######## decoder_scan_sequencer ########
decoder_scan_sequencer/congestion_map.png
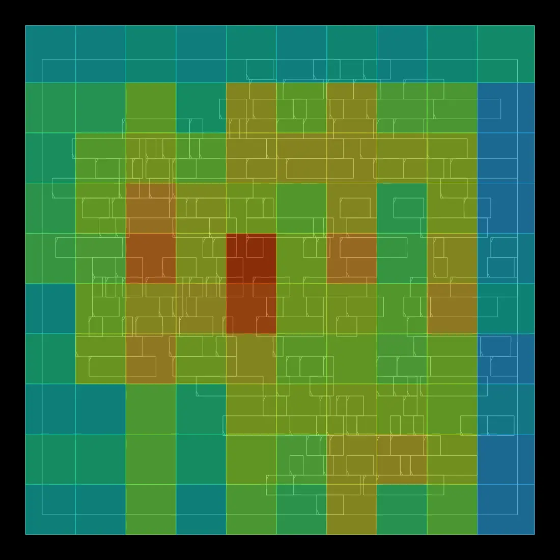

--- src/rtl/decoder_scan_sequencer_pkg.sv ---
// Shared definitions for the decoder scan sequencer: FSM state encoding
// and default sizing for the address and dwell counter.
package decoder_scan_sequencer_pkg;

    localparam int N_DEF       = 3;
    localparam int DWELL_W_DEF = 8;

    typedef enum logic [1:0] {
        ST_IDLE  = 2'd0,
        ST_ON    = 2'd1,
        ST_BLANK = 2'd2
    } state_t;

endpackage : decoder_scan_sequencer_pkg

--- src/rtl/decoder_scan_sequencer_dwell_timer.sv ---
// Dwell timer: down-counter loaded with the dwell length when an ON window
// opens; o_expire marks the last cycle of that window (terminal count 1).
module decoder_scan_sequencer_dwell_timer #(
    parameter int DWELL_W = 8
) (
    input  logic               i_clk,
    input  logic               i_rst,
    input  logic               i_load,
    input  logic [DWELL_W-1:0] i_load_val,
    input  logic               i_clear,
    output logic               o_expire
);

    logic [DWELL_W-1:0] r_cnt;

    // Abort clears, a new window reloads, otherwise count down and rest at zero.
    always_ff @(posedge i_clk or posedge i_rst) begin
        if (i_rst) begin
            r_cnt <= '0;
        end else if (i_clear) begin
            r_cnt <= '0;
        end else if (i_load) begin
            r_cnt <= i_load_val;
        end else if (r_cnt != '0) begin
            r_cnt <= r_cnt - DWELL_W'(1);
        end
    end

    assign o_expire = (r_cnt == DWELL_W'(1));

endmodule : decoder_scan_sequencer_dwell_timer

--- src/rtl/decoder_scan_sequencer.sv ---
// Scan sequencer feeding decoder_nbit: steps the address 0..2**N-1, holding
// each for D enable-high cycles, with a single blanking cycle in between so
// the decoded one-hot lines break before they make.
//
//   state    | meaning
//   ---------+-----------------------------------------------------------
//   ST_IDLE  | waiting for start; a=0, enable=0
//   ST_ON    | address driven, enable high for D cycles
//   ST_BLANK | one cycle enable low before the address advances
module decoder_scan_sequencer
    import decoder_scan_sequencer_pkg::*;
#(
    parameter int N       = N_DEF,
    parameter int DWELL_W = DWELL_W_DEF
) (
    input  logic               i_clk,
    input  logic               i_reset,
    input  logic               i_start,
    input  logic               i_stop,
    input  logic               i_continuous,
    input  logic [DWELL_W-1:0] i_dwell,
    output logic [N-1:0]       o_a,
    output logic               o_enable,
    output logic               o_busy,
    output logic               o_done,
    output logic               o_scan_wrap
);

    localparam logic [N-1:0] A_LAST = '1;

    state_t             r_state;
    logic [N-1:0]       r_a;
    logic               r_enable;
    logic               r_busy;
    logic               r_done;
    logic               r_scan_wrap;
    logic [DWELL_W-1:0] r_dwell_lat;
    logic               r_cont_lat;

    logic [DWELL_W-1:0] w_dwell_eff;
    logic               w_start_ok;
    logic               w_abort;
    logic               w_load;
    logic [DWELL_W-1:0] w_load_val;
    logic               w_expire;

    // A programmed dwell of zero still gives a one-cycle ON window.
    assign w_dwell_eff = (i_dwell == '0) ? DWELL_W'(1) : i_dwell;
    assign w_start_ok  = (r_state == ST_IDLE) && i_start && !i_stop;
    assign w_abort     = (r_state != ST_IDLE) && i_stop;
    // The timer loads straight from the input on start, since the latch
    // only takes the value on that same edge.
    assign w_load      = w_start_ok || ((r_state == ST_BLANK) && !i_stop);
    assign w_load_val  = (r_state == ST_IDLE) ? w_dwell_eff : r_dwell_lat;

    decoder_scan_sequencer_dwell_timer #(
        .DWELL_W (DWELL_W)
    ) u_dwell_timer (
        .i_clk      (i_clk),
        .i_rst      (i_reset),
        .i_load     (w_load),
        .i_load_val (w_load_val),
        .i_clear    (w_abort),
        .o_expire   (w_expire)
    );

    // Scan FSM with registered address, enable, busy and one-cycle pulses.
    always_ff @(posedge i_clk or posedge i_reset) begin
        if (i_reset) begin
            r_state     <= ST_IDLE;
            r_a         <= '0;
            r_enable    <= 1'b0;
            r_busy      <= 1'b0;
            r_done      <= 1'b0;
            r_scan_wrap <= 1'b0;
            r_dwell_lat <= '0;
            r_cont_lat  <= 1'b0;
        end else begin
            r_done      <= 1'b0;
            r_scan_wrap <= 1'b0;
            case (r_state)
                ST_IDLE: begin
                    if (w_start_ok) begin
                        r_dwell_lat <= w_dwell_eff;
                        r_cont_lat  <= i_continuous;
                        r_a         <= '0;
                        r_enable    <= 1'b1;
                        r_busy      <= 1'b1;
                        r_state     <= ST_ON;
                    end
                end
                ST_ON: begin
                    if (i_stop) begin
                        r_a      <= '0;
                        r_enable <= 1'b0;
                        r_busy   <= 1'b0;
                        r_state  <= ST_IDLE;
                    end else if (w_expire) begin
                        if (r_a != A_LAST) begin
                            r_enable <= 1'b0;
                            r_state  <= ST_BLANK;
                        end else if (r_cont_lat) begin
                            r_enable    <= 1'b0;
                            r_scan_wrap <= 1'b1;
                            r_state     <= ST_BLANK;
                        end else begin
                            r_a      <= '0;
                            r_enable <= 1'b0;
                            r_busy   <= 1'b0;
                            r_done   <= 1'b1;
                            r_state  <= ST_IDLE;
                        end
                    end
                end
                ST_BLANK: begin
                    if (i_stop) begin
                        r_a      <= '0;
                        r_enable <= 1'b0;
                        r_busy   <= 1'b0;
                        r_state  <= ST_IDLE;
                    end else begin
                        r_a      <= r_a + N'(1);
                        r_enable <= 1'b1;
                        r_state  <= ST_ON;
                    end
                end
                default: begin
                    r_a      <= '0;
                    r_enable <= 1'b0;
                    r_busy   <= 1'b0;
                    r_state  <= ST_IDLE;
                end
            endcase
        end
    end

    assign o_a         = r_a;
    assign o_enable    = r_enable;
    assign o_busy      = r_busy;
    assign o_done      = r_done;
    assign o_scan_wrap = r_scan_wrap;

endmodule : decoder_scan_sequencer
--- config.mk ---
export PLATFORM = sky130hd
export DESIGN_NAME = decoder_scan_sequencer
export DESIGN_NICKNAME = d
export VERILOG_FILES = /design/src/rtl/decoder_scan_sequencer_pkg.sv /design/src/rtl/decoder_scan_sequencer_dwell_timer.sv /design/src/rtl/decoder_scan_sequencer.sv
export SDC_FILE = /design/constraint.sdc
export NUM_CORES = 1
export LEC_CHECK = 0
export CORE_MARGIN = 2
export CORE_UTILIZATION = 35
export DETAILED_ROUTE_END_ITERATION = 8
export GPL_TIMING_DRIVEN = 0
export MAX_ROUTING_LAYER = met4
export PLACE_DENSITY = 0.57
export SYNTH_ARGS = -nofsm -noshare
export SYNTH_HDL_FRONTEND = slang
export SYNTH_HIERARCHICAL = 1
export SYNTH_SLANG_ARGS = --single-unit
--- constraint.sdc ---
create_clock -name i_clk -period 3 [get_ports i_clk]
set_clock_uncertainty 0.15 [all_clocks]
set_input_delay 0.45 -clock i_clk [delete_from_list [all_inputs] [get_ports i_clk]]
set_output_delay 0.45 -clock i_clk [all_outputs]
set_load 0.05 [all_outputs]
######## fwd_hazard_scoreboard ########
**config.mk**
```make
export PLATFORM = sky130hd
export DESIGN_NAME = fwd_hazard_scoreboard
export DESIGN_NICKNAME = d
export VERILOG_FILES = /design/src/rtl/mips_pkg.sv /design/src/rtl/fwd_src_match.sv /design/src/rtl/fwd_hazard_scoreboard.sv
export SDC_FILE = /design/constraint.sdc
export NUM_CORES = 1
export LEC_CHECK = 0
export ABC_AREA = 0
export CAP_MARGIN = 20
export CORE_MARGIN = 3
export CORE_UTILIZATION = 54
export CTS_BUF_LIST = sky130_fd_sc_hd__clkbuf_2
export DETAILED_ROUTE_END_ITERATION = 6
export MAX_ROUTING_LAYER = met4
export PLACE_DENSITY_LB_ADDON = 0.3
export SYNTH_ARGS = -nofsm -noshare
export SYNTH_HDL_FRONTEND = slang
export SYNTH_HIERARCHICAL = 1
export SYNTH_SLANG_ARGS = --single-unit
```
**constraint.sdc**
```tcl
create_clock -name clk -period 6 [get_ports clk]
set_input_delay 1.5 -clock clk [delete_from_list [all_inputs] [get_ports clk]]
set_output_delay 1.5 -clock clk [all_outputs]
set_load 0.01 [all_outputs]
```
**src/rtl/mips_pkg.sv**
```systemverilog
// Shared constants and the in-flight producer record for the ID-stage forwarding/hazard logic.
package mips_pkg;
  localparam int REG_AW      = 5;
  localparam int SEL_REGFILE = 0;
  localparam int STG_EXE     = 1;
  localparam int STG_MEM     = 2;

  localparam logic [REG_AW-1:0] REG_ZERO = '0;

  typedef struct packed {
    logic              valid;
    logic [REG_AW-1:0] dest;
    logic              wb_en;
    logic              mem_read;
  } fwd_rec_t;

  localparam fwd_rec_t REC_BUBBLE = '0;
endpackage

```
**src/rtl/fwd_src_match.sv**
```systemverilog
// One ID source field against the tracked producer records.
// Yields the youngest bypass select and whether this source forces a stall.
module fwd_src_match
  import mips_pkg::*;
#(
  parameter int DEPTH       = 2,
  parameter int LOAD_STAGES = 1,
  parameter int SEL_W       = 2
) (
  input  logic                  fwd_en,
  input  logic                  id_valid,
  input  logic [REG_AW-1:0]     src,
  input  fwd_rec_t [DEPTH:1]    rec,
  output logic [SEL_W-1:0]      sel,
  output logic                  stall_req
);

  // Walk oldest to youngest so the youngest hit overwrites sel last.
  always_comb begin
    sel       = SEL_W'(SEL_REGFILE);
    stall_req = 1'b0;
    for (int k = DEPTH; k >= 1; k--) begin
      if (id_valid && rec[k].valid && rec[k].wb_en &&
          rec[k].dest == src && src != REG_ZERO) begin
        if (fwd_en) sel = SEL_W'(k);
        if (!fwd_en || (k <= LOAD_STAGES && rec[k].mem_read)) stall_req = 1'b1;
      end
    end
  end

endmodule

```
**src/rtl/fwd_hazard_scoreboard.sv**
```systemverilog
// Forwarding + hazard unit beside ID: tracks DEPTH in-flight producers, drives per-source
// bypass selects, load-use / no-forward stall, and a saturating stall-cycle counter.
module fwd_hazard_scoreboard #(
  parameter int  NUM_SRC     = 3,
  parameter int  REG_AW      = 5,
  parameter int  DEPTH       = 2,
  parameter int  LOAD_STAGES = 1,
  parameter int  CNT_W       = 16,
  localparam int SEL_W       = $clog2(DEPTH+1)
) (
  input  logic                      clk,
  input  logic                      rst,
  input  logic                      fwd_en,
  input  logic                      flush,
  input  logic                      id_valid,
  input  logic [NUM_SRC*REG_AW-1:0] id_src,
  input  logic [REG_AW-1:0]         id_dest,
  input  logic                      id_wb_en,
  input  logic                      id_mem_read,
  output logic                      stall,
  output logic [NUM_SRC*SEL_W-1:0]  sel,
  output logic [CNT_W-1:0]          stall_cnt
);
  import mips_pkg::*;

  fwd_rec_t [DEPTH:1] rec;
  fwd_rec_t           rec_in;
  logic [NUM_SRC-1:0] src_stall;

  for (genvar i = 0; i < NUM_SRC; i++) begin : g_src
    fwd_src_match #(
      .DEPTH       (DEPTH),
      .LOAD_STAGES (LOAD_STAGES),
      .SEL_W       (SEL_W)
    ) u_match (
      .fwd_en    (fwd_en),
      .id_valid  (id_valid),
      .src       (id_src[i*REG_AW +: REG_AW]),
      .rec       (rec),
      .sel       (sel[i*SEL_W +: SEL_W]),
      .stall_req (src_stall[i])
    );
  end

  assign stall = |src_stall;

  always_comb begin
    rec_in          = REC_BUBBLE;
    rec_in.valid    = 1'b1;
    rec_in.dest     = id_dest;
    rec_in.wb_en    = id_wb_en;
    rec_in.mem_read = id_mem_read;
  end

  // Older stages always advance; only the EXE entry takes a bubble on stall/flush/idle.
  always_ff @(posedge clk or posedge rst) begin
    if (rst) begin
      rec       <= '0;
      stall_cnt <= '0;
    end else begin
      for (int k = DEPTH; k >= 2; k--) rec[k] <= rec[k-1];
      rec[1] <= (flush || stall || !id_valid) ? REC_BUBBLE : rec_in;
      if (stall && !flush && stall_cnt != '1) stall_cnt <= stall_cnt + 1'b1;
    end
  end

endmodule

```
######## digest_framer ########
==> src/rtl/digest_framer.sv <==
// Reads a RAM-resident digest byte by byte and emits it as a framed valid/ready byte stream.
// Optional CAN CRC-15 per frame is enabled by defining FRAMER_CRC_EN.
module digest_framer #(
  parameter int unsigned ADDR_WIDTH   = 10,
  parameter int unsigned DATA_WIDTH   = 8,
  parameter int unsigned DIGEST_BYTES = 32,
  parameter int unsigned FRAME_BYTES  = 8,
  parameter int unsigned RD_LATENCY   = 1
) (
  input  logic                  clk,
  input  logic                  rst,
  input  logic                  start,
  input  logic [ADDR_WIDTH-1:0] addrToDigest,
  output logic [ADDR_WIDTH-1:0] memAddr,
  output logic                  memOutEn,
  input  logic [DATA_WIDTH-1:0] memData,
  output logic [DATA_WIDTH-1:0] outData,
  output logic                  outValid,
  input  logic                  outReady,
  output logic                  outFirst,
  output logic                  outLast,
  output logic [1:0]            frameNum,
  output logic                  busy,
  output logic                  finish,
  output logic [14:0]           crcOut,
  output logic                  crcValid
);

  localparam int unsigned IDX_W = $clog2(DIGEST_BYTES);
  localparam int unsigned LAT_W = 2;

  typedef enum logic [2:0] {S_IDLE, S_ISSUE, S_WAIT, S_PRESENT, S_DONE} state_t;

  state_t                r_state;
  logic [ADDR_WIDTH-1:0] r_base;
  logic [IDX_W-1:0]      r_idx;
  logic [LAT_W-1:0]      r_lat;
  int unsigned           w_pos;
  int unsigned           w_frame;

  assign w_pos   = 32'(r_idx) % FRAME_BYTES;
  assign w_frame = 32'(r_idx) / FRAME_BYTES;

  // Sequencer: one RAM read per byte, then hold the byte until the consumer takes it.
  always_ff @(posedge clk) begin
    if (rst) begin
      r_state  <= S_IDLE;
      r_base   <= '0;
      r_idx    <= '0;
      r_lat    <= '0;
      memAddr  <= '0;
      memOutEn <= 1'b0;
      outData  <= '0;
      outValid <= 1'b0;
      outFirst <= 1'b0;
      outLast  <= 1'b0;
      frameNum <= '0;
      busy     <= 1'b0;
      finish   <= 1'b0;
    end else begin
      memOutEn <= 1'b0;
      finish   <= 1'b0;
      case (r_state)
        S_IDLE: begin
          if (start) begin
            r_base  <= addrToDigest;
            r_idx   <= '0;
            busy    <= 1'b1;
            r_state <= S_ISSUE;
          end
        end
        S_ISSUE: begin
          memAddr  <= r_base + ADDR_WIDTH'(r_idx);
          memOutEn <= 1'b1;
          r_lat    <= '0;
          r_state  <= S_WAIT;
        end
        S_WAIT: begin
          if (r_lat == LAT_W'(RD_LATENCY - 1)) begin
            outData  <= memData;
            outValid <= 1'b1;
            outFirst <= (w_pos == 0);
            outLast  <= (w_pos == FRAME_BYTES - 1);
            frameNum <= 2'(w_frame);
            r_state  <= S_PRESENT;
          end else begin
            r_lat <= r_lat + LAT_W'(1);
          end
        end
        S_PRESENT: begin
          if (outReady) begin
            outValid <= 1'b0;
            if (r_idx == IDX_W'(DIGEST_BYTES - 1)) begin
              r_state <= S_DONE;
            end else begin
              r_idx   <= r_idx + IDX_W'(1);
              r_state <= S_ISSUE;
            end
          end
        end
        S_DONE: begin
          finish  <= 1'b1;
          busy    <= 1'b0;
          r_state <= S_IDLE;
        end
        default: r_state <= S_IDLE;
      endcase
    end
  end

`ifdef FRAMER_CRC_EN
  logic [14:0] r_crc_acc;
  logic [14:0] w_crc_next;

  function automatic logic [14:0] crc15_byte(input logic [14:0] c, input logic [DATA_WIDTH-1:0] d);
    logic [14:0] r;
    logic        nxt;
    r = c;
    for (int i = DATA_WIDTH - 1; i >= 0; i--) begin
      nxt = r[14] ^ d[i];
      r   = {r[13:0], 1'b0};
      if (nxt) r = r ^ 15'h4599;
    end
    return r;
  endfunction

  // The first byte of a frame restarts the accumulator from zero.
  assign w_crc_next = crc15_byte(outFirst ? 15'd0 : r_crc_acc, outData);

  always_ff @(posedge clk) begin
    if (rst) begin
      r_crc_acc <= '0;
      crcOut    <= '0;
      crcValid  <= 1'b0;
    end else begin
      crcValid <= 1'b0;
      if (outValid && outReady) begin
        r_crc_acc <= w_crc_next;
        if (outLast) begin
          crcOut   <= w_crc_next;
          crcValid <= 1'b1;
        end
      end
    end
  end
`else
  assign crcOut   = '0;
  assign crcValid = 1'b0;
`endif

endmodule

==> config.mk <==
export PLATFORM = sky130hd
export DESIGN_NAME = digest_framer
export DESIGN_NICKNAME = d
export VERILOG_FILES = /design/src/rtl/digest_framer.sv
export SDC_FILE = /design/constraint.sdc
export NUM_CORES = 1
export LEC_CHECK = 0
export CAP_MARGIN = 5
export CORE_AREA = 2 2 100 54
export DETAILED_ROUTE_END_ITERATION = 10
export DIE_AREA = 0 0 102 56
export PLACE_DENSITY = 0.81
export SYNTH_ARGS = -nofsm -noshare
export SYNTH_HDL_FRONTEND = slang
export SYNTH_SLANG_ARGS = --single-unit
==> constraint.sdc <==
create_clock -name clk -period 2.1 [get_ports clk]
set_clock_uncertainty 0.05 [all_clocks]
set_input_delay 0.21 -clock clk [delete_from_list [all_inputs] [get_ports clk]]
set_output_delay 0.21 -clock clk [all_outputs]
set_load 0.005 [all_outputs]
######## multi_switch_ctrl ########
File: src/rtl/multi_switch_ctrl.sv
`timescale 1ns/1ps
// -----------------------------------------------------------------------------
// multi_switch_ctrl
//
// Purpose: N-channel push-button light controller. Each channel debounces its
// raw button level, emits a one-cycle strobe per accepted press (debounced
// rising edge), and drives its light output in one of three global modes:
// toggle, momentary, or timed auto-off.
//
// Ports:
//   clk      in   system clock, rising-edge active
//   rst_n    in   asynchronous active-low reset
//   btn      in   [N_CH] raw button levels, 1 = pressed
//   mode     in   [2] 00 toggle, 01 momentary, 10 timed, 11 reserved (toggle)
//   all_off  in   synchronous clear of all lights and timers
//   light    out  [N_CH] light state per channel, 1 = on
//   press    out  [N_CH] one-cycle strobe per accepted press
//
// Optional build macro: MULTI_SWITCH_SYNC_EN
//   Defined     -> btn passes through a 2-flop synchroniser (adds 2 cycles).
//   Not defined -> btn drives the debouncer directly (must be clk-synchronous).
// -----------------------------------------------------------------------------
module multi_switch_ctrl #(
  parameter int N_CH       = 4,
  parameter int DEB_CYCLES = 4,
  parameter int TIMEOUT    = 1000
) (
  input  logic            clk,
  input  logic            rst_n,
  input  logic [N_CH-1:0] btn,
  input  logic [1:0]      mode,
  input  logic            all_off,
  output logic [N_CH-1:0] light,
  output logic [N_CH-1:0] press
);

  localparam int CW = $clog2(DEB_CYCLES + 1);
  localparam int TW = $clog2(TIMEOUT + 1);

  // Counter value on which the next mismatching cycle would reach DEB_CYCLES.
  localparam logic [CW-1:0] DEB_LAST   = CW'(DEB_CYCLES - 1);
  localparam logic [CW-1:0] CNT_ONE    = CW'(1);
  localparam logic [TW-1:0] TIMER_LOAD = TW'(TIMEOUT);
  localparam logic [TW-1:0] TIMER_ONE  = TW'(1);

  typedef enum logic [1:0] {
    MODE_TOGGLE    = 2'b00,
    MODE_MOMENTARY = 2'b01,
    MODE_TIMED     = 2'b10,
    MODE_RSVD      = 2'b11
  } mode_e;

  logic [N_CH-1:0] btn_s;
  mode_e           mode_q;
  logic            mode_chg;
  logic            clear_all;

`ifdef MULTI_SWITCH_SYNC_EN
  logic [N_CH-1:0] sync1_q;
  logic [N_CH-1:0] sync2_q;

  always_ff @(posedge clk or negedge rst_n) begin
    if (!rst_n) begin
      sync1_q <= '0;
      sync2_q <= '0;
    end else begin
      sync1_q <= btn;
      sync2_q <= sync1_q;
    end
  end

  assign btn_s = sync2_q;
`else
  assign btn_s = btn;
`endif

  // Mode is sampled every cycle; a mismatch between the live input and the
  // registered copy clears every light/timer on that edge and the new mode
  // takes over from the following cycle.
  always_ff @(posedge clk or negedge rst_n) begin
    if (!rst_n) begin
      mode_q <= MODE_TOGGLE;
    end else begin
      mode_q <= mode_e'(mode);
    end
  end

  assign mode_chg  = (mode != mode_q);
  assign clear_all = all_off | mode_chg;

  genvar gi;
  generate
    for (gi = 0; gi < N_CH; gi++) begin : g_ch
      logic [CW-1:0] cnt_q, cnt_d;
      logic          stable_q, stable_d;
      logic          press_q, press_d;
      logic          light_q, light_d;
      logic [TW-1:0] timer_q, timer_d;

      // Debouncer: count consecutive cycles the raw level disagrees with the
      // accepted level; accept it on the cycle the count would hit DEB_CYCLES.
      always_comb begin
        cnt_d    = '0;
        stable_d = stable_q;
        if (btn_s[gi] != stable_q) begin
          if (cnt_q == DEB_LAST) begin
            stable_d = btn_s[gi];
          end else begin
            cnt_d = cnt_q + CNT_ONE;
          end
        end
        // Strobe registers together with the accepted level, so it is high
        // in exactly the cycle stable first reads 1.
        press_d = stable_d & ~stable_q;
      end

      // Light/timer update works from the registered strobe and level, so the
      // light follows one cycle after the debouncer.
      always_comb begin
        light_d = light_q;
        timer_d = timer_q;
        if (clear_all) begin
          light_d = 1'b0;
          timer_d = '0;
        end else begin
          case (mode_q)
            MODE_MOMENTARY: begin
              light_d = stable_q;
              timer_d = '0;
            end
            MODE_TIMED: begin
              if (press_q) begin
                light_d = 1'b1;
                timer_d = TIMER_LOAD;
              end else if (light_q) begin
                // Expire on the 1->0 step; a zero timer with the light on
                // cannot stay on either.
                if (timer_q <= TIMER_ONE) begin
                  light_d = 1'b0;
                  timer_d = '0;
                end else begin
                  timer_d = timer_q - TIMER_ONE;
                end
              end
            end
            default: begin
              light_d = light_q ^ press_q;
              timer_d = '0;
            end
          endcase
        end
      end

      always_ff @(posedge clk or negedge rst_n) begin
        if (!rst_n) begin
          cnt_q    <= '0;
          stable_q <= 1'b0;
          press_q  <= 1'b0;
          light_q  <= 1'b0;
          timer_q  <= '0;
        end else begin
          cnt_q    <= cnt_d;
          stable_q <= stable_d;
          press_q  <= press_d;
          light_q  <= light_d;
          timer_q  <= timer_d;
        end
      end

      assign light[gi] = light_q;
      assign press[gi] = press_q;
    end
  endgenerate

endmodule
File: config.mk
export PLATFORM = sky130hd
export DESIGN_NAME = multi_switch_ctrl
export DESIGN_NICKNAME = d
export VERILOG_FILES = /design/src/rtl/multi_switch_ctrl.sv
export SDC_FILE = /design/constraint.sdc
export NUM_CORES = 1
export LEC_CHECK = 0
export CAP_MARGIN = 20
export CORE_AREA = 5 5 116 63
export DETAILED_ROUTE_END_ITERATION = 16
export DIE_AREA = 0 0 121 68
export HOLD_SLACK_MARGIN = 0.06
export PLACE_DENSITY = 0.88
export SETUP_SLACK_MARGIN = 0.15
export SYNTH_ARGS = -nofsm -noshare
export SYNTH_HDL_FRONTEND = slang
export SYNTH_SLANG_ARGS = --single-unit
export TNS_END_PERCENT = 1
File: constraint.sdc
create_clock -name clk -period 2.44 [get_ports clk]
set_input_delay 0.488 -clock clk [delete_from_list [all_inputs] [get_ports clk]]
set_output_delay 0.488 -clock clk [all_outputs]
set_load 0.01 [all_outputs]
fwd_hazard_scoreboard/congestion_map.png
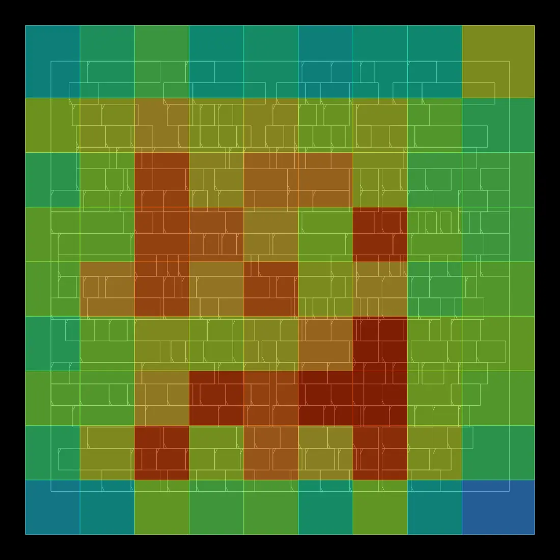
overall fraction of global-route tracks in use: 0.240
final standard cell utilization of the core: 0.778
global-route met3 utilization: 0.0703
routing usage on met1: 0.309
GRT Max-Usage Layer: met2

==> results_slide.txt, fwd_hazard_scoreboard <==
Synthesis and Place & Route Summary

Worst setup path
  • CP Depth: 8
  • Endpoint type of the worst setup path: primary output
  • Highest fanout seen on the critical path: 5
  • Arrival time at the worst endpoint: 3.92 ns
  • Crit Path Category: input pin to primary output
  • Crit-path cells: clkdlybuf4s50_1, xnor2_1, nand4_1, or3_2, a2bb2oi_1, nor3_4, inv_1, clkdlybuf4s50_1
  • Number of cells traversed by the worst register-to-register path: 8

Finish
  • Area growth, synth to finish: 33.3%
  • Number of clock buffers in the layout: 5
  • Final cell area excluding filler cells: 2450 um2
  • Leading registers by flop count: stall_cnt (16), rec (15)

Clocking
  • Total number of H-tree levels: 2

Detailed routing
  • Wire length on met3: 309 um

Floorplanning
  • Starting utilization of the core area: 0.583
  • Chip Footprint: 4140 um2

Run status
  • Result of the run: completed

Global route
  • Aggregate global routing overflow: 0

Final timing
  • Final critical-path required period: 5.42 ns
  • Final Hold Slack: 0.447 ns
  • Setup Viol. Count Final: 0

Power
  • Leading power group: registers
  • Internal Pwr Total: 273 uW
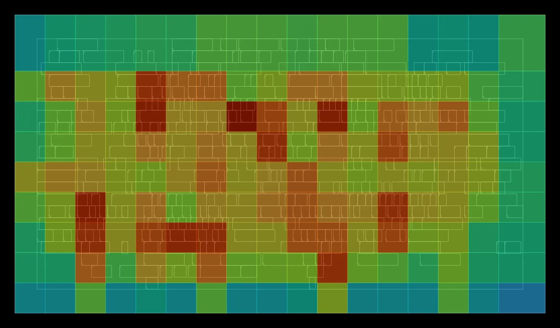
multi_switch_ctrl/congestion_map.png
routing usage on met1: 0.303
overall fraction of global-route tracks in use: 0.222
final standard cell utilization of the core: 0.663
global routing met2 resource utilization: 0.341
detail-routed net length per standard cell: 16.9 um

==> results_slide.txt, multi_switch_ctrl <==
Synthesis and Place & Route Summary

Run status
  • Result of the run: completed

Power
  • Leakage power: 0.00185 uW
  • Power consumed by sequential cells: 1300 uW
  • Power density over the cells: 703 nW/um2
  • Post-route total power: 2950 uW
  • Clock group share of total power: 0.443

Flow run
  • Total tool warning count: 32

Worst setup path
  • Cell family with most CP delay: AND-OR/OR-AND gates
  • Number of cells traversed by the worst register-to-register path: 7
  • Largest stage delay, worst path: 0.42 ns
  • CP bufs+invs: 1
  • Crit Path Category: flip-flop to flip-flop

Final timing
  • Final worst-path cycle share: 0.900
  • Worst slew slack as a fraction of its limit: 0.598
  • Final Hold Slack: 0.447 ns
  • Fin. max-slew vios: 0

Logic synthesis
  • Average instance area after synthesis: 9.62 um2
  • Number of cell instances after yosys synthesis: 374
  • Yosys stat area: 3600 um2
  • Post-synth mux share: 0.0240
  • Syn_nets: 397
  • Post-synthesis sequential element count: 66
  • Cell type contributing the most total cell area after synthesis: sky130_fd_sc_hd__dfrtp_1

Finish
  • Area growth, synth to finish: 16.6%
  • Fill cells: 481
  • Seq_cells: 66
  • Layout cell share with drive strength beyond 1: 0.114

Floorplanning
  • Number of primary I/O pins: 17
  • Number of tap cells added at floorplan: 92

Clocking
  • Deepest clock path buffer count: 2

Place
  • Global placement routability congestion: 0.861

Detailed routing
  • Post-route antenna net violation count: 0
  • Detailed Routing Iterations Pass 1: 4
  • Routed WL: 8.36 mm
  • Metal1 wirelength: 3.86 mm

Min path
  • Worst Hold Depth: 1
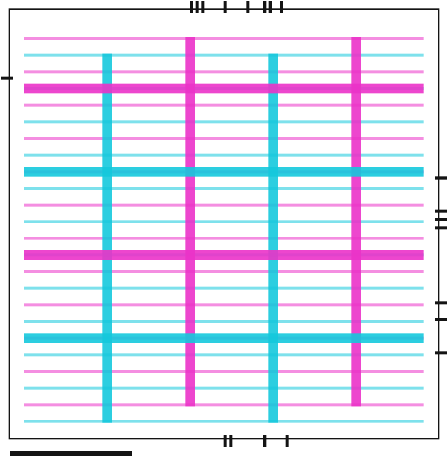
decoder_scan_sequencer/floorplan.png
Bar = 20 um. Pins as bars on the die edge.
VSS: shown in cyan. VDD: shown in magenta.
The core has 23 rows. 24 met1 rails follow the rows. 4 straps on met5. 20 signal pins sit on the boundary. 4 straps on met4.

Notes on decoder_scan_sequencer/congestion_map.png above:
overall fraction of global-route tracks in use: 0.135
detail-routed net length per standard cell: 13.7 um
routing usage on met1: 0.174
GRT Max-Usage Layer: met2
global-route met3 utilization: 0.0361

==> results_slide.txt, decoder_scan_sequencer <==
Synthesis and Place & Route Summary

Worst setup path
  • Cell family with most CP delay: buffers and inverters
  • Number of cells traversed by the worst register-to-register path: 5
  • Crit Path Category: input pin to flip-flop
  • Required @ worst endpoint: 3.02 ns
  • CP bufs+invs: 2

Clocking
  • Post-cts hold buffer count: 0

Finish
  • Most common logic cells in the final layout: 26 x sky130_fd_sc_hd__dfrtp_1, 18 x sky130_fd_sc_hd__clkdlybuf4s50_1, 12 x sky130_fd_sc_hd__nor2_1
  • Layout cell share with drive strength beyond 1: 0.198
  • Fill cells: 395
  • Seq_cells: 26

Detailed routing
  • Wire length on met3: 83 um
  • Top routing layer in use: met4

Power
  • Power consumed by sequential cells: 524 uW
  • Leakage power: 0.000876 uW
  • Fraction of power spent switching nets: 0.322

Final timing
  • Setup repair after global routing missed its margin: no
  • Worst slew slack as a fraction of its limit: 0.450

Logic synthesis
  • Post-synth mux share: 0.138
  • Area contributors post-synth: sky130_fd_sc_hd__dfrtp_1 43%, sky130_fd_sc_hd__mux2_2 5.9%, sky130_fd_sc_hd__mux2_4 5.9%
  • Yosys stat area: 1520 um2

Run status
  • Result of the run: completed
digest_framer/class_map.png
Bar = 20 um.
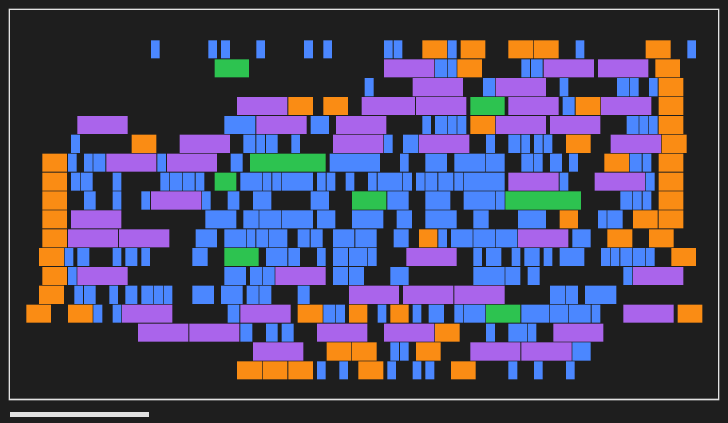
remaining logic cells: shown in blue, cells 204. registers: shown in purple, cells 46. clock drivers and dummy loads: shown in green, cells 8. remaining buffers and delay cells: shown in orange, cells 51.

==> results_slide.txt, digest_framer <==
Synthesis and Place & Route Summary

Run status
  • Result of the run: completed

Logic synthesis
  • Yosys stat area: 2180 um2
  • Post-synth seq share: 0.422

Worst setup path
  • Crit Path Category: flip-flop to flip-flop
  • CP Launch Type: flip-flop
  • Endpoint of the most critical setup path: r_idx[3]$_SDFFE_PP0P_

Final timing
  • Final worst-path cycle share: 0.940
  • Final worst setup slack: 0.125 ns

Global route
  • Overall fraction of global-route tracks in use: 0.170
  • Number of antenna violations at the first check in global routing: 0

Power
  • Clock group share of total power: 0.384
  • Leading power group: registers

Finish
  • Fill cells: 440
  • Number of clock buffers in the layout: 5
  • Final cell area excluding filler cells: 2790 um2
  • Number of non-filler instances in the completed layout: 379

Clocking
  • Clock buffers created by TritonCTS: 5

Detailed routing
  • Detailed Routing Iterations Pass 1: 4
  • Wire length on met3: 333 um

Place
  • Number of buffers inserted by port buffering: 47

######## shift_sequencer ########
shift_sequencer/clock_wires.png
Bar = 20 um.
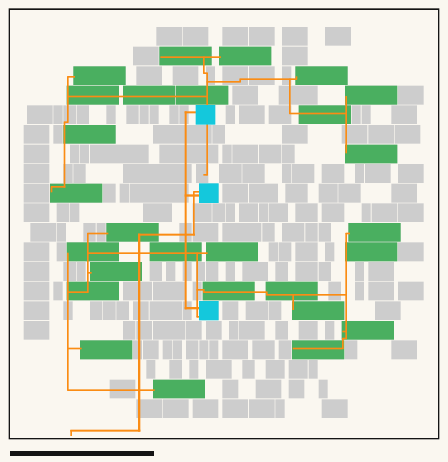

$ cat src/rtl/shift_seq_pkg.sv
// Shared constants and FSM state encoding for the shift sequencer.
package shift_seq_pkg;

    localparam int WIDTH = 8;
    localparam int CNT_W = $clog2(WIDTH);

    typedef enum logic [2:0] {
        IDLE,
        LOAD,
        SHIFT,
        CAPTURE,
        RESP
    } state_t;

endpackage

$ cat src/rtl/shift_expect.sv
// Combinational reference shift: arithmetic or logical right shift of a value by an amount.
module shift_expect #(
    parameter int WIDTH = shift_seq_pkg::WIDTH,
    parameter int CNT_W = shift_seq_pkg::CNT_W
) (
    input  logic [WIDTH-1:0] data,
    input  logic [CNT_W-1:0] amount,
    input  logic             arith,
    output logic [WIDTH-1:0] expected
);
    import shift_seq_pkg::*;

    logic signed [WIDTH-1:0] data_s;
    logic signed [WIDTH-1:0] asr_val;
    logic        [WIDTH-1:0] lsr_val;

    // Kept as separate signed/unsigned nets so >>> is not evaluated in an unsigned context.
    assign data_s   = data;
    assign asr_val  = data_s >>> amount;
    assign lsr_val  = data >> amount;
    assign expected = arith ? asr_val : lsr_val;

endmodule

$ cat src/rtl/shift_sequencer.sv
// Command-driven controller for an external load/shift-right/ASR register: load, N shifts,
// capture, and return the result with a self-check flag.
module shift_sequencer #(
    parameter int WIDTH = shift_seq_pkg::WIDTH,
    parameter int CNT_W = shift_seq_pkg::CNT_W
) (
    input  logic             clk,
    input  logic             reset,
    input  logic             cmd_valid,
    output logic             cmd_ready,
    input  logic [WIDTH-1:0] cmd_data,
    input  logic [CNT_W-1:0] cmd_amount,
    input  logic             cmd_arith,
    output logic [WIDTH-1:0] sh_load_val,
    output logic             sh_load_n,
    output logic             sh_shift,
    output logic             sh_asr,
    input  logic [WIDTH-1:0] sh_q,
    output logic             rsp_valid,
    input  logic             rsp_ready,
    output logic [WIDTH-1:0] rsp_data,
    output logic             rsp_mismatch
);
    import shift_seq_pkg::*;

    state_t           state;
    state_t           state_nxt;
    logic [CNT_W-1:0] cnt;
    logic [WIDTH-1:0] data_q;
    logic [CNT_W-1:0] amt_q;
    logic             arith_q;
    logic [WIDTH-1:0] expected;
    logic [WIDTH-1:0] rsp_data_q;
    logic             rsp_mis_q;

    shift_expect #(
        .WIDTH (WIDTH),
        .CNT_W (CNT_W)
    ) u_expect (
        .data     (data_q),
        .amount   (amt_q),
        .arith    (arith_q),
        .expected (expected)
    );

    always_ff @(posedge clk) begin
        if (reset) begin
            state <= IDLE;
        end else begin
            state <= state_nxt;
        end
    end

    always_comb begin
        state_nxt = state;
        cmd_ready = 1'b0;
        sh_load_n = 1'b1;
        sh_shift  = 1'b0;
        rsp_valid = 1'b0;
        case (state)
            IDLE: begin
                cmd_ready = 1'b1;
                if (cmd_valid) begin
                    state_nxt = LOAD;
                end
            end
            LOAD: begin
                sh_load_n = 1'b0;
                state_nxt = (cnt != '0) ? SHIFT : CAPTURE;
            end
            SHIFT: begin
                sh_shift = 1'b1;
                if (cnt == CNT_W'(1)) begin
                    state_nxt = CAPTURE;
                end
            end
            CAPTURE: begin
                state_nxt = RESP;
            end
            RESP: begin
                rsp_valid = 1'b1;
                if (rsp_ready) begin
                    state_nxt = IDLE;
                end
            end
            default: begin
                state_nxt = IDLE;
            end
        endcase
    end

    // Fill select follows the latched command for the whole operation, dropped only in IDLE.
    assign sh_asr       = (state != IDLE) && arith_q;
    assign sh_load_val  = data_q;
    assign rsp_data     = rsp_data_q;
    assign rsp_mismatch = rsp_mis_q;

    always_ff @(posedge clk) begin
        if (reset) begin
            cnt        <= '0;
            data_q     <= '0;
            amt_q      <= '0;
            arith_q    <= 1'b0;
            rsp_data_q <= '0;
            rsp_mis_q  <= 1'b0;
        end else begin
            case (state)
                IDLE: begin
                    if (cmd_valid) begin
                        data_q  <= cmd_data;
                        amt_q   <= cmd_amount;
                        arith_q <= cmd_arith;
                        cnt     <= cmd_amount;
                    end
                end
                SHIFT: begin
                    cnt <= cnt - CNT_W'(1);
                end
                CAPTURE: begin
                    rsp_data_q <= sh_q;
                    rsp_mis_q  <= (sh_q != expected);
                end
                default: begin
                end
            endcase
        end
    end

endmodule

$ cat config.mk
export PLATFORM = sky130hd
export DESIGN_NAME = shift_sequencer
export DESIGN_NICKNAME = d
export VERILOG_FILES = /design/src/rtl/shift_seq_pkg.sv /design/src/rtl/shift_expect.sv /design/src/rtl/shift_sequencer.sv
export SDC_FILE = /design/constraint.sdc
export NUM_CORES = 1
export LEC_CHECK = 0
export CORE_UTILIZATION = 45
export CTS_BUF_LIST = sky130_fd_sc_hd__clkbuf_4
export DETAILED_ROUTE_END_ITERATION = 12
export GPL_TIMING_DRIVEN = 0
export HOLD_SLACK_MARGIN = 0.03
export PLACE_DENSITY = 0.88
export SLEW_MARGIN = 20
export SYNTH_ARGS = -nofsm -noshare
export SYNTH_HDL_FRONTEND = slang
export SYNTH_SLANG_ARGS = --single-unit
export TNS_END_PERCENT = 10
$ cat constraint.sdc
create_clock -name clk -period 3.3 [get_ports clk]
set_clock_uncertainty 0.05 [all_clocks]
set_input_delay 0.66 -clock clk [delete_from_list [all_inputs] [get_ports clk]]
set_output_delay 0.66 -clock clk [all_outputs]
set_load 0.005 [all_outputs]
######## pcie_read_scheduler ########
<file path="src/rtl/pcie_read_scheduler_pkg.sv">
// Shared constants, FSM state type and helpers
// for the PCIe DMA read-request scheduler.
package pcie_read_scheduler_pkg;

  localparam int REQ_BYTES     = 512;
  localparam int PAGE_BYTES    = 4096;
  localparam int REQS_PER_PAGE = 8;
  localparam int TAG_WIDTH     = 8;
  localparam int CHUNK_W       = $clog2(REQS_PER_PAGE);

  typedef enum logic [1:0] {
    S_IDLE,
    S_ARB,
    S_WAIT
  } state_t;

  function automatic logic [5:0] popcount32(
    input logic [31:0] v
  );
    logic [5:0] n;
    n = '0;
    for (int i = 0; i < 32; i++) n = n + 6'(v[i]);
    return n;
  endfunction

endpackage

</file>
<file path="src/rtl/pcie_read_scheduler_tag_pool.sv">
// Read-tag pool: free bitmap, lowest-free pick,
// free validation and registered in-use count.
module pcie_read_scheduler_tag_pool
  import pcie_read_scheduler_pkg::*;
#(
  parameter int                   NTAGS    = 8,
  parameter logic [TAG_WIDTH-1:0] TAG_BASE = 8'h00,
  localparam int IW = (NTAGS > 1) ? $clog2(NTAGS) : 1
) (
  input  logic                 clock,
  input  logic                 reset,
  input  logic                 alloc,
  input  logic                 free_valid,
  input  logic [TAG_WIDTH-1:0] free_tag,
  output logic                 any_free,
  output logic [IW-1:0]        alloc_idx,
  output logic                 free_err,
  output logic [5:0]           outstanding
);

  logic [NTAGS-1:0]     free_map;
  logic [NTAGS-1:0]     alloc_oh;
  logic [NTAGS-1:0]     free_oh;
  logic [NTAGS-1:0]     next_map;
  logic [TAG_WIDTH-1:0] off;

  assign off      = free_tag - TAG_BASE;
  assign any_free = |free_map;

  always_comb begin
    alloc_idx = '0;
    alloc_oh  = '0;
    free_oh   = '0;
    for (int i = NTAGS - 1; i >= 0; i--)
      if (free_map[i]) alloc_idx = IW'(i);
    for (int i = 0; i < NTAGS; i++) begin
      alloc_oh[i] = alloc && any_free &&
                    alloc_idx == IW'(i);
      // only a tag that is currently in use can be freed
      free_oh[i]  = free_valid &&
                    off == TAG_WIDTH'(i) &&
                    !free_map[i];
    end
  end

  assign free_err = free_valid && !(|free_oh);
  assign next_map = (free_map & ~alloc_oh) | free_oh;

  always_ff @(posedge clock) begin
    if (reset) begin
      free_map    <= '1;
      outstanding <= '0;
    end else begin
      free_map    <= next_map;
      outstanding <= 6'(NTAGS) -
                     popcount32(32'(next_map));
    end
  end

endmodule

</file>
<file path="src/rtl/pcie_read_scheduler.sv">
// Splits 4 KiB host pages into 512-byte read
// requests, gated by free tags and FIFO credits.
module pcie_read_scheduler
  import pcie_read_scheduler_pkg::*;
#(
  parameter int                   NTAGS    = 8,
  parameter logic [TAG_WIDTH-1:0] TAG_BASE = 8'h00,
  parameter int                   CREDITS  = 8
) (
  input  logic                 clock,
  input  logic                 reset,
  input  logic                 enable,
  input  logic                 page_valid,
  input  logic [63:0]          page_addr,
  output logic                 page_ready,
  output logic                 read_request_valid,
  output logic [63:0]          read_request_address,
  output logic [TAG_WIDTH-1:0] read_request_tag,
  input  logic                 read_request_ready,
  input  logic                 tag_done_valid,
  input  logic [TAG_WIDTH-1:0] tag_done,
  input  logic                 credit_release,
  output logic [5:0]           outstanding,
  output logic                 busy,
  output logic                 error
);

  localparam int IW = (NTAGS > 1) ? $clog2(NTAGS) : 1;
  localparam int CW = $clog2(CREDITS + 1);
  localparam logic [63:0] PAGE_MASK =
    ~64'(PAGE_BYTES - 1);

  state_t             state, state_nx;
  logic [63:0]        page;
  logic [CHUNK_W-1:0] chunk;
  logic [CW-1:0]      credits;
  logic               valid_reg;
  logic               any_free;
  logic [IW-1:0]      alloc_idx;
  logic               alloc;
  logic               free_err;
  logic               credit_ovf;
  logic               accept;
  logic               last;

  assign accept = state == S_IDLE &&
                  page_valid && enable;
  assign alloc  = state == S_ARB && enable &&
                  any_free && credits != '0;
  assign last   = chunk == CHUNK_W'(REQS_PER_PAGE - 1);

  // TX re-samples valid on its ready cycle, so mask it
  assign read_request_valid =
    valid_reg & ~read_request_ready;

  assign busy = state != S_IDLE || outstanding != '0;

  assign credit_ovf = credit_release && !alloc &&
                      credits == CW'(CREDITS);

  pcie_read_scheduler_tag_pool #(
    .NTAGS    (NTAGS),
    .TAG_BASE (TAG_BASE)
  ) u_pool (
    .clock       (clock),
    .reset       (reset),
    .alloc       (alloc),
    .free_valid  (tag_done_valid),
    .free_tag    (tag_done),
    .any_free    (any_free),
    .alloc_idx   (alloc_idx),
    .free_err    (free_err),
    .outstanding (outstanding)
  );

  always_comb begin
    state_nx = state;
    unique case (state)
      S_IDLE: if (accept) state_nx = S_ARB;
      S_ARB:  if (alloc) state_nx = S_WAIT;
      S_WAIT:
        if (read_request_ready)
          state_nx = last ? S_IDLE : S_ARB;
      default: state_nx = S_IDLE;
    endcase
  end

  always_ff @(posedge clock) begin
    if (reset) state <= S_IDLE;
    else       state <= state_nx;
  end

  always_ff @(posedge clock) begin
    if (reset) begin
      page                 <= '0;
      chunk                <= '0;
      credits              <= CW'(CREDITS);
      valid_reg            <= 1'b0;
      read_request_address <= '0;
      read_request_tag     <= '0;
      page_ready           <= 1'b0;
      error                <= 1'b0;
    end else begin
      page_ready <= accept;
      if (accept) begin
        page  <= page_addr & PAGE_MASK;
        chunk <= '0;
      end
      if (alloc) begin
        valid_reg            <= 1'b1;
        read_request_address <= page +
          (64'(chunk) << $clog2(REQ_BYTES));
        read_request_tag     <= TAG_BASE +
          TAG_WIDTH'(alloc_idx);
      end
      if (state == S_WAIT && read_request_ready) begin
        valid_reg <= 1'b0;
        if (!last) chunk <= chunk + 1'b1;
      end
      if (alloc && !credit_release)
        credits <= credits - 1'b1;
      else if (credit_release && !alloc && !credit_ovf)
        credits <= credits + 1'b1;
      error <= error | free_err | credit_ovf;
    end
  end

endmodule

</file>
<file path="config.mk">
export PLATFORM = sky130hd
export DESIGN_NAME = pcie_read_scheduler
export DESIGN_NICKNAME = d
export VERILOG_FILES = /design/src/rtl/pcie_read_scheduler_pkg.sv /design/src/rtl/pcie_read_scheduler_tag_pool.sv /design/src/rtl/pcie_read_scheduler.sv
export SDC_FILE = /design/constraint.sdc
export NUM_CORES = 1
export LEC_CHECK = 0
export CORE_MARGIN = 2
export CORE_UTILIZATION = 51
export CTS_CLUSTER_DIAMETER = 100
export CTS_CLUSTER_SIZE = 14
export DETAILED_ROUTE_END_ITERATION = 6
export PLACE_DENSITY = 0.95
export SLEW_MARGIN = 20
export SYNTH_ARGS = -nofsm -noshare
export SYNTH_HDL_FRONTEND = slang
export SYNTH_SLANG_ARGS = --single-unit
</file>
<file path="constraint.sdc">
create_clock -name clock -period 9.2 [get_ports clock]
set_input_delay 1.84 -clock clock [delete_from_list [all_inputs] [get_ports clock]]
set_output_delay 1.84 -clock clock [all_outputs]
set_load 0.03 [all_outputs]
</file>
pcie_read_scheduler/class_map.png
Bar = 20 um.
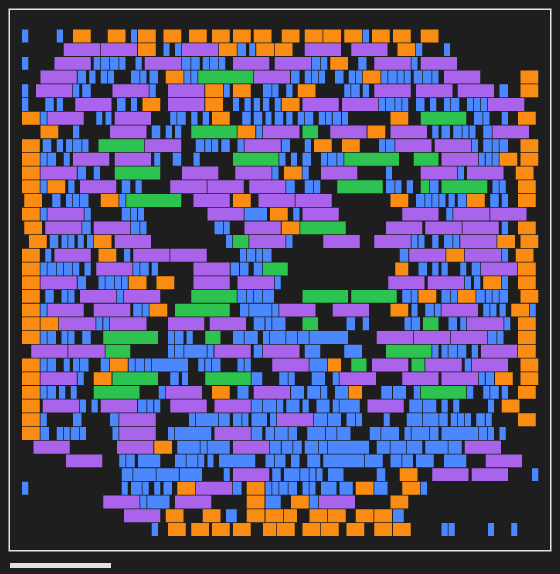
clock drivers and dummy loads: shown in green, cells 32. remaining logic cells: shown in blue, cells 490. remaining buffers and delay cells: shown in orange, cells 138. registers: shown in purple, cells 135.

==> results_slide.txt, pcie_read_scheduler <==
Synthesis and Place & Route Summary

Run status
  • Result of the run: completed

Place
  • Global placement routability congestion: 0.974
  • Number of buffers inserted by port buffering: 134

Finish
  • Number of clock buffers in the layout: 19
  • Final standard cell utilization of the core: 0.716
  • Leading registers by flop count: read_request_address (55), page (52), u_pool.free_map (8)

Floorplanning
  • Core Region: 10300 um2
  • Die outline width: 107 um
  • Placement row count: 37

Worst setup path
  • Slowest cell on crit path: sky130_fd_sc_hd__or3b_2
  • Highest fanout seen on the critical path: 5
  • Number of cells traversed by the worst register-to-register path: 13
  • Slack of the worst reg-to-reg path: 5.49 ns

Detailed routing
  • Number of remaining DRC errors: 0

Global route
  • Number of antenna violations at the first check in global routing: 0
  • Vias in the first global route: 4591
  • Maximum number of pins on one net before global-route repair: 96

Power
  • Reported net switching power: 366 uW

Logic synthesis
  • Cell type contributing the most total cell area after synthesis: sky130_fd_sc_hd__dfxtp_1

Final timing
  • Number of hold violations in the final report: 0
shift_sequencer/congestion_map.png
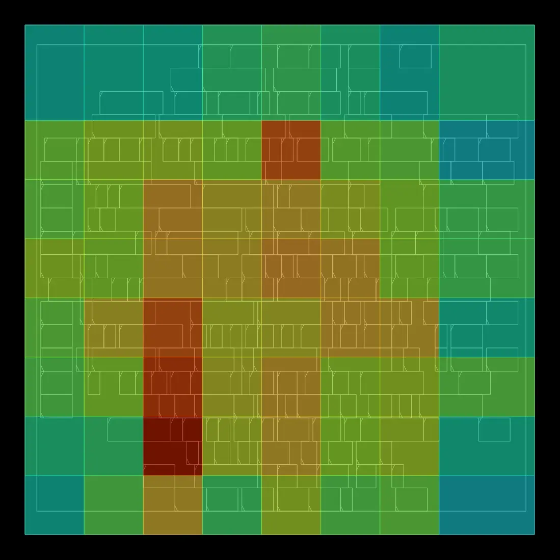
routing usage on met1: 0.279
GRT Max-Usage Layer: met2
final standard cell utilization of the core: 0.647
global routing met2 resource utilization: 0.292

## Picture notes: shift_sequencer/clock_wires.png
flip-flops: shown in green, count 27. clock-net drivers: shown in cyan, count 3. clock wires: shown in orange, length 309 um.
Position of the flops: widely spread.

==> results_slide.txt, shift_sequencer <==
Synthesis and Place & Route Summary

Detailed routing
  • Routed length on met2: 1.45 mm
  • Post-route antenna net violation count: 0

Final timing
  • Setup Viol. Count Final: 0
  • Slew @ Worst Pin: 0.736 ns

Worst setup path
  • Cell family with most CP delay: buffers and inverters
  • Startpoint of the lowest-slack register-to-register path: sh_load_val[7]$_SDFFE_PP0P_
  • Arrival time at the worst endpoint: 2.11 ns
  • Highest fanout seen on the critical path: 8

Finish
  • Number of clock buffers in the layout: 3
  • Non-clock buffer instance count of the final layout: 57
  • Most used logic cell in the final layout: sky130_fd_sc_hd__clkdlybuf4s50_1
  • Comb gates: 122
  • Seq_cells: 27
  • Logic area: 851 um2

Logic synthesis
  • Proportion of synthesized flip-flops having asynchronous set or reset: 0
  • Syn_nets: 194
  • Area contributors post-synth: sky130_fd_sc_hd__dfxtp_1 36%, sky130_fd_sc_hd__mux2i_1 8.1%, sky130_fd_sc_hd__nand2_1 7.3%

Clocking
  • Number of cells upsized or downsized after cts: 0
  • Clk latency late pin: 0.33 ns
  • Number of setup buffers added after CTS: 0

Global route
  • Global-route met3 utilization: 0.0131

Run status
  • Result of the run: completed

Power
  • Combinational share of power: 0.494

Floorplanning
  • Starting utilization of the core area: 0.478
  • Die Height: 59.4 um

## Gallery

Supply network.
Bar = 20 um. Pins as bars on the die edge.
panel A
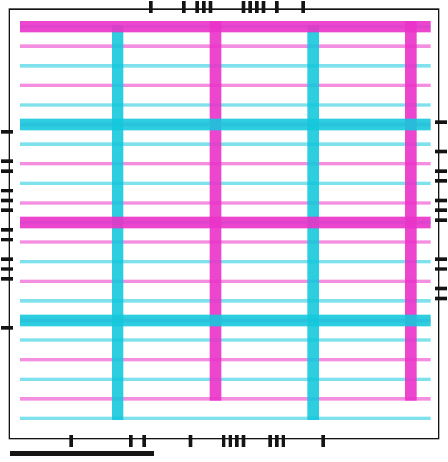
panel B
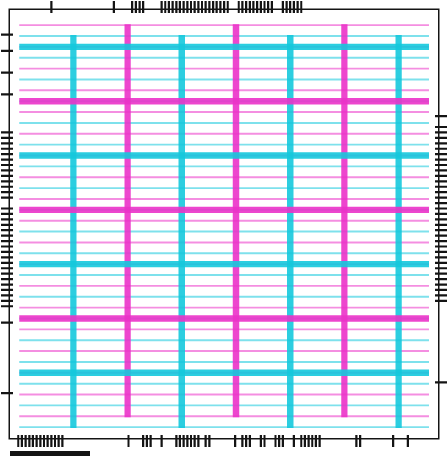
pcie_read_scheduler is panel B.
shift_sequencer is panel A.
- largest die: panel B


######## direction_validator ########
direction_validator/layers.png
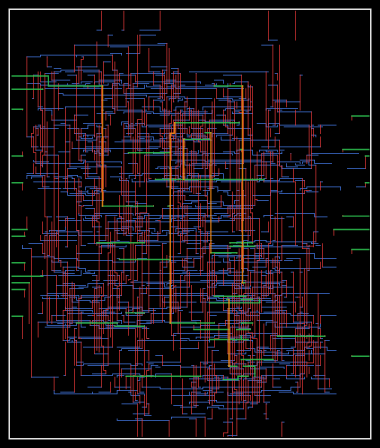

$ cat src/rtl/direction_validator.sv
// direction_validator: walks the padded 10x10 board from a candidate cell
// along one direction. It reports whether that direction flanks at least one
// opponent piece and can optionally flip the flanked pieces to the mover's
// colour.
module direction_validator #(
  parameter int ADDR_W      = 7,
  parameter int BOARD_CELLS = 100,
  parameter int MAX_RUN     = 8
) (
  input  logic              clock,
  input  logic              reset,
  input  logic              ld,
  input  logic              enable,
  input  logic [ADDR_W-1:0] start_addr_i,
  input  logic [4:0]        step_in,
  input  logic [1:0]        player_i,
  input  logic              flip_i,
  output logic [ADDR_W-1:0] mem_addr_o,
  input  logic [1:0]        mem_data_i,
  output logic              mem_wr_o,
  output logic [1:0]        mem_wdata_o,
  output logic              s_done_o,
  output logic              dir_status_o,
  output logic              busy_o
);

  // The extra top bit of the cursor catches both underflow and overflow.
  localparam int CW = ADDR_W + 1;
  localparam int RW = $clog2(MAX_RUN + 1);
  localparam logic [CW-1:0] CELLS   = CW'(BOARD_CELLS);
  localparam logic [RW-1:0] RUN_MAX = RW'(MAX_RUN);

  typedef enum logic [2:0] {S_IDLE, S_ISSUE, S_EVAL, S_FLIP, S_DONE} state_t;

  state_t            state_q, state_d;
  logic [ADDR_W-1:0] start_q, start_d;
  logic [4:0]        step_q, step_d;
  logic [1:0]        player_q, player_d;
  logic              flip_q, flip_d;
  logic [CW-1:0]     cur_q, cur_d;
  logic [RW-1:0]     run_q, run_d;
  logic              dir_q, dir_d;
  logic [ADDR_W-1:0] addr_q, addr_d;

  logic [CW-1:0]     stepx_q, stepx_d;
  logic [1:0]        opp;
  logic              pvalid;

  // Opponent is the mover colour with its bits swapped; 00/11 movers never flank.
  assign opp     = {player_q[0], player_q[1]};
  assign pvalid  = player_q[0] ^ player_q[1];
  assign stepx_q = {{(CW-5){step_q[4]}}, step_q};

  // Next-state, datapath updates and memory-port outputs.
  always_comb begin
    state_d     = state_q;
    start_d     = start_q;
    step_d      = step_q;
    player_d    = player_q;
    flip_d      = flip_q;
    cur_d       = cur_q;
    run_d       = run_q;
    dir_d       = dir_q;
    addr_d      = addr_q;
    mem_wr_o    = 1'b0;
    mem_wdata_o = 2'b00;
    stepx_d     = stepx_q;

    case (state_q)
      S_IDLE: begin
        if (ld) begin
          start_d  = start_addr_i;
          step_d   = step_in;
          player_d = player_i;
          flip_d   = flip_i;
        end
        stepx_d = {{(CW-5){step_d[4]}}, step_d};
        if (enable) begin
          cur_d   = {1'b0, start_d} + stepx_d;
          run_d   = '0;
          dir_d   = 1'b0;
          state_d = S_ISSUE;
        end
      end
      S_ISSUE: begin
        addr_d = cur_q[ADDR_W-1:0];
        if (cur_q[CW-1] || cur_q >= CELLS) begin
          dir_d   = 1'b0;
          state_d = S_DONE;
        end else begin
          state_d = S_EVAL;
        end
      end
      S_EVAL: begin
        if (!pvalid) begin
          dir_d   = 1'b0;
          state_d = S_DONE;
        end else if (mem_data_i == opp) begin
          run_d = run_q + 1'b1;
          cur_d = cur_q + stepx_q;
          if (run_d == RUN_MAX) begin
            dir_d   = 1'b0;
            state_d = S_DONE;
          end else begin
            state_d = S_ISSUE;
          end
        end else if (mem_data_i == player_q) begin
          dir_d = (run_q != '0);
          if (run_q != '0 && flip_q) begin
            // Restart the walk at the first flanked cell for the write pass.
            cur_d   = {1'b0, start_q} + stepx_q;
            state_d = S_FLIP;
          end else begin
            state_d = S_DONE;
          end
        end else begin
          dir_d   = 1'b0;
          state_d = S_DONE;
        end
      end
      S_FLIP: begin
        mem_wr_o    = 1'b1;
        mem_wdata_o = player_q;
        addr_d      = cur_q[ADDR_W-1:0];
        cur_d       = cur_q + stepx_q;
        run_d       = run_q - 1'b1;
        if (run_q == RW'(1)) begin
          dir_d   = 1'b1;
          state_d = S_DONE;
        end
      end
      S_DONE: begin
        state_d = S_IDLE;
      end
      default: state_d = S_IDLE;
    endcase
  end

  assign mem_addr_o   = addr_d;
  assign s_done_o     = (state_q == S_DONE);
  assign busy_o       = (state_q != S_IDLE);
  assign dir_status_o = dir_q;

  // State and datapath registers with synchronous active-low reset.
  always_ff @(posedge clock) begin
    if (!reset) begin
      state_q  <= S_IDLE;
      start_q  <= '0;
      step_q   <= '0;
      player_q <= '0;
      flip_q   <= 1'b0;
      cur_q    <= '0;
      run_q    <= '0;
      dir_q    <= 1'b0;
      addr_q   <= '0;
    end else begin
      state_q  <= state_d;
      start_q  <= start_d;
      step_q   <= step_d;
      player_q <= player_d;
      flip_q   <= flip_d;
      cur_q    <= cur_d;
      run_q    <= run_d;
      dir_q    <= dir_d;
      addr_q   <= addr_d;
    end
  end

endmodule
$ cat config.mk
export PLATFORM = sky130hd
export DESIGN_NAME = direction_validator
export DESIGN_NICKNAME = d
export VERILOG_FILES = /design/src/rtl/direction_validator.sv
export SDC_FILE = /design/constraint.sdc
export NUM_CORES = 1
export LEC_CHECK = 0
export ABC_CLOCK_PERIOD_IN_PS = 4400
export CORE_ASPECT_RATIO = 1.2
export CORE_MARGIN = 2
export CORE_UTILIZATION = 50
export DETAILED_ROUTE_END_ITERATION = 10
export GPL_ROUTABILITY_DRIVEN = 0
export HOLD_SLACK_MARGIN = 0.03
export PLACE_DENSITY = 0.82
export SETUP_SLACK_MARGIN = 0.3
export SLEW_MARGIN = 0
export SYNTH_ARGS = -nofsm -noshare
export SYNTH_HDL_FRONTEND = slang
export SYNTH_SLANG_ARGS = --single-unit
$ cat constraint.sdc
create_clock -name clock -period 4.4 [get_ports clock]
set_input_delay 0.66 -clock clock [delete_from_list [all_inputs] [get_ports clock]]
set_output_delay 0.66 -clock clock [all_outputs]
set_load 0.02 [all_outputs]
######## pmem_arbiter ########
File: config.mk
export PLATFORM = sky130hd
export DESIGN_NAME = pmem_arbiter
export DESIGN_NICKNAME = d
export VERILOG_FILES = /design/src/rtl/pmem_arbiter.sv
export SDC_FILE = /design/constraint.sdc
export NUM_CORES = 1
export LEC_CHECK = 0
export CAP_MARGIN = 10
export CORE_AREA = 3 3 319 321
export CTS_CLUSTER_DIAMETER = 120
export DETAILED_ROUTE_END_ITERATION = 10
export DIE_AREA = 0 0 322 324
export PLACE_DENSITY_LB_ADDON = 0.15
export SLEW_MARGIN = 20
export SYNTH_ARGS = -nofsm -noshare
export SYNTH_HDL_FRONTEND = slang
export SYNTH_SLANG_ARGS = --single-unit
File: constraint.sdc
create_clock -name clk -period 1.6 [get_ports clk]
set_clock_uncertainty 0.1 [all_clocks]
set_input_delay 0.32 -clock clk [delete_from_list [all_inputs] [get_ports clk]]
set_output_delay 0.32 -clock clk [all_outputs]
set_load 0.02 [all_outputs]
File: src/rtl/pmem_arbiter.sv
// Two-port (instruction/data cache) arbiter in front of a single physical memory port.
// Optional macro ARB_ROUND_ROBIN_EN swaps fixed data-first priority for alternating priority.
`timescale 1ns/1ps

module pmem_arbiter #(
    parameter int ADDR_W = 16,
    parameter int LINE_W = 128
) (
    input  logic              clk,
    input  logic              rst_n,

    input  logic              i_read,
    input  logic              i_write,
    input  logic [ADDR_W-1:0] i_address,
    input  logic [LINE_W-1:0] i_wdata,
    output logic              i_resp,
    output logic [LINE_W-1:0] i_rdata,

    input  logic              d_read,
    input  logic              d_write,
    input  logic [ADDR_W-1:0] d_address,
    input  logic [LINE_W-1:0] d_wdata,
    output logic              d_resp,
    output logic [LINE_W-1:0] d_rdata,

    output logic              pmem_read,
    output logic              pmem_write,
    output logic [ADDR_W-1:0] pmem_address,
    output logic [LINE_W-1:0] pmem_wdata,
    input  logic              pmem_resp,
    input  logic [LINE_W-1:0] pmem_rdata
);

    typedef enum logic [1:0] {
        IDLE    = 2'd0,
        GRANT_I = 2'd1,
        GRANT_D = 2'd2,
        DONE    = 2'd3
    } state_t;

    state_t            r_state;
    state_t            w_nextState;
    logic [ADDR_W-1:0] r_addr;
    logic [LINE_W-1:0] r_wdata;
    logic              r_write;

    logic w_reqI;
    logic w_reqD;
    logic w_pickD;

    assign w_reqI = i_read | i_write;
    assign w_reqD = d_read | d_write;

`ifdef ARB_ROUND_ROBIN_EN
    logic r_lastGntD;

    // Pointer only moves on a contested grant, so an uncontested grant does not steal the next turn.
    assign w_pickD = w_reqD & (~w_reqI | ~r_lastGntD);

    always_ff @(posedge clk or negedge rst_n) begin
        if (!rst_n) begin
            r_lastGntD <= 1'b0;
        end else if (r_state == IDLE && w_reqI && w_reqD) begin
            r_lastGntD <= w_pickD;
        end
    end
`else
    assign w_pickD = w_reqD;
`endif

    always_ff @(posedge clk or negedge rst_n) begin
        if (!rst_n) begin
            r_state <= IDLE;
        end else begin
            r_state <= w_nextState;
        end
    end

    // Write wins when a port raises read and write together.
    always_ff @(posedge clk or negedge rst_n) begin
        if (!rst_n) begin
            r_addr  <= '0;
            r_wdata <= '0;
            r_write <= 1'b0;
        end else if (r_state == IDLE) begin
            if (w_pickD) begin
                r_addr  <= d_address;
                r_wdata <= d_wdata;
                r_write <= d_write;
            end else if (w_reqI) begin
                r_addr  <= i_address;
                r_wdata <= i_wdata;
                r_write <= i_write;
            end
        end
    end

    always_comb begin
        w_nextState = r_state;
        unique case (r_state)
            IDLE: begin
                if (w_pickD) begin
                    w_nextState = GRANT_D;
                end else if (w_reqI) begin
                    w_nextState = GRANT_I;
                end
            end
            GRANT_I, GRANT_D: begin
                if (pmem_resp) begin
                    w_nextState = DONE;
                end
            end
            DONE:    w_nextState = IDLE;
            default: w_nextState = IDLE;
        endcase
    end

    // Memory side is fed only from the latched request; the requester may change its inputs freely.
    always_comb begin
        pmem_read    = 1'b0;
        pmem_write   = 1'b0;
        pmem_address = '0;
        pmem_wdata   = '0;
        i_resp       = 1'b0;
        i_rdata      = '0;
        d_resp       = 1'b0;
        d_rdata      = '0;
        if (r_state == GRANT_I || r_state == GRANT_D) begin
            pmem_read    = ~r_write;
            pmem_write   = r_write;
            pmem_address = r_addr;
            pmem_wdata   = r_wdata;
        end
        if (r_state == GRANT_I && pmem_resp) begin
            i_resp  = 1'b1;
            i_rdata = pmem_rdata;
        end
        if (r_state == GRANT_D && pmem_resp) begin
            d_resp  = 1'b1;
            d_rdata = pmem_rdata;
        end
    end

endmodule

direction_validator/floorplan.png
Bar = 20 um. Pins as bars on the die edge.
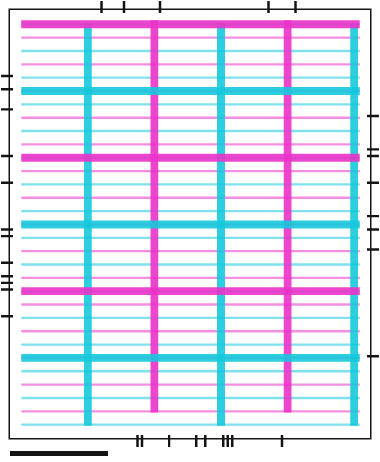
VDD: shown in magenta. VSS: shown in cyan.
6 straps on met5. 5 straps on met4. 31 met1 rails follow the rows. 34 signal pins sit on the boundary. The core has 30 rows.

Notes on direction_validator/layers.png above:
M3: shown in green, wire length 297 um. M1: shown in blue, wire length 3130 um. M4: shown in orange, wire length 153 um. M2: shown in red, wire length 3410 um.

==> results_slide.txt, direction_validator <==
Synthesis and Place & Route Summary

Run status
  • Result of the run: completed

Clocking
  • TritonCTS clock tree: built

Min path
  • Worst hold path class: flip-flop to flip-flop

Logic synthesis
  • Yosys adder share: 0.125
  • Proportion of synthesized flip-flops having asynchronous set or reset: 0
  • Largest non-sequential cell family by area: simple AND/OR/NAND/NOR gates
  • Yosys stat area: 2890 um2
  • Area contributors post-synth: sky130_fd_sc_hd__dfxtp_1 26%, sky130_fd_sc_hd__ha_1 10%, sky130_fd_sc_hd__nor2_1 5.7%
  • Area fraction in compound gates after synthesis: 0.225

Final timing
  • Number of hold violations in the final report: 0
  • Setup repair after global routing missed its margin: no
  • Worst slew slack as a fraction of its limit: 0.510

Detailed routing
  • Routed WL: 6.99 mm
  • Wire length on met3: 296 um
  • Post-route antenna net violation count: 0

Place
  • Number of buffers inserted by port buffering: 33

Worst setup path
  • Slowest cell on crit path: sky130_fd_sc_hd__clkdlybuf4s50_1
  • Largest stage delay, worst path: 0.65 ns

Global route
  • Routing usage on met1: 0.291

Finish
  • Fill cells: 526
  • Clk tree area frac: 0.0229
pmem_arbiter/layers.png
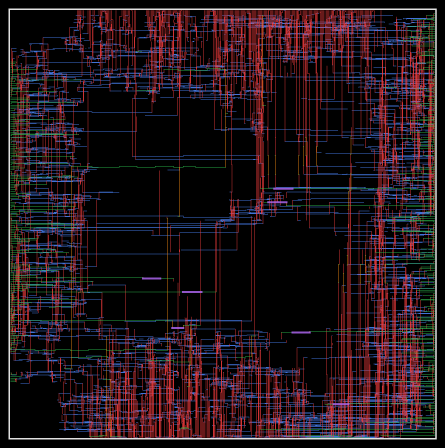
M3: shown in green, wire length 5370 um. M2: shown in red, wire length 38.9 mm. M4: shown in orange, wire length 839 um. M5: shown in purple, wire length 86.5 um. M1: shown in blue, wire length 27.5 mm.

==> results_slide.txt, pmem_arbiter <==
Synthesis and Place & Route Summary

Power
  • Register share of total power: 0.154
  • Power density over the cells: 1870 nW/um2

Finish
  • Total area of sequential cells: 3680 um2
  • Final standard cell utilization of the core: 0.233
  • Logic area: 6900 um2

Logic synthesis
  • Average instance area after synthesis: 8.59 um2
  • Area contributors post-synth: sky130_fd_sc_hd__dfrtp_1 38%, sky130_fd_sc_hd__and3_1 17%, sky130_fd_sc_hd__mux2i_1 15%

Final timing
  • Setup Viol. Count Final: 550
  • Fin. max-slew vios: 0
  • Final worst setup slack: -0.843 ns

Worst setup path
  • Endpoint of the most critical setup path: pmem_address[7]
  • Required @ worst endpoint: 1.18 ns
  • CP Launch Type: flip-flop
  • Highest fanout seen on the critical path: 6
  • CP Depth: 8

Detailed routing
  • Detail-routed net length per standard cell: 21.7 um
  • Metal1 wirelength: 27.5 mm
  • Routed WL: 72.7 mm
  • Post-route antenna net violation count: 0

Clocking
  • Clk latency late pin: 0.47 ns
  • Number of setup buffers added after CTS: 16

Run status
  • Violations in the final reports: setup timing
  • Result of the run: complete, but fails checks

Global route
  • Overall fraction of global-route tracks in use: 0.126

==> layout pictures side by side <==
Routing congestion map.
shot_01.png
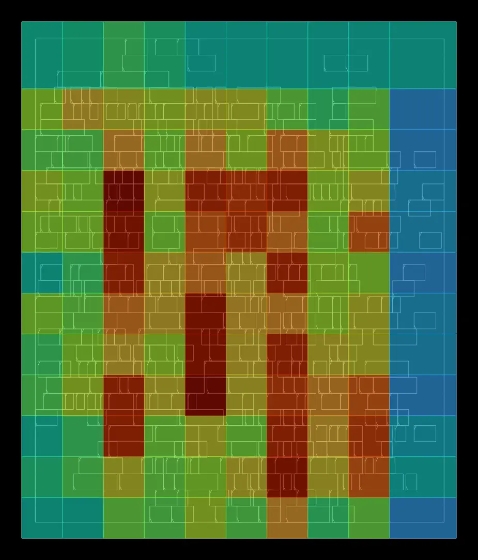
shot_02.png
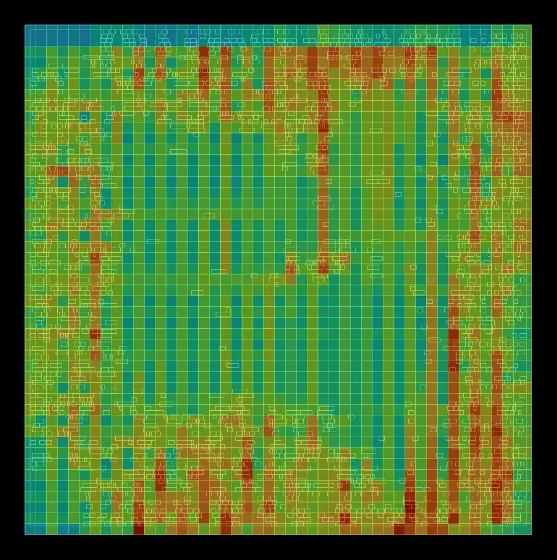
- highest utilization: shot_01.png
- most wire per cell: shot_02.png
| from | picture |
|---|---|
| direction_validator | shot_01.png |
| pmem_arbiter | shot_02.png |


######## display_arbiter ########
display_arbiter/class_map.png
Bar = 20 um.
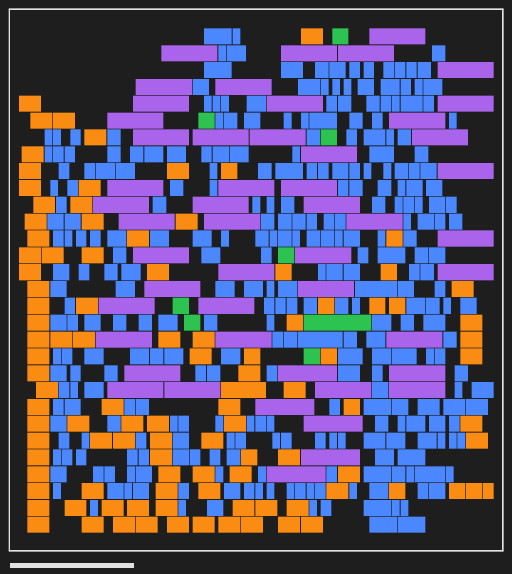

$ cat src/rtl/disp_pkg.sv
// Shared types and constants for the display arbiter.
package disp_pkg;

  typedef enum logic [1:0] {
    ST_IDLE = 2'd0,
    ST_SHOW = 2'd1,
    ST_GAP  = 2'd2
  } state_e;

  localparam logic [3:0] BLANK_ALL = 4'hF;
  localparam int DEF_N_SRC = 3;
  // Four full 2^16-cycle scan frames per grant.
  localparam int DEF_DWELL = 262144;
  localparam int DEF_GAP   = 16;

endpackage

$ cat src/rtl/rr_pick.sv
// Combinational round-robin picker: searches upward from last_owner+1, wrapping.
module rr_pick #(
  parameter int N_SRC = 3,
  parameter int OW    = (N_SRC > 1) ? $clog2(N_SRC) : 1
) (
  input  logic [N_SRC-1:0] req,
  input  logic [OW-1:0]    last_owner,
  output logic [N_SRC-1:0] pick,
  output logic [OW-1:0]    pick_idx,
  output logic             valid
);

  // First set request bit after the last owner wins.
  always_comb begin
    int idx;
    idx      = 0;
    pick     = '0;
    pick_idx = '0;
    valid    = 1'b0;
    for (int i = 0; i < N_SRC; i++) begin
      idx = (int'(last_owner) + 1 + i) % N_SRC;
      if (!valid && req[idx]) begin
        valid     = 1'b1;
        pick[idx] = 1'b1;
        pick_idx  = OW'(idx);
      end
    end
  end

endmodule

$ cat src/rtl/display_arbiter.sv
// Shares one 4-digit hex display among N_SRC requesters with minimum dwell
// and a blanked gap between owners.
//
// state | meaning
// IDLE  | no owner, display dark, waiting for any request
// SHOW  | grantee's value/mask on display, dwell counter running
// GAP   | display dark between owners, gap down-counter running
module display_arbiter
  import disp_pkg::*;
#(
  parameter int N_SRC = DEF_N_SRC,
  parameter int DWELL = DEF_DWELL,
  parameter int GAP   = DEF_GAP
) (
  input  logic                  clk,
  input  logic                  rst,
  input  logic [N_SRC-1:0]      req,
  input  logic [16*N_SRC-1:0]   src_data,
  input  logic [4*N_SRC-1:0]    src_mask,
  output logic [N_SRC-1:0]      grant,
  output logic [15:0]           disp_value,
  output logic [3:0]            disp_blank,
  output logic                  busy
);

  localparam int OW      = (N_SRC > 1) ? $clog2(N_SRC) : 1;
  localparam int DW      = (DWELL > 1) ? $clog2(DWELL) : 1;
  // A zero gap still costs one blanked cycle.
  localparam int GAP_EFF = (GAP < 1) ? 1 : GAP;
  localparam int GW      = (GAP_EFF > 1) ? $clog2(GAP_EFF) : 1;
  localparam logic [DW-1:0] DWELL_MAX = DW'(DWELL - 1);
  localparam logic [GW-1:0] GAP_LOAD  = GW'(GAP_EFF - 1);

  state_e             state_q, state_d;
  logic [N_SRC-1:0]   grant_q, grant_d;
  logic [15:0]        value_q, value_d;
  logic [3:0]         blank_q, blank_d;
  logic               busy_q, busy_d;
  logic [DW-1:0]      dwell_q, dwell_d;
  logic [GW-1:0]      gap_q, gap_d;
  logic [OW-1:0]      last_q, last_d;

  logic [N_SRC-1:0]   pick_oh;
  logic [OW-1:0]      pick_idx;
  logic               pick_valid;
  logic [15:0]        owner_data;
  logic [3:0]         owner_mask;
  logic               owner_req;
  logic               other_req;

  rr_pick #(.N_SRC(N_SRC), .OW(OW)) u_pick (
    .req        (req),
    .last_owner (last_q),
    .pick       (pick_oh),
    .pick_idx   (pick_idx),
    .valid      (pick_valid)
  );

  // Select the current owner's data and mask.
  always_comb begin
    owner_data = '0;
    owner_mask = '0;
    for (int i = 0; i < N_SRC; i++) begin
      if (last_q == OW'(i)) begin
        owner_data = src_data[16*i +: 16];
        owner_mask = src_mask[4*i +: 4];
      end
    end
  end

  assign owner_req = |(req & grant_q);
  assign other_req = |(req & ~grant_q);

  // Next-state and next-output computation.
  always_comb begin
    state_d = state_q;
    grant_d = grant_q;
    value_d = value_q;
    blank_d = blank_q;
    dwell_d = dwell_q;
    gap_d   = gap_q;
    last_d  = last_q;
    case (state_q)
      ST_IDLE: begin
        if (pick_valid) begin
          state_d = ST_SHOW;
          grant_d = pick_oh;
          last_d  = pick_idx;
          dwell_d = '0;
        end
      end
      ST_SHOW: begin
        // Release by the owner takes priority over a dwell-based handover.
        if (!owner_req || (dwell_q == DWELL_MAX && other_req)) begin
          state_d = ST_GAP;
          grant_d = '0;
          blank_d = BLANK_ALL;
          gap_d   = GAP_LOAD;
        end else begin
          value_d = owner_data;
          blank_d = ~owner_mask;
          if (dwell_q != DWELL_MAX) dwell_d = dwell_q + 1'b1;
        end
      end
      ST_GAP: begin
        if (gap_q != '0) begin
          gap_d = gap_q - 1'b1;
        end else if (pick_valid) begin
          state_d = ST_SHOW;
          grant_d = pick_oh;
          last_d  = pick_idx;
          dwell_d = '0;
        end else begin
          state_d = ST_IDLE;
          value_d = '0;
        end
      end
      default: begin
        state_d = ST_IDLE;
        grant_d = '0;
        value_d = '0;
        blank_d = BLANK_ALL;
      end
    endcase
    busy_d = (state_d != ST_IDLE);
  end

  // State, counters and registered outputs.
  always_ff @(posedge clk or negedge rst) begin
    if (!rst) begin
      state_q <= ST_IDLE;
      grant_q <= '0;
      value_q <= '0;
      blank_q <= BLANK_ALL;
      busy_q  <= 1'b0;
      dwell_q <= '0;
      gap_q   <= '0;
      last_q  <= OW'(N_SRC - 1);
    end else begin
      state_q <= state_d;
      grant_q <= grant_d;
      value_q <= value_d;
      blank_q <= blank_d;
      busy_q  <= busy_d;
      dwell_q <= dwell_d;
      gap_q   <= gap_d;
      last_q  <= last_d;
    end
  end

  assign grant      = grant_q;
  assign disp_value = value_q;
  assign disp_blank = blank_q;
  assign busy       = busy_q;

endmodule

$ cat config.mk
export PLATFORM = sky130hd
export DESIGN_NAME = display_arbiter
export DESIGN_NICKNAME = d
export VERILOG_FILES = /design/src/rtl/disp_pkg.sv /design/src/rtl/rr_pick.sv /design/src/rtl/display_arbiter.sv
export SDC_FILE = /design/constraint.sdc
export NUM_CORES = 1
export LEC_CHECK = 0
export CORE_ASPECT_RATIO = 1.1
export CORE_UTILIZATION = 50
export CTS_BUF_LIST = sky130_fd_sc_hd__clkbuf_4
export CTS_CLUSTER_DIAMETER = 150
export DETAILED_ROUTE_END_ITERATION = 10
export PLACE_DENSITY = 0.81
export SLEW_MARGIN = 0
export SYNTH_ARGS = -nofsm -noshare
export SYNTH_HDL_FRONTEND = slang
export SYNTH_SLANG_ARGS = --single-unit
export TNS_END_PERCENT = 5
$ cat constraint.sdc
create_clock -name clk -period 2.8 [get_ports clk]
set_input_delay 0.56 -clock clk [delete_from_list [all_inputs] [get_ports clk]]
set_output_delay 0.56 -clock clk [all_outputs]
set_load 0.03 [all_outputs]
######## axi_tx_buffered_channel_flat ########
--- src/rtl/axi_tx_buffered_channel_pkg.sv ---
// Shared types and width helpers for the AXI TX channel family.
// The single-beat channel's RST state is retired; synchronous reset lands in IDLE.
package axi_tx_pkg;

    typedef enum logic [1:0] {
        IDLE  = 2'd0,
        SEND  = 2'd1,
        STALL = 2'd2
    } state_t;

    function automatic int ptr_w(input int depth);
        return $clog2(depth);
    endfunction

    // Occupancy must represent 0..DEPTH, so one bit wider than the pointers.
    function automatic int cnt_w(input int depth);
        return $clog2(depth) + 1;
    endfunction

endpackage

--- src/rtl/axi_tx_buffered_channel_if.sv ---
// Bus-side VALID/READY/payload and producer-side push/status signals of one TX channel.
interface axi_tx_buffered_channel_if
    import axi_tx_pkg::*;
#(
    parameter int WIDTH = 8,
    parameter int DEPTH = 4
);
    logic                      VALID;
    logic                      READY;
    logic [WIDTH-1:0]          xDATA;
    logic                      tx_en;
    logic [WIDTH-1:0]          tx_data;
    logic                      tx_hold;
    logic                      tx_afull;
    logic                      tx_drop;
    logic [cnt_w(DEPTH)-1:0]   tx_count;

    modport master (
        output VALID, xDATA, tx_hold, tx_afull, tx_drop, tx_count,
        input  READY, tx_en, tx_data
    );

    modport slave (
        input  VALID, xDATA, tx_hold, tx_afull, tx_drop, tx_count,
        output READY, tx_en, tx_data
    );
endinterface

--- src/rtl/axi_tx_buffered_channel_fifo_mem.sv ---
// DEPTH x WIDTH payload storage: one synchronous write port, one asynchronous read port.
module axi_tx_fifo_mem
    import axi_tx_pkg::*;
#(
    parameter int WIDTH = 8,
    parameter int DEPTH = 4
) (
    input  logic                      clk,
    input  logic                      i_we,
    input  logic [ptr_w(DEPTH)-1:0]   i_waddr,
    input  logic [WIDTH-1:0]          i_wdata,
    input  logic [ptr_w(DEPTH)-1:0]   i_raddr,
    output logic [WIDTH-1:0]          o_rdata
);
    logic [WIDTH-1:0] r_mem [DEPTH];

    // Data array is deliberately not reset; unread entries are masked by VALID upstream.
    always_ff @(posedge clk) begin
        if (i_we) begin
            r_mem[i_waddr] <= i_wdata;
        end
    end

    assign o_rdata = r_mem[i_raddr];
endmodule

--- src/rtl/axi_tx_buffered_channel.sv ---
// Buffered AXI TX channel: producer pushes into a DEPTH-entry FIFO, head beat is
// presented on VALID/xDATA and held stable until READY.
module axi_tx_buffered_channel
    import axi_tx_pkg::*;
#(
    parameter int WIDTH     = 8,
    parameter int DEPTH     = 4,
    parameter int AFULL_LVL = 3
) (
    input  logic                        ACLK,
    input  logic                        ARESET,
    axi_tx_buffered_channel_if.master   bus
);
    localparam int AW = ptr_w(DEPTH);
    localparam int CW = cnt_w(DEPTH);

    logic [AW-1:0]    r_wr_ptr;
    logic [AW-1:0]    r_rd_ptr;
    logic [CW-1:0]    r_count;
    state_t           r_state;
    logic             r_drop;

    logic             w_full;
    logic             w_valid;
    logic             w_push;
    logic             w_pop;
    logic [CW-1:0]    w_count_next;
    logic [WIDTH-1:0] w_head;

    assign w_full  = (r_count == CW'(DEPTH));
    assign w_valid = (r_state != IDLE);
    assign w_push  = bus.tx_en & ~w_full;
    assign w_pop   = w_valid & bus.READY;

    always_comb begin
        w_count_next = r_count;
        case ({w_push, w_pop})
            2'b10:   w_count_next = r_count + CW'(1);
            2'b01:   w_count_next = r_count - CW'(1);
            default: w_count_next = r_count;
        endcase
    end

    axi_tx_fifo_mem #(
        .WIDTH (WIDTH),
        .DEPTH (DEPTH)
    ) u_mem (
        .clk     (ACLK),
        .i_we    (w_push),
        .i_waddr (r_wr_ptr),
        .i_wdata (bus.tx_data),
        .i_raddr (r_rd_ptr),
        .o_rdata (w_head)
    );

    always_ff @(posedge ACLK) begin
        if (ARESET) begin
            r_wr_ptr <= '0;
            r_rd_ptr <= '0;
            r_count  <= '0;
            r_state  <= IDLE;
            r_drop   <= 1'b0;
        end else begin
            if (w_push) r_wr_ptr <= r_wr_ptr + AW'(1);
            if (w_pop)  r_rd_ptr <= r_rd_ptr + AW'(1);
            r_count <= w_count_next;
            r_drop  <= bus.tx_en & w_full;
            case (r_state)
                IDLE: begin
                    if (w_push) r_state <= SEND;
                end
                SEND: begin
                    if (!bus.READY)                r_state <= STALL;
                    else if (w_count_next == '0)   r_state <= IDLE;
                    else                           r_state <= SEND;
                end
                STALL: begin
                    if (bus.READY) r_state <= (w_count_next == '0) ? IDLE : SEND;
                end
                default: r_state <= IDLE;
            endcase
        end
    end

    // The FSM and the occupancy counter must always agree on whether a beat is on the bus.
    always_ff @(posedge ACLK) begin
        if (!ARESET) begin
            assert (w_valid == (r_count != '0));
        end
    end

    assign bus.VALID    = w_valid;
    assign bus.xDATA    = w_valid ? w_head : '0;
    assign bus.tx_hold  = w_full;
    assign bus.tx_afull = (r_count >= CW'(AFULL_LVL));
    assign bus.tx_drop  = r_drop;
    assign bus.tx_count = r_count;
endmodule

--- src/flat_wrapper.sv ---
// flat-port wrapper written by rule: the top's interface ports become plain ports
module axi_tx_buffered_channel_flat import axi_tx_pkg::*;
#(
    parameter int WIDTH     = 8,
    parameter int DEPTH     = 4,
    parameter int AFULL_LVL = 3
)
  (ACLK, ARESET, bus_VALID, bus_xDATA, bus_tx_hold, bus_tx_afull, bus_tx_drop, bus_tx_count, bus_READY, bus_tx_en, bus_tx_data);
  axi_tx_buffered_channel_if #(.WIDTH(WIDTH), .DEPTH(DEPTH)) bus_i ();
  input  logic ACLK;
  input  logic ARESET;
  output wire logic [$bits(bus_i.VALID)-1:0] bus_VALID;
  output wire logic [$bits(bus_i.xDATA)-1:0] bus_xDATA;
  output wire logic [$bits(bus_i.tx_hold)-1:0] bus_tx_hold;
  output wire logic [$bits(bus_i.tx_afull)-1:0] bus_tx_afull;
  output wire logic [$bits(bus_i.tx_drop)-1:0] bus_tx_drop;
  output wire logic [$bits(bus_i.tx_count)-1:0] bus_tx_count;
  input wire logic [$bits(bus_i.READY)-1:0] bus_READY;
  input wire logic [$bits(bus_i.tx_en)-1:0] bus_tx_en;
  input wire logic [$bits(bus_i.tx_data)-1:0] bus_tx_data;
  assign bus_VALID = bus_i.VALID;
  assign bus_xDATA = bus_i.xDATA;
  assign bus_tx_hold = bus_i.tx_hold;
  assign bus_tx_afull = bus_i.tx_afull;
  assign bus_tx_drop = bus_i.tx_drop;
  assign bus_tx_count = bus_i.tx_count;
  assign bus_i.READY = bus_READY;
  assign bus_i.tx_en = bus_tx_en;
  assign bus_i.tx_data = bus_tx_data;
  axi_tx_buffered_channel #(.WIDTH(WIDTH), .DEPTH(DEPTH), .AFULL_LVL(AFULL_LVL)) u_core (.ACLK(ACLK), .ARESET(ARESET), .bus(bus_i));
endmodule
--- config.mk ---
export PLATFORM = sky130hd
export DESIGN_NAME = axi_tx_buffered_channel_flat
export DESIGN_NICKNAME = d
export VERILOG_FILES = /design/src/rtl/axi_tx_buffered_channel_pkg.sv /design/src/rtl/axi_tx_buffered_channel_if.sv /design/src/rtl/axi_tx_buffered_channel_fifo_mem.sv /design/src/rtl/axi_tx_buffered_channel.sv /design/src/flat_wrapper.sv
export SDC_FILE = /design/constraint.sdc
export NUM_CORES = 1
export LEC_CHECK = 0
export ABC_AREA = 1
export CAP_MARGIN = 20
export CORE_UTILIZATION = 45
export CTS_CLUSTER_SIZE = 30
export DETAILED_ROUTE_END_ITERATION = 10
export GPL_TIMING_DRIVEN = 0
export PLACE_DENSITY = 0.74
export SETUP_SLACK_MARGIN = 0.2
export SYNTH_ARGS = -nofsm -noshare
export SYNTH_HDL_FRONTEND = slang
export SYNTH_HIERARCHICAL = 1
export SYNTH_SLANG_ARGS = --single-unit
--- constraint.sdc ---
create_clock -name ACLK -period 3.3 [get_ports ACLK]
set_input_delay 0.825 -clock ACLK [delete_from_list [all_inputs] [get_ports ACLK]]
set_output_delay 0.825 -clock ACLK [all_outputs]
set_load 0.01 [all_outputs]

==> layout pictures side by side <==
Routing congestion map.
Plate I
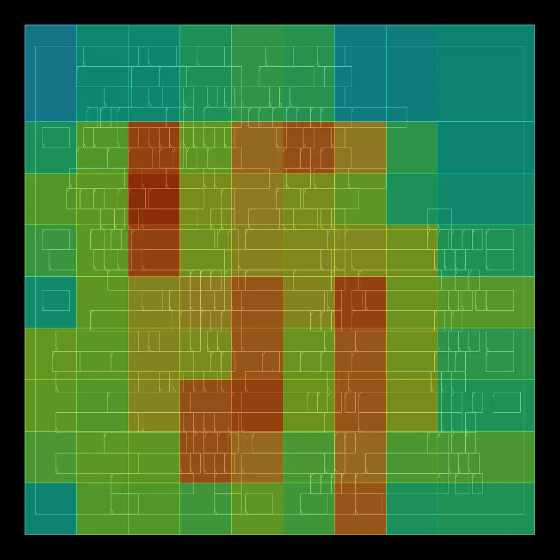
Plate II
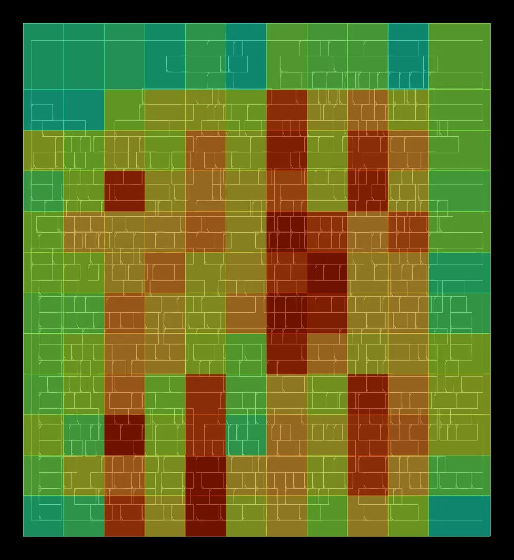
axi_tx_buffered_channel_flat is Plate I.
display_arbiter is Plate II.
The one with the highest utilization is Plate II.

axi_tx_buffered_channel_flat/layers.png
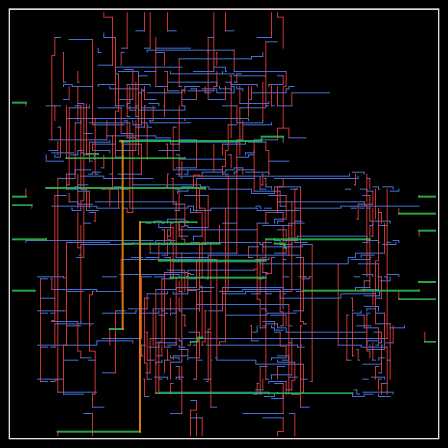
M1: shown in blue, wire length 1560 um. M4: shown in orange, wire length 63.2 um. M2: shown in red, wire length 1580 um. M3: shown in green, wire length 252 um.

==> results_slide.txt, axi_tx_buffered_channel_flat <==
Synthesis and Place & Route Summary

Finish
  • Number of non-filler instances in the completed layout: 302
  • Seq_cells: 42
  • Clk tree area frac: 0.0384
  • Non-clock buffer instance count of the final layout: 35
  • Fill cells: 354
  • Non-clock buffers, area share: 0.140
  • Reg with most FFs: u_core/u_mem/r_mem

Worst setup path
  • Startpoint of the lowest-slack register-to-register path: u_core/bus.tx_count[0]$_SDFF_PP0_
  • Cell family with most CP delay: buffers and inverters
  • Highest fanout seen on the critical path: 9
  • CP Depth: 7
  • Endpoint type of the worst setup path: primary output
  • CP bufs+invs: 4
  • Crit-path cells: buf_2, inv_1, nand3_1, nand2_1, inv_1, nor2_1, clkdlybuf4s50_1
  • Endpoint of the most critical setup path: bus_xDATA[3]
  • Slowest cell on crit path: sky130_fd_sc_hd__clkdlybuf4s50_1

Min path
  • Worst min-delay path startpoint: u_core/r_rd_ptr[1]$_SDFFE_PP0P_

Flow run
  • Total tool warning count: 26
  • Count of maximum capacitance violations: 0

Run status
  • Result of the run: completed

Detailed routing
  • Wire length on met3: 252 um
  • Number of remaining DRC errors: 0

Power
  • Reported net switching power: 402 uW
  • Worst vdd ir: 0.314 mV
  • Clock group share of total power: 0.249
  • Fraction of power spent switching nets: 0.302

Clocking
  • Clk latency late pin: 0.30 ns
  • Deepest clock path buffer count: 2

Floorplanning
  • Placement row count: 23
  • Number of primary I/O pins: 27
  • Die Height: 68.1 um
  • Chip Footprint: 4640 um2
  • Starting utilization of the core area: 0.481

Logic synthesis
  • Yosys stat area: 1970 um2
  • Post-synth seq share: 0.590
  • Top cell type by instance count after synthesis: sky130_fd_sc_hd__inv_1
  • Fraction of the mapped netlist area in simple logic gates: 0.211
  • Cell type contributing the most total cell area after synthesis: sky130_fd_sc_hd__edfxtp_1
  • Xor-xnor portion of the synthesized cell area: 0.0134
  • Synth Flop Type: sky130_fd_sc_hd__edfxtp_1

Global route
  • Aggregate global routing overflow: 0
  • Routing usage on met1: 0.217

Place
  • Global placement routability congestion: 0.766

Final timing
  • Worst slew slack as a fraction of its limit: 0.495
  • Final Hold Slack: 0.499 ns
display_arbiter/layers.png
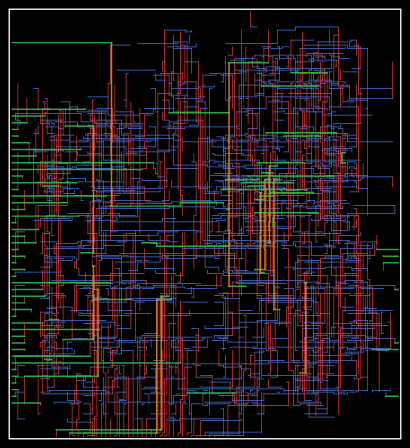
M4: shown in orange, wire length 287 um. M2: shown in red, wire length 4460 um. M3: shown in green, wire length 672 um. M1: shown in blue, wire length 3750 um.

About display_arbiter/class_map.png:
remaining logic cells: shown in blue, cells 305. clock drivers and dummy loads: shown in green, cells 8. registers: shown in purple, cells 50. remaining buffers and delay cells: shown in orange, cells 104.

==> results_slide.txt, display_arbiter <==
Synthesis and Place & Route Summary

Run status
  • Result of the run: completed

Finish
  • Count of antenna diodes in the layout: 0
  • Layout cell share with drive strength beyond 1: 0.122
  • Most common logic cells in the final layout: 87 x sky130_fd_sc_hd__clkdlybuf4s50_1, 48 x sky130_fd_sc_hd__a21oi_1, 47 x sky130_fd_sc_hd__nand2_1
  • Logic share of the area: 0.426
  • Seq_cells: 50
  • Number of non-filler instances in the completed layout: 547
  • Final standard cell utilization of the core: 0.695
  • Area growth, synth to finish: 32.0%

Worst setup path
  • CP Depth: 6
  • Slowest cell on crit path: sky130_fd_sc_hd__dfstp_2
  • Number of cells traversed by the worst register-to-register path: 6
  • Arrival time at the worst endpoint: 2.72 ns

Logic synthesis
  • Most instantiated cells after synthesis: 48 x sky130_fd_sc_hd__a21oi_1, 47 x sky130_fd_sc_hd__nand2_1, 45 x sky130_fd_sc_hd__dfrtp_1
  • Largest non-sequential cell family by area: AND-OR/OR-AND gates
  • Syn_nets: 456
  • Cell type contributing the most total cell area after synthesis: sky130_fd_sc_hd__dfrtp_1

Detailed routing
  • Iteration-0 DRC count of the detailed router: 255
  • Routed WL: 9.17 mm
  • Routed length on met2: 4.46 mm

Power
  • Worst vdd ir: 0.493 mV
  • Reported net switching power: 1800 uW
  • Register share of total power: 0.278
  • Post-route total power: 3880 uW
  • Combinational share of power: 0.610

Floorplanning
  • Core Region: 6270 um2

Global route
  • Maximum number of pins on one net before global-route repair: 51
  • GRT Max-Usage Layer: met2

Final timing
  • Slew @ Worst Pin: 0.796 ns
  • Worst setup skew after layout: 0.0202 ns
  • Setup Viol. Count Final: 0
  • Final worst setup slack: 0.390 ns
  • Fin. max-slew vios: 0

######## fb_write_scheduler ########
fb_write_scheduler/layers.png
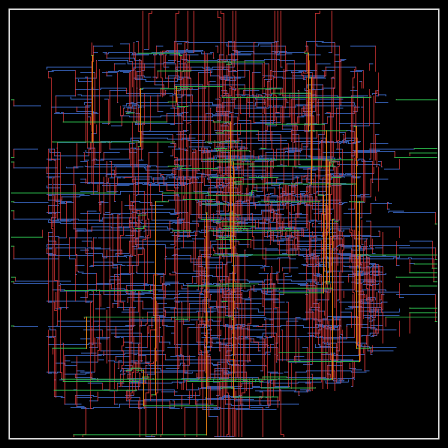

$ cat src/rtl/fb_write_scheduler.sv
// Purpose: arbitrates frame-buffer write port between a host write FIFO and a full-screen clear sweep.
// Latency: a host write is issued no earlier than the cycle after its push; fb outputs are combinational from state and slot.
// Backpressure: o_wr_ready drops when the FIFO is full or a clear is pending/running; writes wait for a safe slot.
// Optional macro FB_ACTIVE_WRITE_EN: also treat active-video cycles without a pixel-advance strobe as safe slots.
module fb_write_scheduler #(
    parameter int FIFO_DEPTH = 8,
    parameter int FB_WORDS   = 4800
) (
    input  logic                          clk,
    input  logic                          reset_,
    input  logic                          i_wr_valid,
    output logic                          o_wr_ready,
    input  logic [12:0]                   i_wr_addr,
    input  logic [7:0]                    i_wr_data,
    input  logic                          i_clear_req,
    input  logic [7:0]                    i_clear_data,
    output logic                          o_clear_busy,
    input  logic                          i_blank,
    input  logic                          i_fetch_next_pixel,
    output logic                          o_fb_update,
    output logic [12:0]                   o_fb_addr,
    output logic [7:0]                    o_fb_data,
    output logic [$clog2(FIFO_DEPTH):0]   o_fifo_level
);

    localparam int AW = $clog2(FIFO_DEPTH);
    localparam int LW = AW + 1;
    localparam logic [12:0]   LAST_ADDR = 13'(FB_WORDS - 1);
    localparam logic [LW-1:0] FULL_LVL  = LW'(FIFO_DEPTH);

    typedef enum logic {IDLE, CLEAR} state_t;

    logic [12:0]   fifo_addr [FIFO_DEPTH];
    logic [7:0]    fifo_data [FIFO_DEPTH];
    logic [AW-1:0] rd_ptr;
    logic [AW-1:0] wr_ptr;
    logic [LW-1:0] level;

    state_t        state;
    logic          clear_pending;
    logic [12:0]   clear_addr;
    logic [7:0]    fill_byte;
    logic          clear_busy;

    logic          slot;
    logic          empty;
    logic          full;
    logic          push;
    logic          pop;
    logic          clear_wr;
    logic          clear_accept;

`ifdef FB_ACTIVE_WRITE_EN
    assign slot = i_blank | ~i_fetch_next_pixel;
`else
    // Pixel strobe only matters when active-video writes are allowed.
    logic unused_fetch;
    assign unused_fetch = i_fetch_next_pixel;
    assign slot = i_blank;
`endif

    assign empty        = (level == '0);
    assign full         = (level == FULL_LVL);
    assign o_wr_ready   = !full && !clear_pending && (state != CLEAR);
    assign push         = i_wr_valid && o_wr_ready;
    // Head is written only from IDLE, so pops are naturally suppressed while sweeping.
    assign pop          = (state == IDLE) && slot && !empty;
    assign clear_wr     = (state == CLEAR) && slot;
    assign clear_accept = i_clear_req && !clear_pending && (state != CLEAR);

    assign o_fb_update  = pop | clear_wr;
    assign o_clear_busy = clear_busy;
    assign o_fifo_level = level;

    // Select write address/data; idle bus is held at zero.
    always_comb begin
        o_fb_addr = '0;
        o_fb_data = '0;
        if (clear_wr) begin
            o_fb_addr = clear_addr;
            o_fb_data = fill_byte;
        end else if (pop) begin
            o_fb_addr = fifo_addr[rd_ptr];
            o_fb_data = fifo_data[rd_ptr];
        end
    end

    // FIFO storage: payload only, no reset needed since level gates every read.
    always_ff @(posedge clk) begin
        if (push) begin
            fifo_addr[wr_ptr] <= i_wr_addr;
            fifo_data[wr_ptr] <= i_wr_data;
        end
    end

    // FIFO pointers and occupancy; simultaneous push and pop leave level unchanged.
    always_ff @(posedge clk or posedge reset_) begin
        if (reset_) begin
            rd_ptr <= '0;
            wr_ptr <= '0;
            level  <= '0;
        end else begin
            if (push) wr_ptr <= wr_ptr + AW'(1);
            if (pop)  rd_ptr <= rd_ptr + AW'(1);
            case ({push, pop})
                2'b10:   level <= level + LW'(1);
                2'b01:   level <= level - LW'(1);
                default: level <= level;
            endcase
        end
    end

    // Clear sequencer: latch request, wait for FIFO to drain, then sweep every address in safe slots.
    always_ff @(posedge clk or posedge reset_) begin
        if (reset_) begin
            state         <= IDLE;
            clear_pending <= 1'b0;
            clear_addr    <= '0;
            fill_byte     <= '0;
            clear_busy    <= 1'b0;
        end else begin
            if (clear_accept) begin
                clear_pending <= 1'b1;
                fill_byte     <= i_clear_data;
                clear_busy    <= 1'b1;
            end
            case (state)
                IDLE: begin
                    if (clear_pending && empty && slot) begin
                        state      <= CLEAR;
                        clear_addr <= '0;
                    end
                end
                CLEAR: begin
                    if (slot) begin
                        if (clear_addr == LAST_ADDR) begin
                            state         <= IDLE;
                            clear_pending <= 1'b0;
                            clear_busy    <= 1'b0;
                            clear_addr    <= '0;
                        end else begin
                            clear_addr <= clear_addr + 13'd1;
                        end
                    end
                end
            endcase
        end
    end

endmodule
$ cat config.mk
export PLATFORM = sky130hd
export DESIGN_NAME = fb_write_scheduler
export DESIGN_NICKNAME = d
export VERILOG_FILES = /design/src/rtl/fb_write_scheduler.sv
export SDC_FILE = /design/constraint.sdc
export NUM_CORES = 1
export LEC_CHECK = 0
export CAP_MARGIN = 20
export CORE_MARGIN = 8
export CORE_UTILIZATION = 62
export DETAILED_ROUTE_END_ITERATION = 8
export PLACE_DENSITY = 0.86
export SYNTH_ARGS = -nofsm -noshare
export SYNTH_HDL_FRONTEND = slang
export SYNTH_SLANG_ARGS = --single-unit
$ cat constraint.sdc
create_clock -name clk -period 8.5 [get_ports clk]
set_clock_uncertainty 0.1 [all_clocks]
set_input_delay 1.7 -clock clk [delete_from_list [all_inputs] [get_ports clk]]
set_output_delay 1.7 -clock clk [all_outputs]
set_load 0.02 [all_outputs]
######## switch_debouncer ########
## src/rtl/switch_debouncer.sv

```systemverilog
// switch_debouncer
// Cleans up one raw mechanical switch input for the downstream SR flip-flop
// stage. sw_rise drives S and sw_fall drives R. The input is first brought
// into the clk domain by a two-flop synchroniser. A four-state FSM with a
// stability counter then accepts a new level only after it has been seen for
// STABLE_CYCLES consecutive synchronised samples. All outputs come straight
// from flops, so there is no combinational path from sw_raw to any output.
//
// Parameter constraints: STABLE_CYCLES >= 2, and 2**CNT_W > STABLE_CYCLES.

module switch_debouncer #(
    parameter int STABLE_CYCLES = 1000000,
    parameter int CNT_W         = 20
) (
    input  logic clk,
    input  logic rst_n,
    input  logic sw_raw,
    output logic sw_level,
    output logic sw_rise,
    output logic sw_fall
);

    // FSM encoding. The level states and the wait states are kept distinct,
    // so a candidate that is rejected drops straight back to its idle state.
    localparam logic [1:0] ST_IDLE_LOW  = 2'd0;
    localparam logic [1:0] ST_WAIT_HIGH = 2'd1;
    localparam logic [1:0] ST_IDLE_HIGH = 2'd2;
    localparam logic [1:0] ST_WAIT_LOW  = 2'd3;

    // The counter value at which a candidate level is committed. The counter
    // is loaded with 1 on entry to a wait state, so reaching this value means
    // STABLE_CYCLES consecutive agreeing samples have been seen.
    localparam logic [CNT_W-1:0] CNT_MAX  = CNT_W'(STABLE_CYCLES - 1);
    localparam logic [CNT_W-1:0] CNT_ZERO = {CNT_W{1'b0}};
    localparam logic [CNT_W-1:0] CNT_ONE  = {{(CNT_W-1){1'b0}}, 1'b1};

    // Synchroniser chain.
    logic s0_q;
    logic sync_q;

    // FSM and datapath state.
    logic [1:0]       state_q;
    logic [1:0]       state_d;
    logic [CNT_W-1:0] cnt_q;
    logic [CNT_W-1:0] cnt_d;
    logic             level_q;
    logic             level_d;
    logic             rise_q;
    logic             rise_d;
    logic             fall_q;
    logic             fall_d;

    // Two-flop synchroniser: the raw input may be metastable on s0_q. Only
    // sync_q is used by the logic below.
    always_ff @(posedge clk) begin
        if (!rst_n) begin
            s0_q   <= 1'b0;
            sync_q <= 1'b0;
        end else begin
            s0_q   <= sw_raw;
            sync_q <= s0_q;
        end
    end

    // Next-state logic. The pulses default low so that each one lasts exactly
    // one cycle. A disagreeing sample in a wait state clears the candidate.
    always_comb begin
        state_d = state_q;
        cnt_d   = cnt_q;
        level_d = level_q;
        rise_d  = 1'b0;
        fall_d  = 1'b0;

        case (state_q)
            ST_IDLE_LOW: begin
                if (sync_q) begin
                    state_d = ST_WAIT_HIGH;
                    cnt_d   = CNT_ONE;
                end else begin
                    cnt_d   = CNT_ZERO;
                end
            end

            ST_WAIT_HIGH: begin
                if (!sync_q) begin
                    state_d = ST_IDLE_LOW;
                    cnt_d   = CNT_ZERO;
                end else if (cnt_q == CNT_MAX) begin
                    state_d = ST_IDLE_HIGH;
                    cnt_d   = CNT_ZERO;
                    level_d = 1'b1;
                    rise_d  = 1'b1;
                end else begin
                    cnt_d   = cnt_q + CNT_ONE;
                end
            end

            ST_IDLE_HIGH: begin
                if (!sync_q) begin
                    state_d = ST_WAIT_LOW;
                    cnt_d   = CNT_ONE;
                end else begin
                    cnt_d   = CNT_ZERO;
                end
            end

            ST_WAIT_LOW: begin
                if (sync_q) begin
                    state_d = ST_IDLE_HIGH;
                    cnt_d   = CNT_ZERO;
                end else if (cnt_q == CNT_MAX) begin
                    state_d = ST_IDLE_LOW;
                    cnt_d   = CNT_ZERO;
                    level_d = 1'b0;
                    fall_d  = 1'b1;
                end else begin
                    cnt_d   = cnt_q + CNT_ONE;
                end
            end

            default: begin
                // An illegal encoding cannot be reached from reset. If one
                // appears anyway, recover to the safe low level with no pulse.
                state_d = ST_IDLE_LOW;
                cnt_d   = CNT_ZERO;
                level_d = 1'b0;
            end
        endcase
    end

    // State, counter and output registers. Reset takes priority and discards
    // any candidate that is in flight.
    always_ff @(posedge clk) begin
        if (!rst_n) begin
            state_q <= ST_IDLE_LOW;
            cnt_q   <= CNT_ZERO;
            level_q <= 1'b0;
            rise_q  <= 1'b0;
            fall_q  <= 1'b0;
        end else begin
            state_q <= state_d;
            cnt_q   <= cnt_d;
            level_q <= level_d;
            rise_q  <= rise_d;
            fall_q  <= fall_d;
        end
    end

    assign sw_level = level_q;
    assign sw_rise  = rise_q;
    assign sw_fall  = fall_q;

endmodule

```

## config.mk

```make
export PLATFORM = sky130hd
export DESIGN_NAME = switch_debouncer
export DESIGN_NICKNAME = d
export VERILOG_FILES = /design/src/rtl/switch_debouncer.sv
export SDC_FILE = /design/constraint.sdc
export NUM_CORES = 1
export LEC_CHECK = 0
export ABC_AREA = 1
export CAP_MARGIN = 40
export CORE_MARGIN = 5
export CORE_UTILIZATION = 25
export DETAILED_ROUTE_END_ITERATION = 16
export PLACE_DENSITY = 0.42
export SYNTH_ARGS = -nofsm -noshare
export SYNTH_HDL_FRONTEND = slang
export SYNTH_SLANG_ARGS = --single-unit
```

## constraint.sdc

```tcl
create_clock -name clk -period 2.3 [get_ports clk]
set_input_delay 0.46 -clock clk [delete_from_list [all_inputs] [get_ports clk]]
set_output_delay 0.46 -clock clk [all_outputs]
set_load 0.01 [all_outputs]
```

######## bus_arbiter ########
===== config.mk =====
export PLATFORM = sky130hd
export DESIGN_NAME = bus_arbiter
export DESIGN_NICKNAME = d
export VERILOG_FILES = /design/src/rtl/bus_arbiter.sv
export SDC_FILE = /design/constraint.sdc
export NUM_CORES = 1
export LEC_CHECK = 0
export CORE_AREA = 2 2 115 117
export CTS_BUF_LIST = sky130_fd_sc_hd__clkbuf_4
export DETAILED_ROUTE_END_ITERATION = 7
export DIE_AREA = 0 0 117 119
export SETUP_SLACK_MARGIN = 0.1
export SLEW_MARGIN = 20
export SYNTH_ARGS = -nofsm -noshare
export SYNTH_HDL_FRONTEND = slang
export SYNTH_SLANG_ARGS = --single-unit

===== constraint.sdc =====
create_clock -name clock -period 1.8 [get_ports clock]
set_clock_uncertainty 0.05 [all_clocks]
set_input_delay 0.18 -clock clock [delete_from_list [all_inputs] [get_ports clock]]
set_output_delay 0.18 -clock clock [all_outputs]
set_load 0.01 [all_outputs]

===== src/rtl/bus_arbiter.sv =====
`default_nettype none
// ============================================================================
//  Module      : bus_arbiter (with tilelink_pkg)
//  Description : Two-requester, one-target round-robin arbiter for the
//                pinwheel data bus. One outstanding transaction, combinational
//                request issue and response steering, plus a watchdog that
//                answers with an error response when a target never replies.
//  Revision    : 1.0 - initial release
// ============================================================================

package tilelink_pkg;

    // TileLink channel A opcodes used by this bus
    localparam logic [2:0] c_op_put_partial = 3'd1;
    localparam logic [2:0] c_op_get         = 3'd4;

    typedef struct packed {
        logic        a_valid;
        logic [2:0]  a_opcode;
        logic [2:0]  a_param;
        logic [2:0]  a_size;
        logic        a_source;
        logic [31:0] a_address;
        logic [3:0]  a_mask;
        logic [31:0] a_data;
    } tilelink_a;

endpackage

module bus_arbiter
    import tilelink_pkg::*;
#(
    parameter int unsigned TIMEOUT  = 16,
    parameter logic [31:0] ERR_DATA = 32'hDEADBEEF
) (
    input  logic        clock,
    input  logic        reset_in,

    input  logic        req0_valid,
    input  logic        req0_wren,
    input  logic [31:0] req0_addr,
    input  logic [31:0] req0_wdata,
    input  logic [3:0]  req0_wmask,
    output logic        req0_ready,

    input  logic        req1_valid,
    input  logic        req1_wren,
    input  logic [31:0] req1_addr,
    input  logic [31:0] req1_wdata,
    input  logic [3:0]  req1_wmask,
    output logic        req1_ready,

    output logic        rsp0_valid,
    output logic        rsp1_valid,
    output logic [31:0] rsp_data,
    output logic        rsp_err,

    output tilelink_a   bus_tla,
    input  logic        bus_d_valid,
    input  logic [31:0] bus_d_data,

    output logic        busy
);

    typedef enum logic [0:0] {
        S_IDLE = 1'b0,
        S_BUSY = 1'b1
    } state_t;

    // Timer comparison value; TIMEOUT is limited to 2..255 so it fits 8 bits
    localparam logic [7:0] c_timer_last = 8'(TIMEOUT - 1);

    state_t      r_state;
    logic        r_last_grant;
    logic        r_owner;
    logic [7:0]  r_timer;

    logic        w_busy;
    logic        w_timeout;
    logic        w_done;
    logic        w_can_accept;
    logic        w_accept;
    logic        w_grant;
    logic        w_rsp;

    assign w_busy = (r_state == S_BUSY);

    // Watchdog fires on the last allowed silent cycle; a real ack wins over it
    assign w_timeout = w_busy && !bus_d_valid && (r_timer == c_timer_last);

    // Completion this cycle; suppressed while reset is held so a dropped
    // transaction never produces a response
    assign w_done = !reset_in && w_busy && (bus_d_valid || w_timeout);

    // A completing transaction frees the bus in the same cycle, allowing
    // back-to-back issue against single-cycle targets
    assign w_can_accept = !reset_in && ((r_state == S_IDLE) || w_done);
    assign w_accept     = w_can_accept && (req0_valid || req1_valid);

    // Round-robin pick: a lone requester wins, contention goes to the one
    // that was not served last
    always_comb begin
        w_grant = 1'b0;
        if (req0_valid && req1_valid) begin
            w_grant = ~r_last_grant;
        end else if (req1_valid) begin
            w_grant = 1'b1;
        end
    end

    assign req0_ready = w_accept && (w_grant == 1'b0);
    assign req1_ready = w_accept && (w_grant == 1'b1);

    // Drive channel A from the granted requester only in the acceptance cycle
    always_comb begin
        bus_tla = '0;
        if (w_accept) begin
            bus_tla.a_valid = 1'b1;
            bus_tla.a_size  = 3'd2;
            if (w_grant) begin
                bus_tla.a_opcode  = req1_wren ? c_op_put_partial : c_op_get;
                bus_tla.a_address = req1_addr;
                bus_tla.a_mask    = req1_wmask;
                bus_tla.a_data    = req1_wdata;
            end else begin
                bus_tla.a_opcode  = req0_wren ? c_op_put_partial : c_op_get;
                bus_tla.a_address = req0_addr;
                bus_tla.a_mask    = req0_wmask;
                bus_tla.a_data    = req0_wdata;
            end
        end
    end

    // Response steering to the owner; data bus is zero when no response
    assign w_rsp      = w_done;
    assign rsp0_valid = w_rsp && (r_owner == 1'b0);
    assign rsp1_valid = w_rsp && (r_owner == 1'b1);
    assign rsp_err    = w_rsp && !bus_d_valid;
    assign rsp_data   = !w_rsp     ? 32'h0 :
                        bus_d_valid ? bus_d_data : ERR_DATA;

    assign busy = w_busy;

    // Transaction FSM: ownership, fairness pointer and watchdog timer
    always_ff @(posedge clock) begin
        if (reset_in) begin
            r_state      <= S_IDLE;
            r_last_grant <= 1'b1;
            r_owner      <= 1'b0;
            r_timer      <= 8'd0;
        end else if (w_accept) begin
            r_state      <= S_BUSY;
            r_owner      <= w_grant;
            r_last_grant <= w_grant;
            r_timer      <= 8'd0;
        end else if (w_done) begin
            r_state      <= S_IDLE;
            r_timer      <= 8'd0;
        end else if (w_busy && (r_timer != 8'hFF)) begin
            r_timer      <= r_timer + 8'd1;
        end
    end

endmodule
`default_nettype wire



==> layout pictures side by side <==
Clock network drawn from the DEF.
(a)
Bar = 20 um.
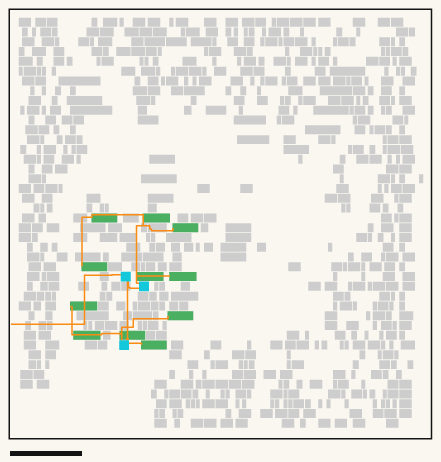
(b)
Bar = 20 um.
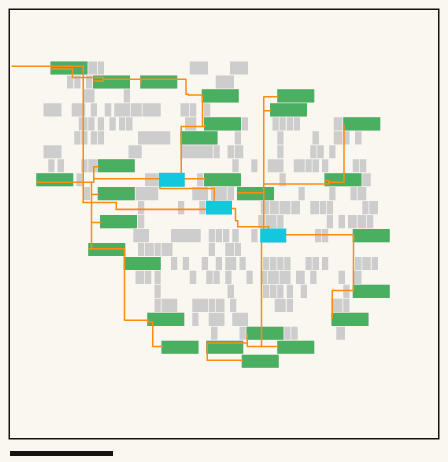
(c)
Bar = 50 um.
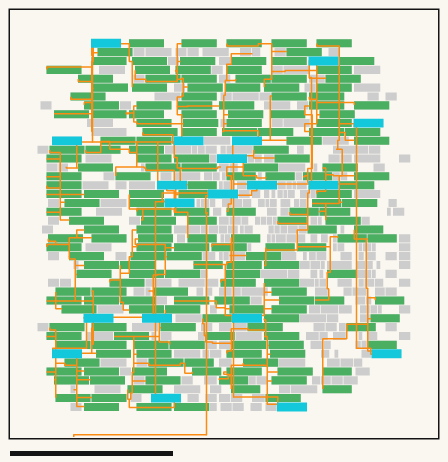
(b) -> switch_debouncer
(a) -> bus_arbiter
(c) -> fb_write_scheduler
Of these, smallest die: (b)
Of these, most sequential cells: (c)

Key to (c):
clock wires: shown in orange, length 2150 um. clock-net drivers: shown in cyan, count 19. flip-flops: shown in green, count 202.
There are 20 routed clock nets.

fb_write_scheduler/congestion_map.png
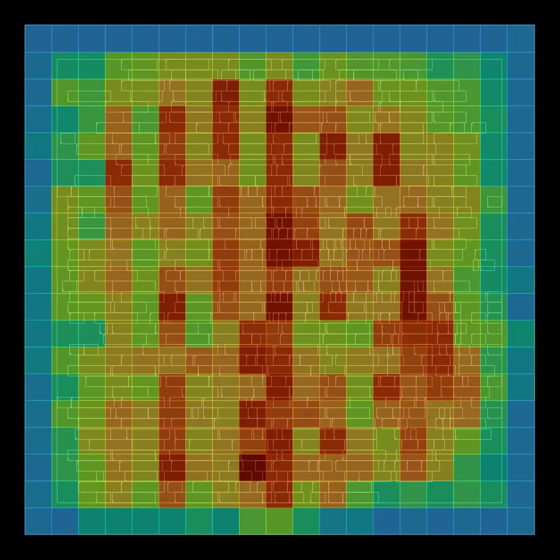
global-route met3 utilization: 0.0362
final standard cell utilization of the core: 0.742
GRT Max-Usage Layer: met2
routing usage on met1: 0.265

Notes on fb_write_scheduler/layers.png above:
M2: shown in red, wire length 8690 um. M4: shown in orange, wire length 643 um. M3: shown in green, wire length 1300 um. M1: shown in blue, wire length 7020 um.

==> results_slide.txt, fb_write_scheduler <==
Synthesis and Place & Route Summary

Worst setup path
  • Slowest cell on crit path: sky130_fd_sc_hd__clkdlybuf4s50_1
  • Arrival time at the worst endpoint: 5.32 ns
  • Crit Path Category: input pin to primary output
  • Number of cells traversed by the worst register-to-register path: 9

Global route
  • Overall fraction of global-route tracks in use: 0.204
  • Vias in the first global route: 4805

Detailed routing
  • Wire length on met3: 1.30 mm

Logic synthesis
  • Post-synth seq share: 0.716
  • Top cell type by instance count after synthesis: sky130_fd_sc_hd__edfxtp_1
  • Post-synthesis sequential element count: 202
  • Post-synth mux share: 0.132
  • Synth Flop Type: sky130_fd_sc_hd__edfxtp_1
  • EDFF count, synth: 168
  • Number of cell instances after yosys synthesis: 447
  • Syn_nets: 488
  • Area leader share: 0.613

Final timing
  • Highest Clock Rate: 140 MHz
  • Setup Viol. Count Final: 0
  • Fin Setup TNS: 0 ns

Finish
  • Non-clock buffer instance count of the final layout: 73
  • Comb gates: 214
  • Layout cell share with drive strength beyond 1: 0.216

Min path
  • Worst Hold Depth: 2
  • Worst min-delay path startpoint: o_clear_busy$_DFF_PP0_

Flow run
  • Count of maximum capacitance violations: 0

Clocking
  • Post-cts hold buffer count: 0
  • Number of setup buffers added after CTS: 0

Power
  • Leading power group: registers
  • Register share of total power: 0.435
  • Power consumed by sequential cells: 1280 uW

Floorplanning
  • Die outline width: 131 um

Run status
  • Result of the run: completed

Place
  • Placement-stage cell area: 9050 um2
bus_arbiter/class_map.png
Bar = 20 um.
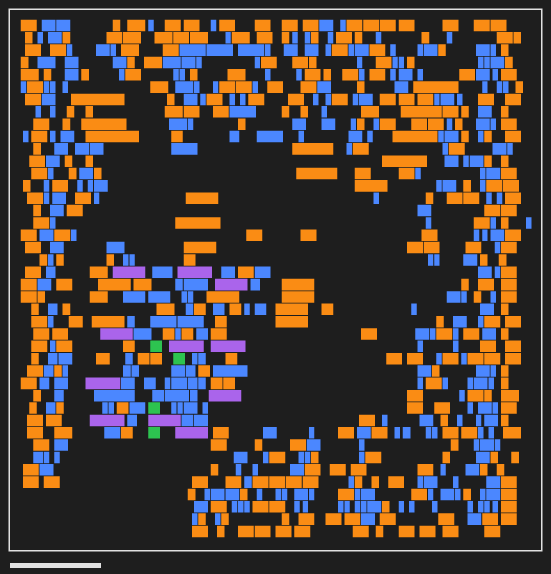
remaining logic cells: shown in blue, cells 325. registers: shown in purple, cells 11. clock drivers and dummy loads: shown in green, cells 4. remaining buffers and delay cells: shown in orange, cells 326.

bus_arbiter/layers.png
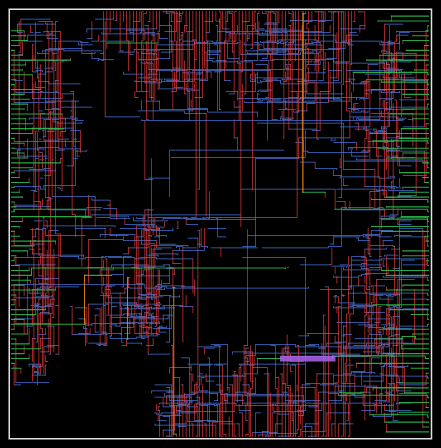
M5: shown in purple, wire length 13.8 um. M1: shown in blue, wire length 4860 um. M4: shown in orange, wire length 122 um. M3: shown in green, wire length 1190 um. M2: shown in red, wire length 6550 um.

==> results_slide.txt, bus_arbiter <==
Synthesis and Place & Route Summary

Run status
  • Result of the run: complete, but fails checks
  • Violations in the final reports: setup timing

Clocking
  • Deepest clock path buffer count: 2
  • TritonCTS clock tree: built

Final timing
  • Final worst setup slack: -0.326 ns
  • Final critical-path required period: 2.13 ns
  • Setup Viol. Count Final: 102
  • Number of hold violations in the final report: 0

Floorplanning
  • Core Region: 12900 um2

Power
  • Leakage power: 0.00250 uW
  • Power density over the cells: 318 nW/um2

Finish
  • Final cell area excluding filler cells: 5550 um2
  • Number of clock buffers in the layout: 4
  • Non-clock buffer instance count of the final layout: 326
  • Area growth, synth to finish: 162%

Logic synthesis
  • EDFF count, synth: 0
switch_debouncer/congestion_map.png
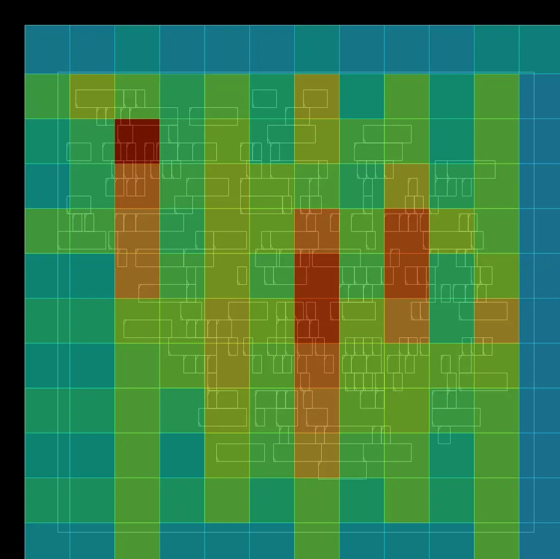
GRT Max-Usage Layer: met2
global-route met3 utilization: 0.0238
final standard cell utilization of the core: 0.296

==> results_slide.txt, switch_debouncer <==
Synthesis and Place & Route Summary

Logic synthesis
  • Yosys adder share: 0.00929
  • Area contributors post-synth: sky130_fd_sc_hd__dfxtp_1 40%, sky130_fd_sc_hd__nand2_1 13%, sky130_fd_sc_hd__nor2_1 13%
  • Most instantiated cells after synthesis: 47 x sky130_fd_sc_hd__nand2_1, 46 x sky130_fd_sc_hd__nor2_1, 27 x sky130_fd_sc_hd__dfxtp_1
  • Fraction of the mapped netlist area in simple logic gates: 0.421

Floorplanning
  • Chip Footprint: 6950 um2

Worst setup path
  • Required @ worst endpoint: 2.47 ns
  • Crit-path cells: ha_1, inv_1, nor3_4, nand3_4, nand3_4, inv_2, nand2_1, nor2_1

Finish
  • Final cell area excluding filler cells: 1530 um2
  • Number of clock buffers in the layout: 3
  • Reg with most FFs: cnt_q

Clocking
  • TritonCTS clock tree: built

Detailed routing
  • Detail-routed net length per standard cell: 10.2 um
  • Vias per Instance: 4.21

Run status
  • Result of the run: completed

Final timing
  • Fin Setup TNS: 0 ns
  • Worst slew slack as a fraction of its limit: 0.789

Global route
  • Global routing met2 resource utilization: 0.146


==> screenshots <==
Clock network drawn from the DEF.
Bar = 20 um.
image #1
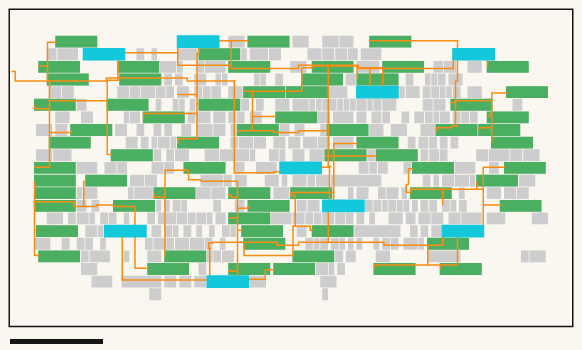
image #2
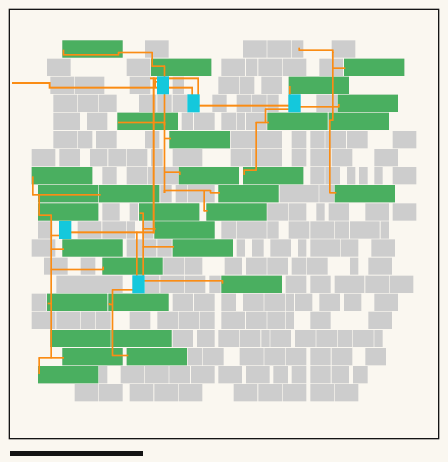
image #3
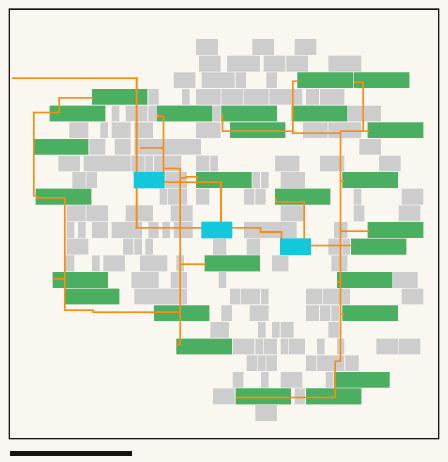
image #4
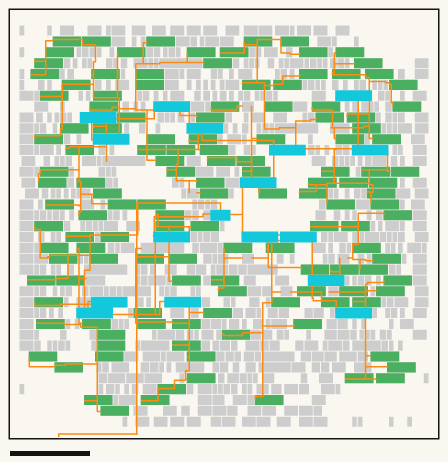
image #5
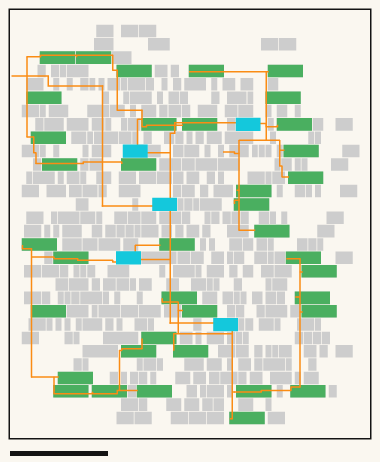
image #6
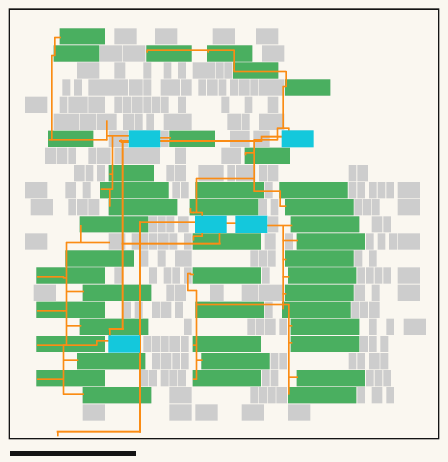
Image #5 is direction_validator.
Image #2 is fwd_hazard_scoreboard.
Image #6 is axi_tx_buffered_channel_flat.
Image #4 is pcie_read_scheduler.
Image #1 is multi_switch_ctrl.
Image #3 is decoder_scan_sequencer.
The one with the most sequential cells is image #4.
The one with the largest die is image #4.

Key to image #3:
clock-net drivers: shown in cyan, count 3. flip-flops: shown in green, count 26. clock wires: shown in orange, length 350 um.
Position of the flops: widely spread.


==> layout pictures side by side <==
Clock network drawn from the DEF.
picture 1
Bar = 20 um.
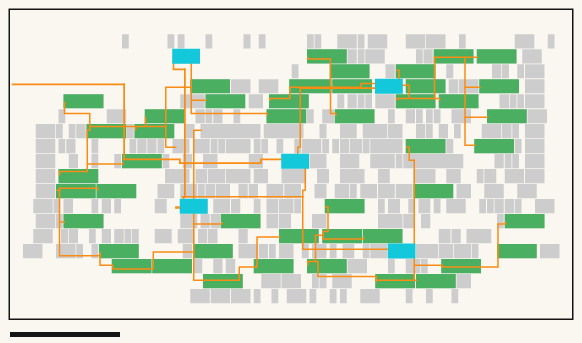
picture 2
Bar = 20 um.
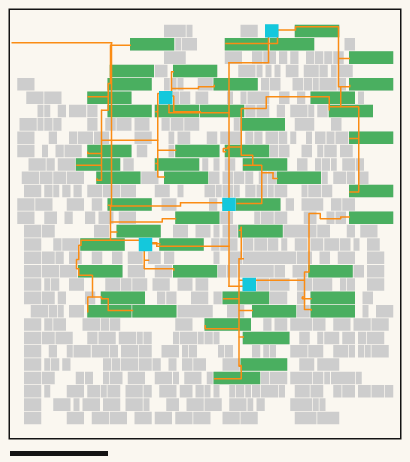
picture 3
Bar = 100 um.
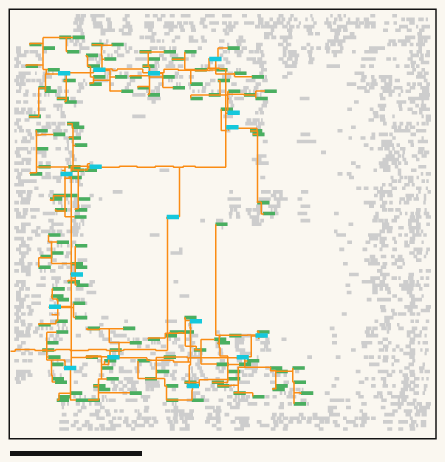
- smallest die: picture 1
picture 1: digest_framer
picture 3: pmem_arbiter
picture 2: display_arbiter

Key to picture 1:
flip-flops: shown in green, count 46. clock-net drivers: shown in cyan, count 5. clock wires: shown in orange, length 574 um.
Position of the flops: widely spread.

Power figures rest on the tool's default switching activity, not on a simulated workload.
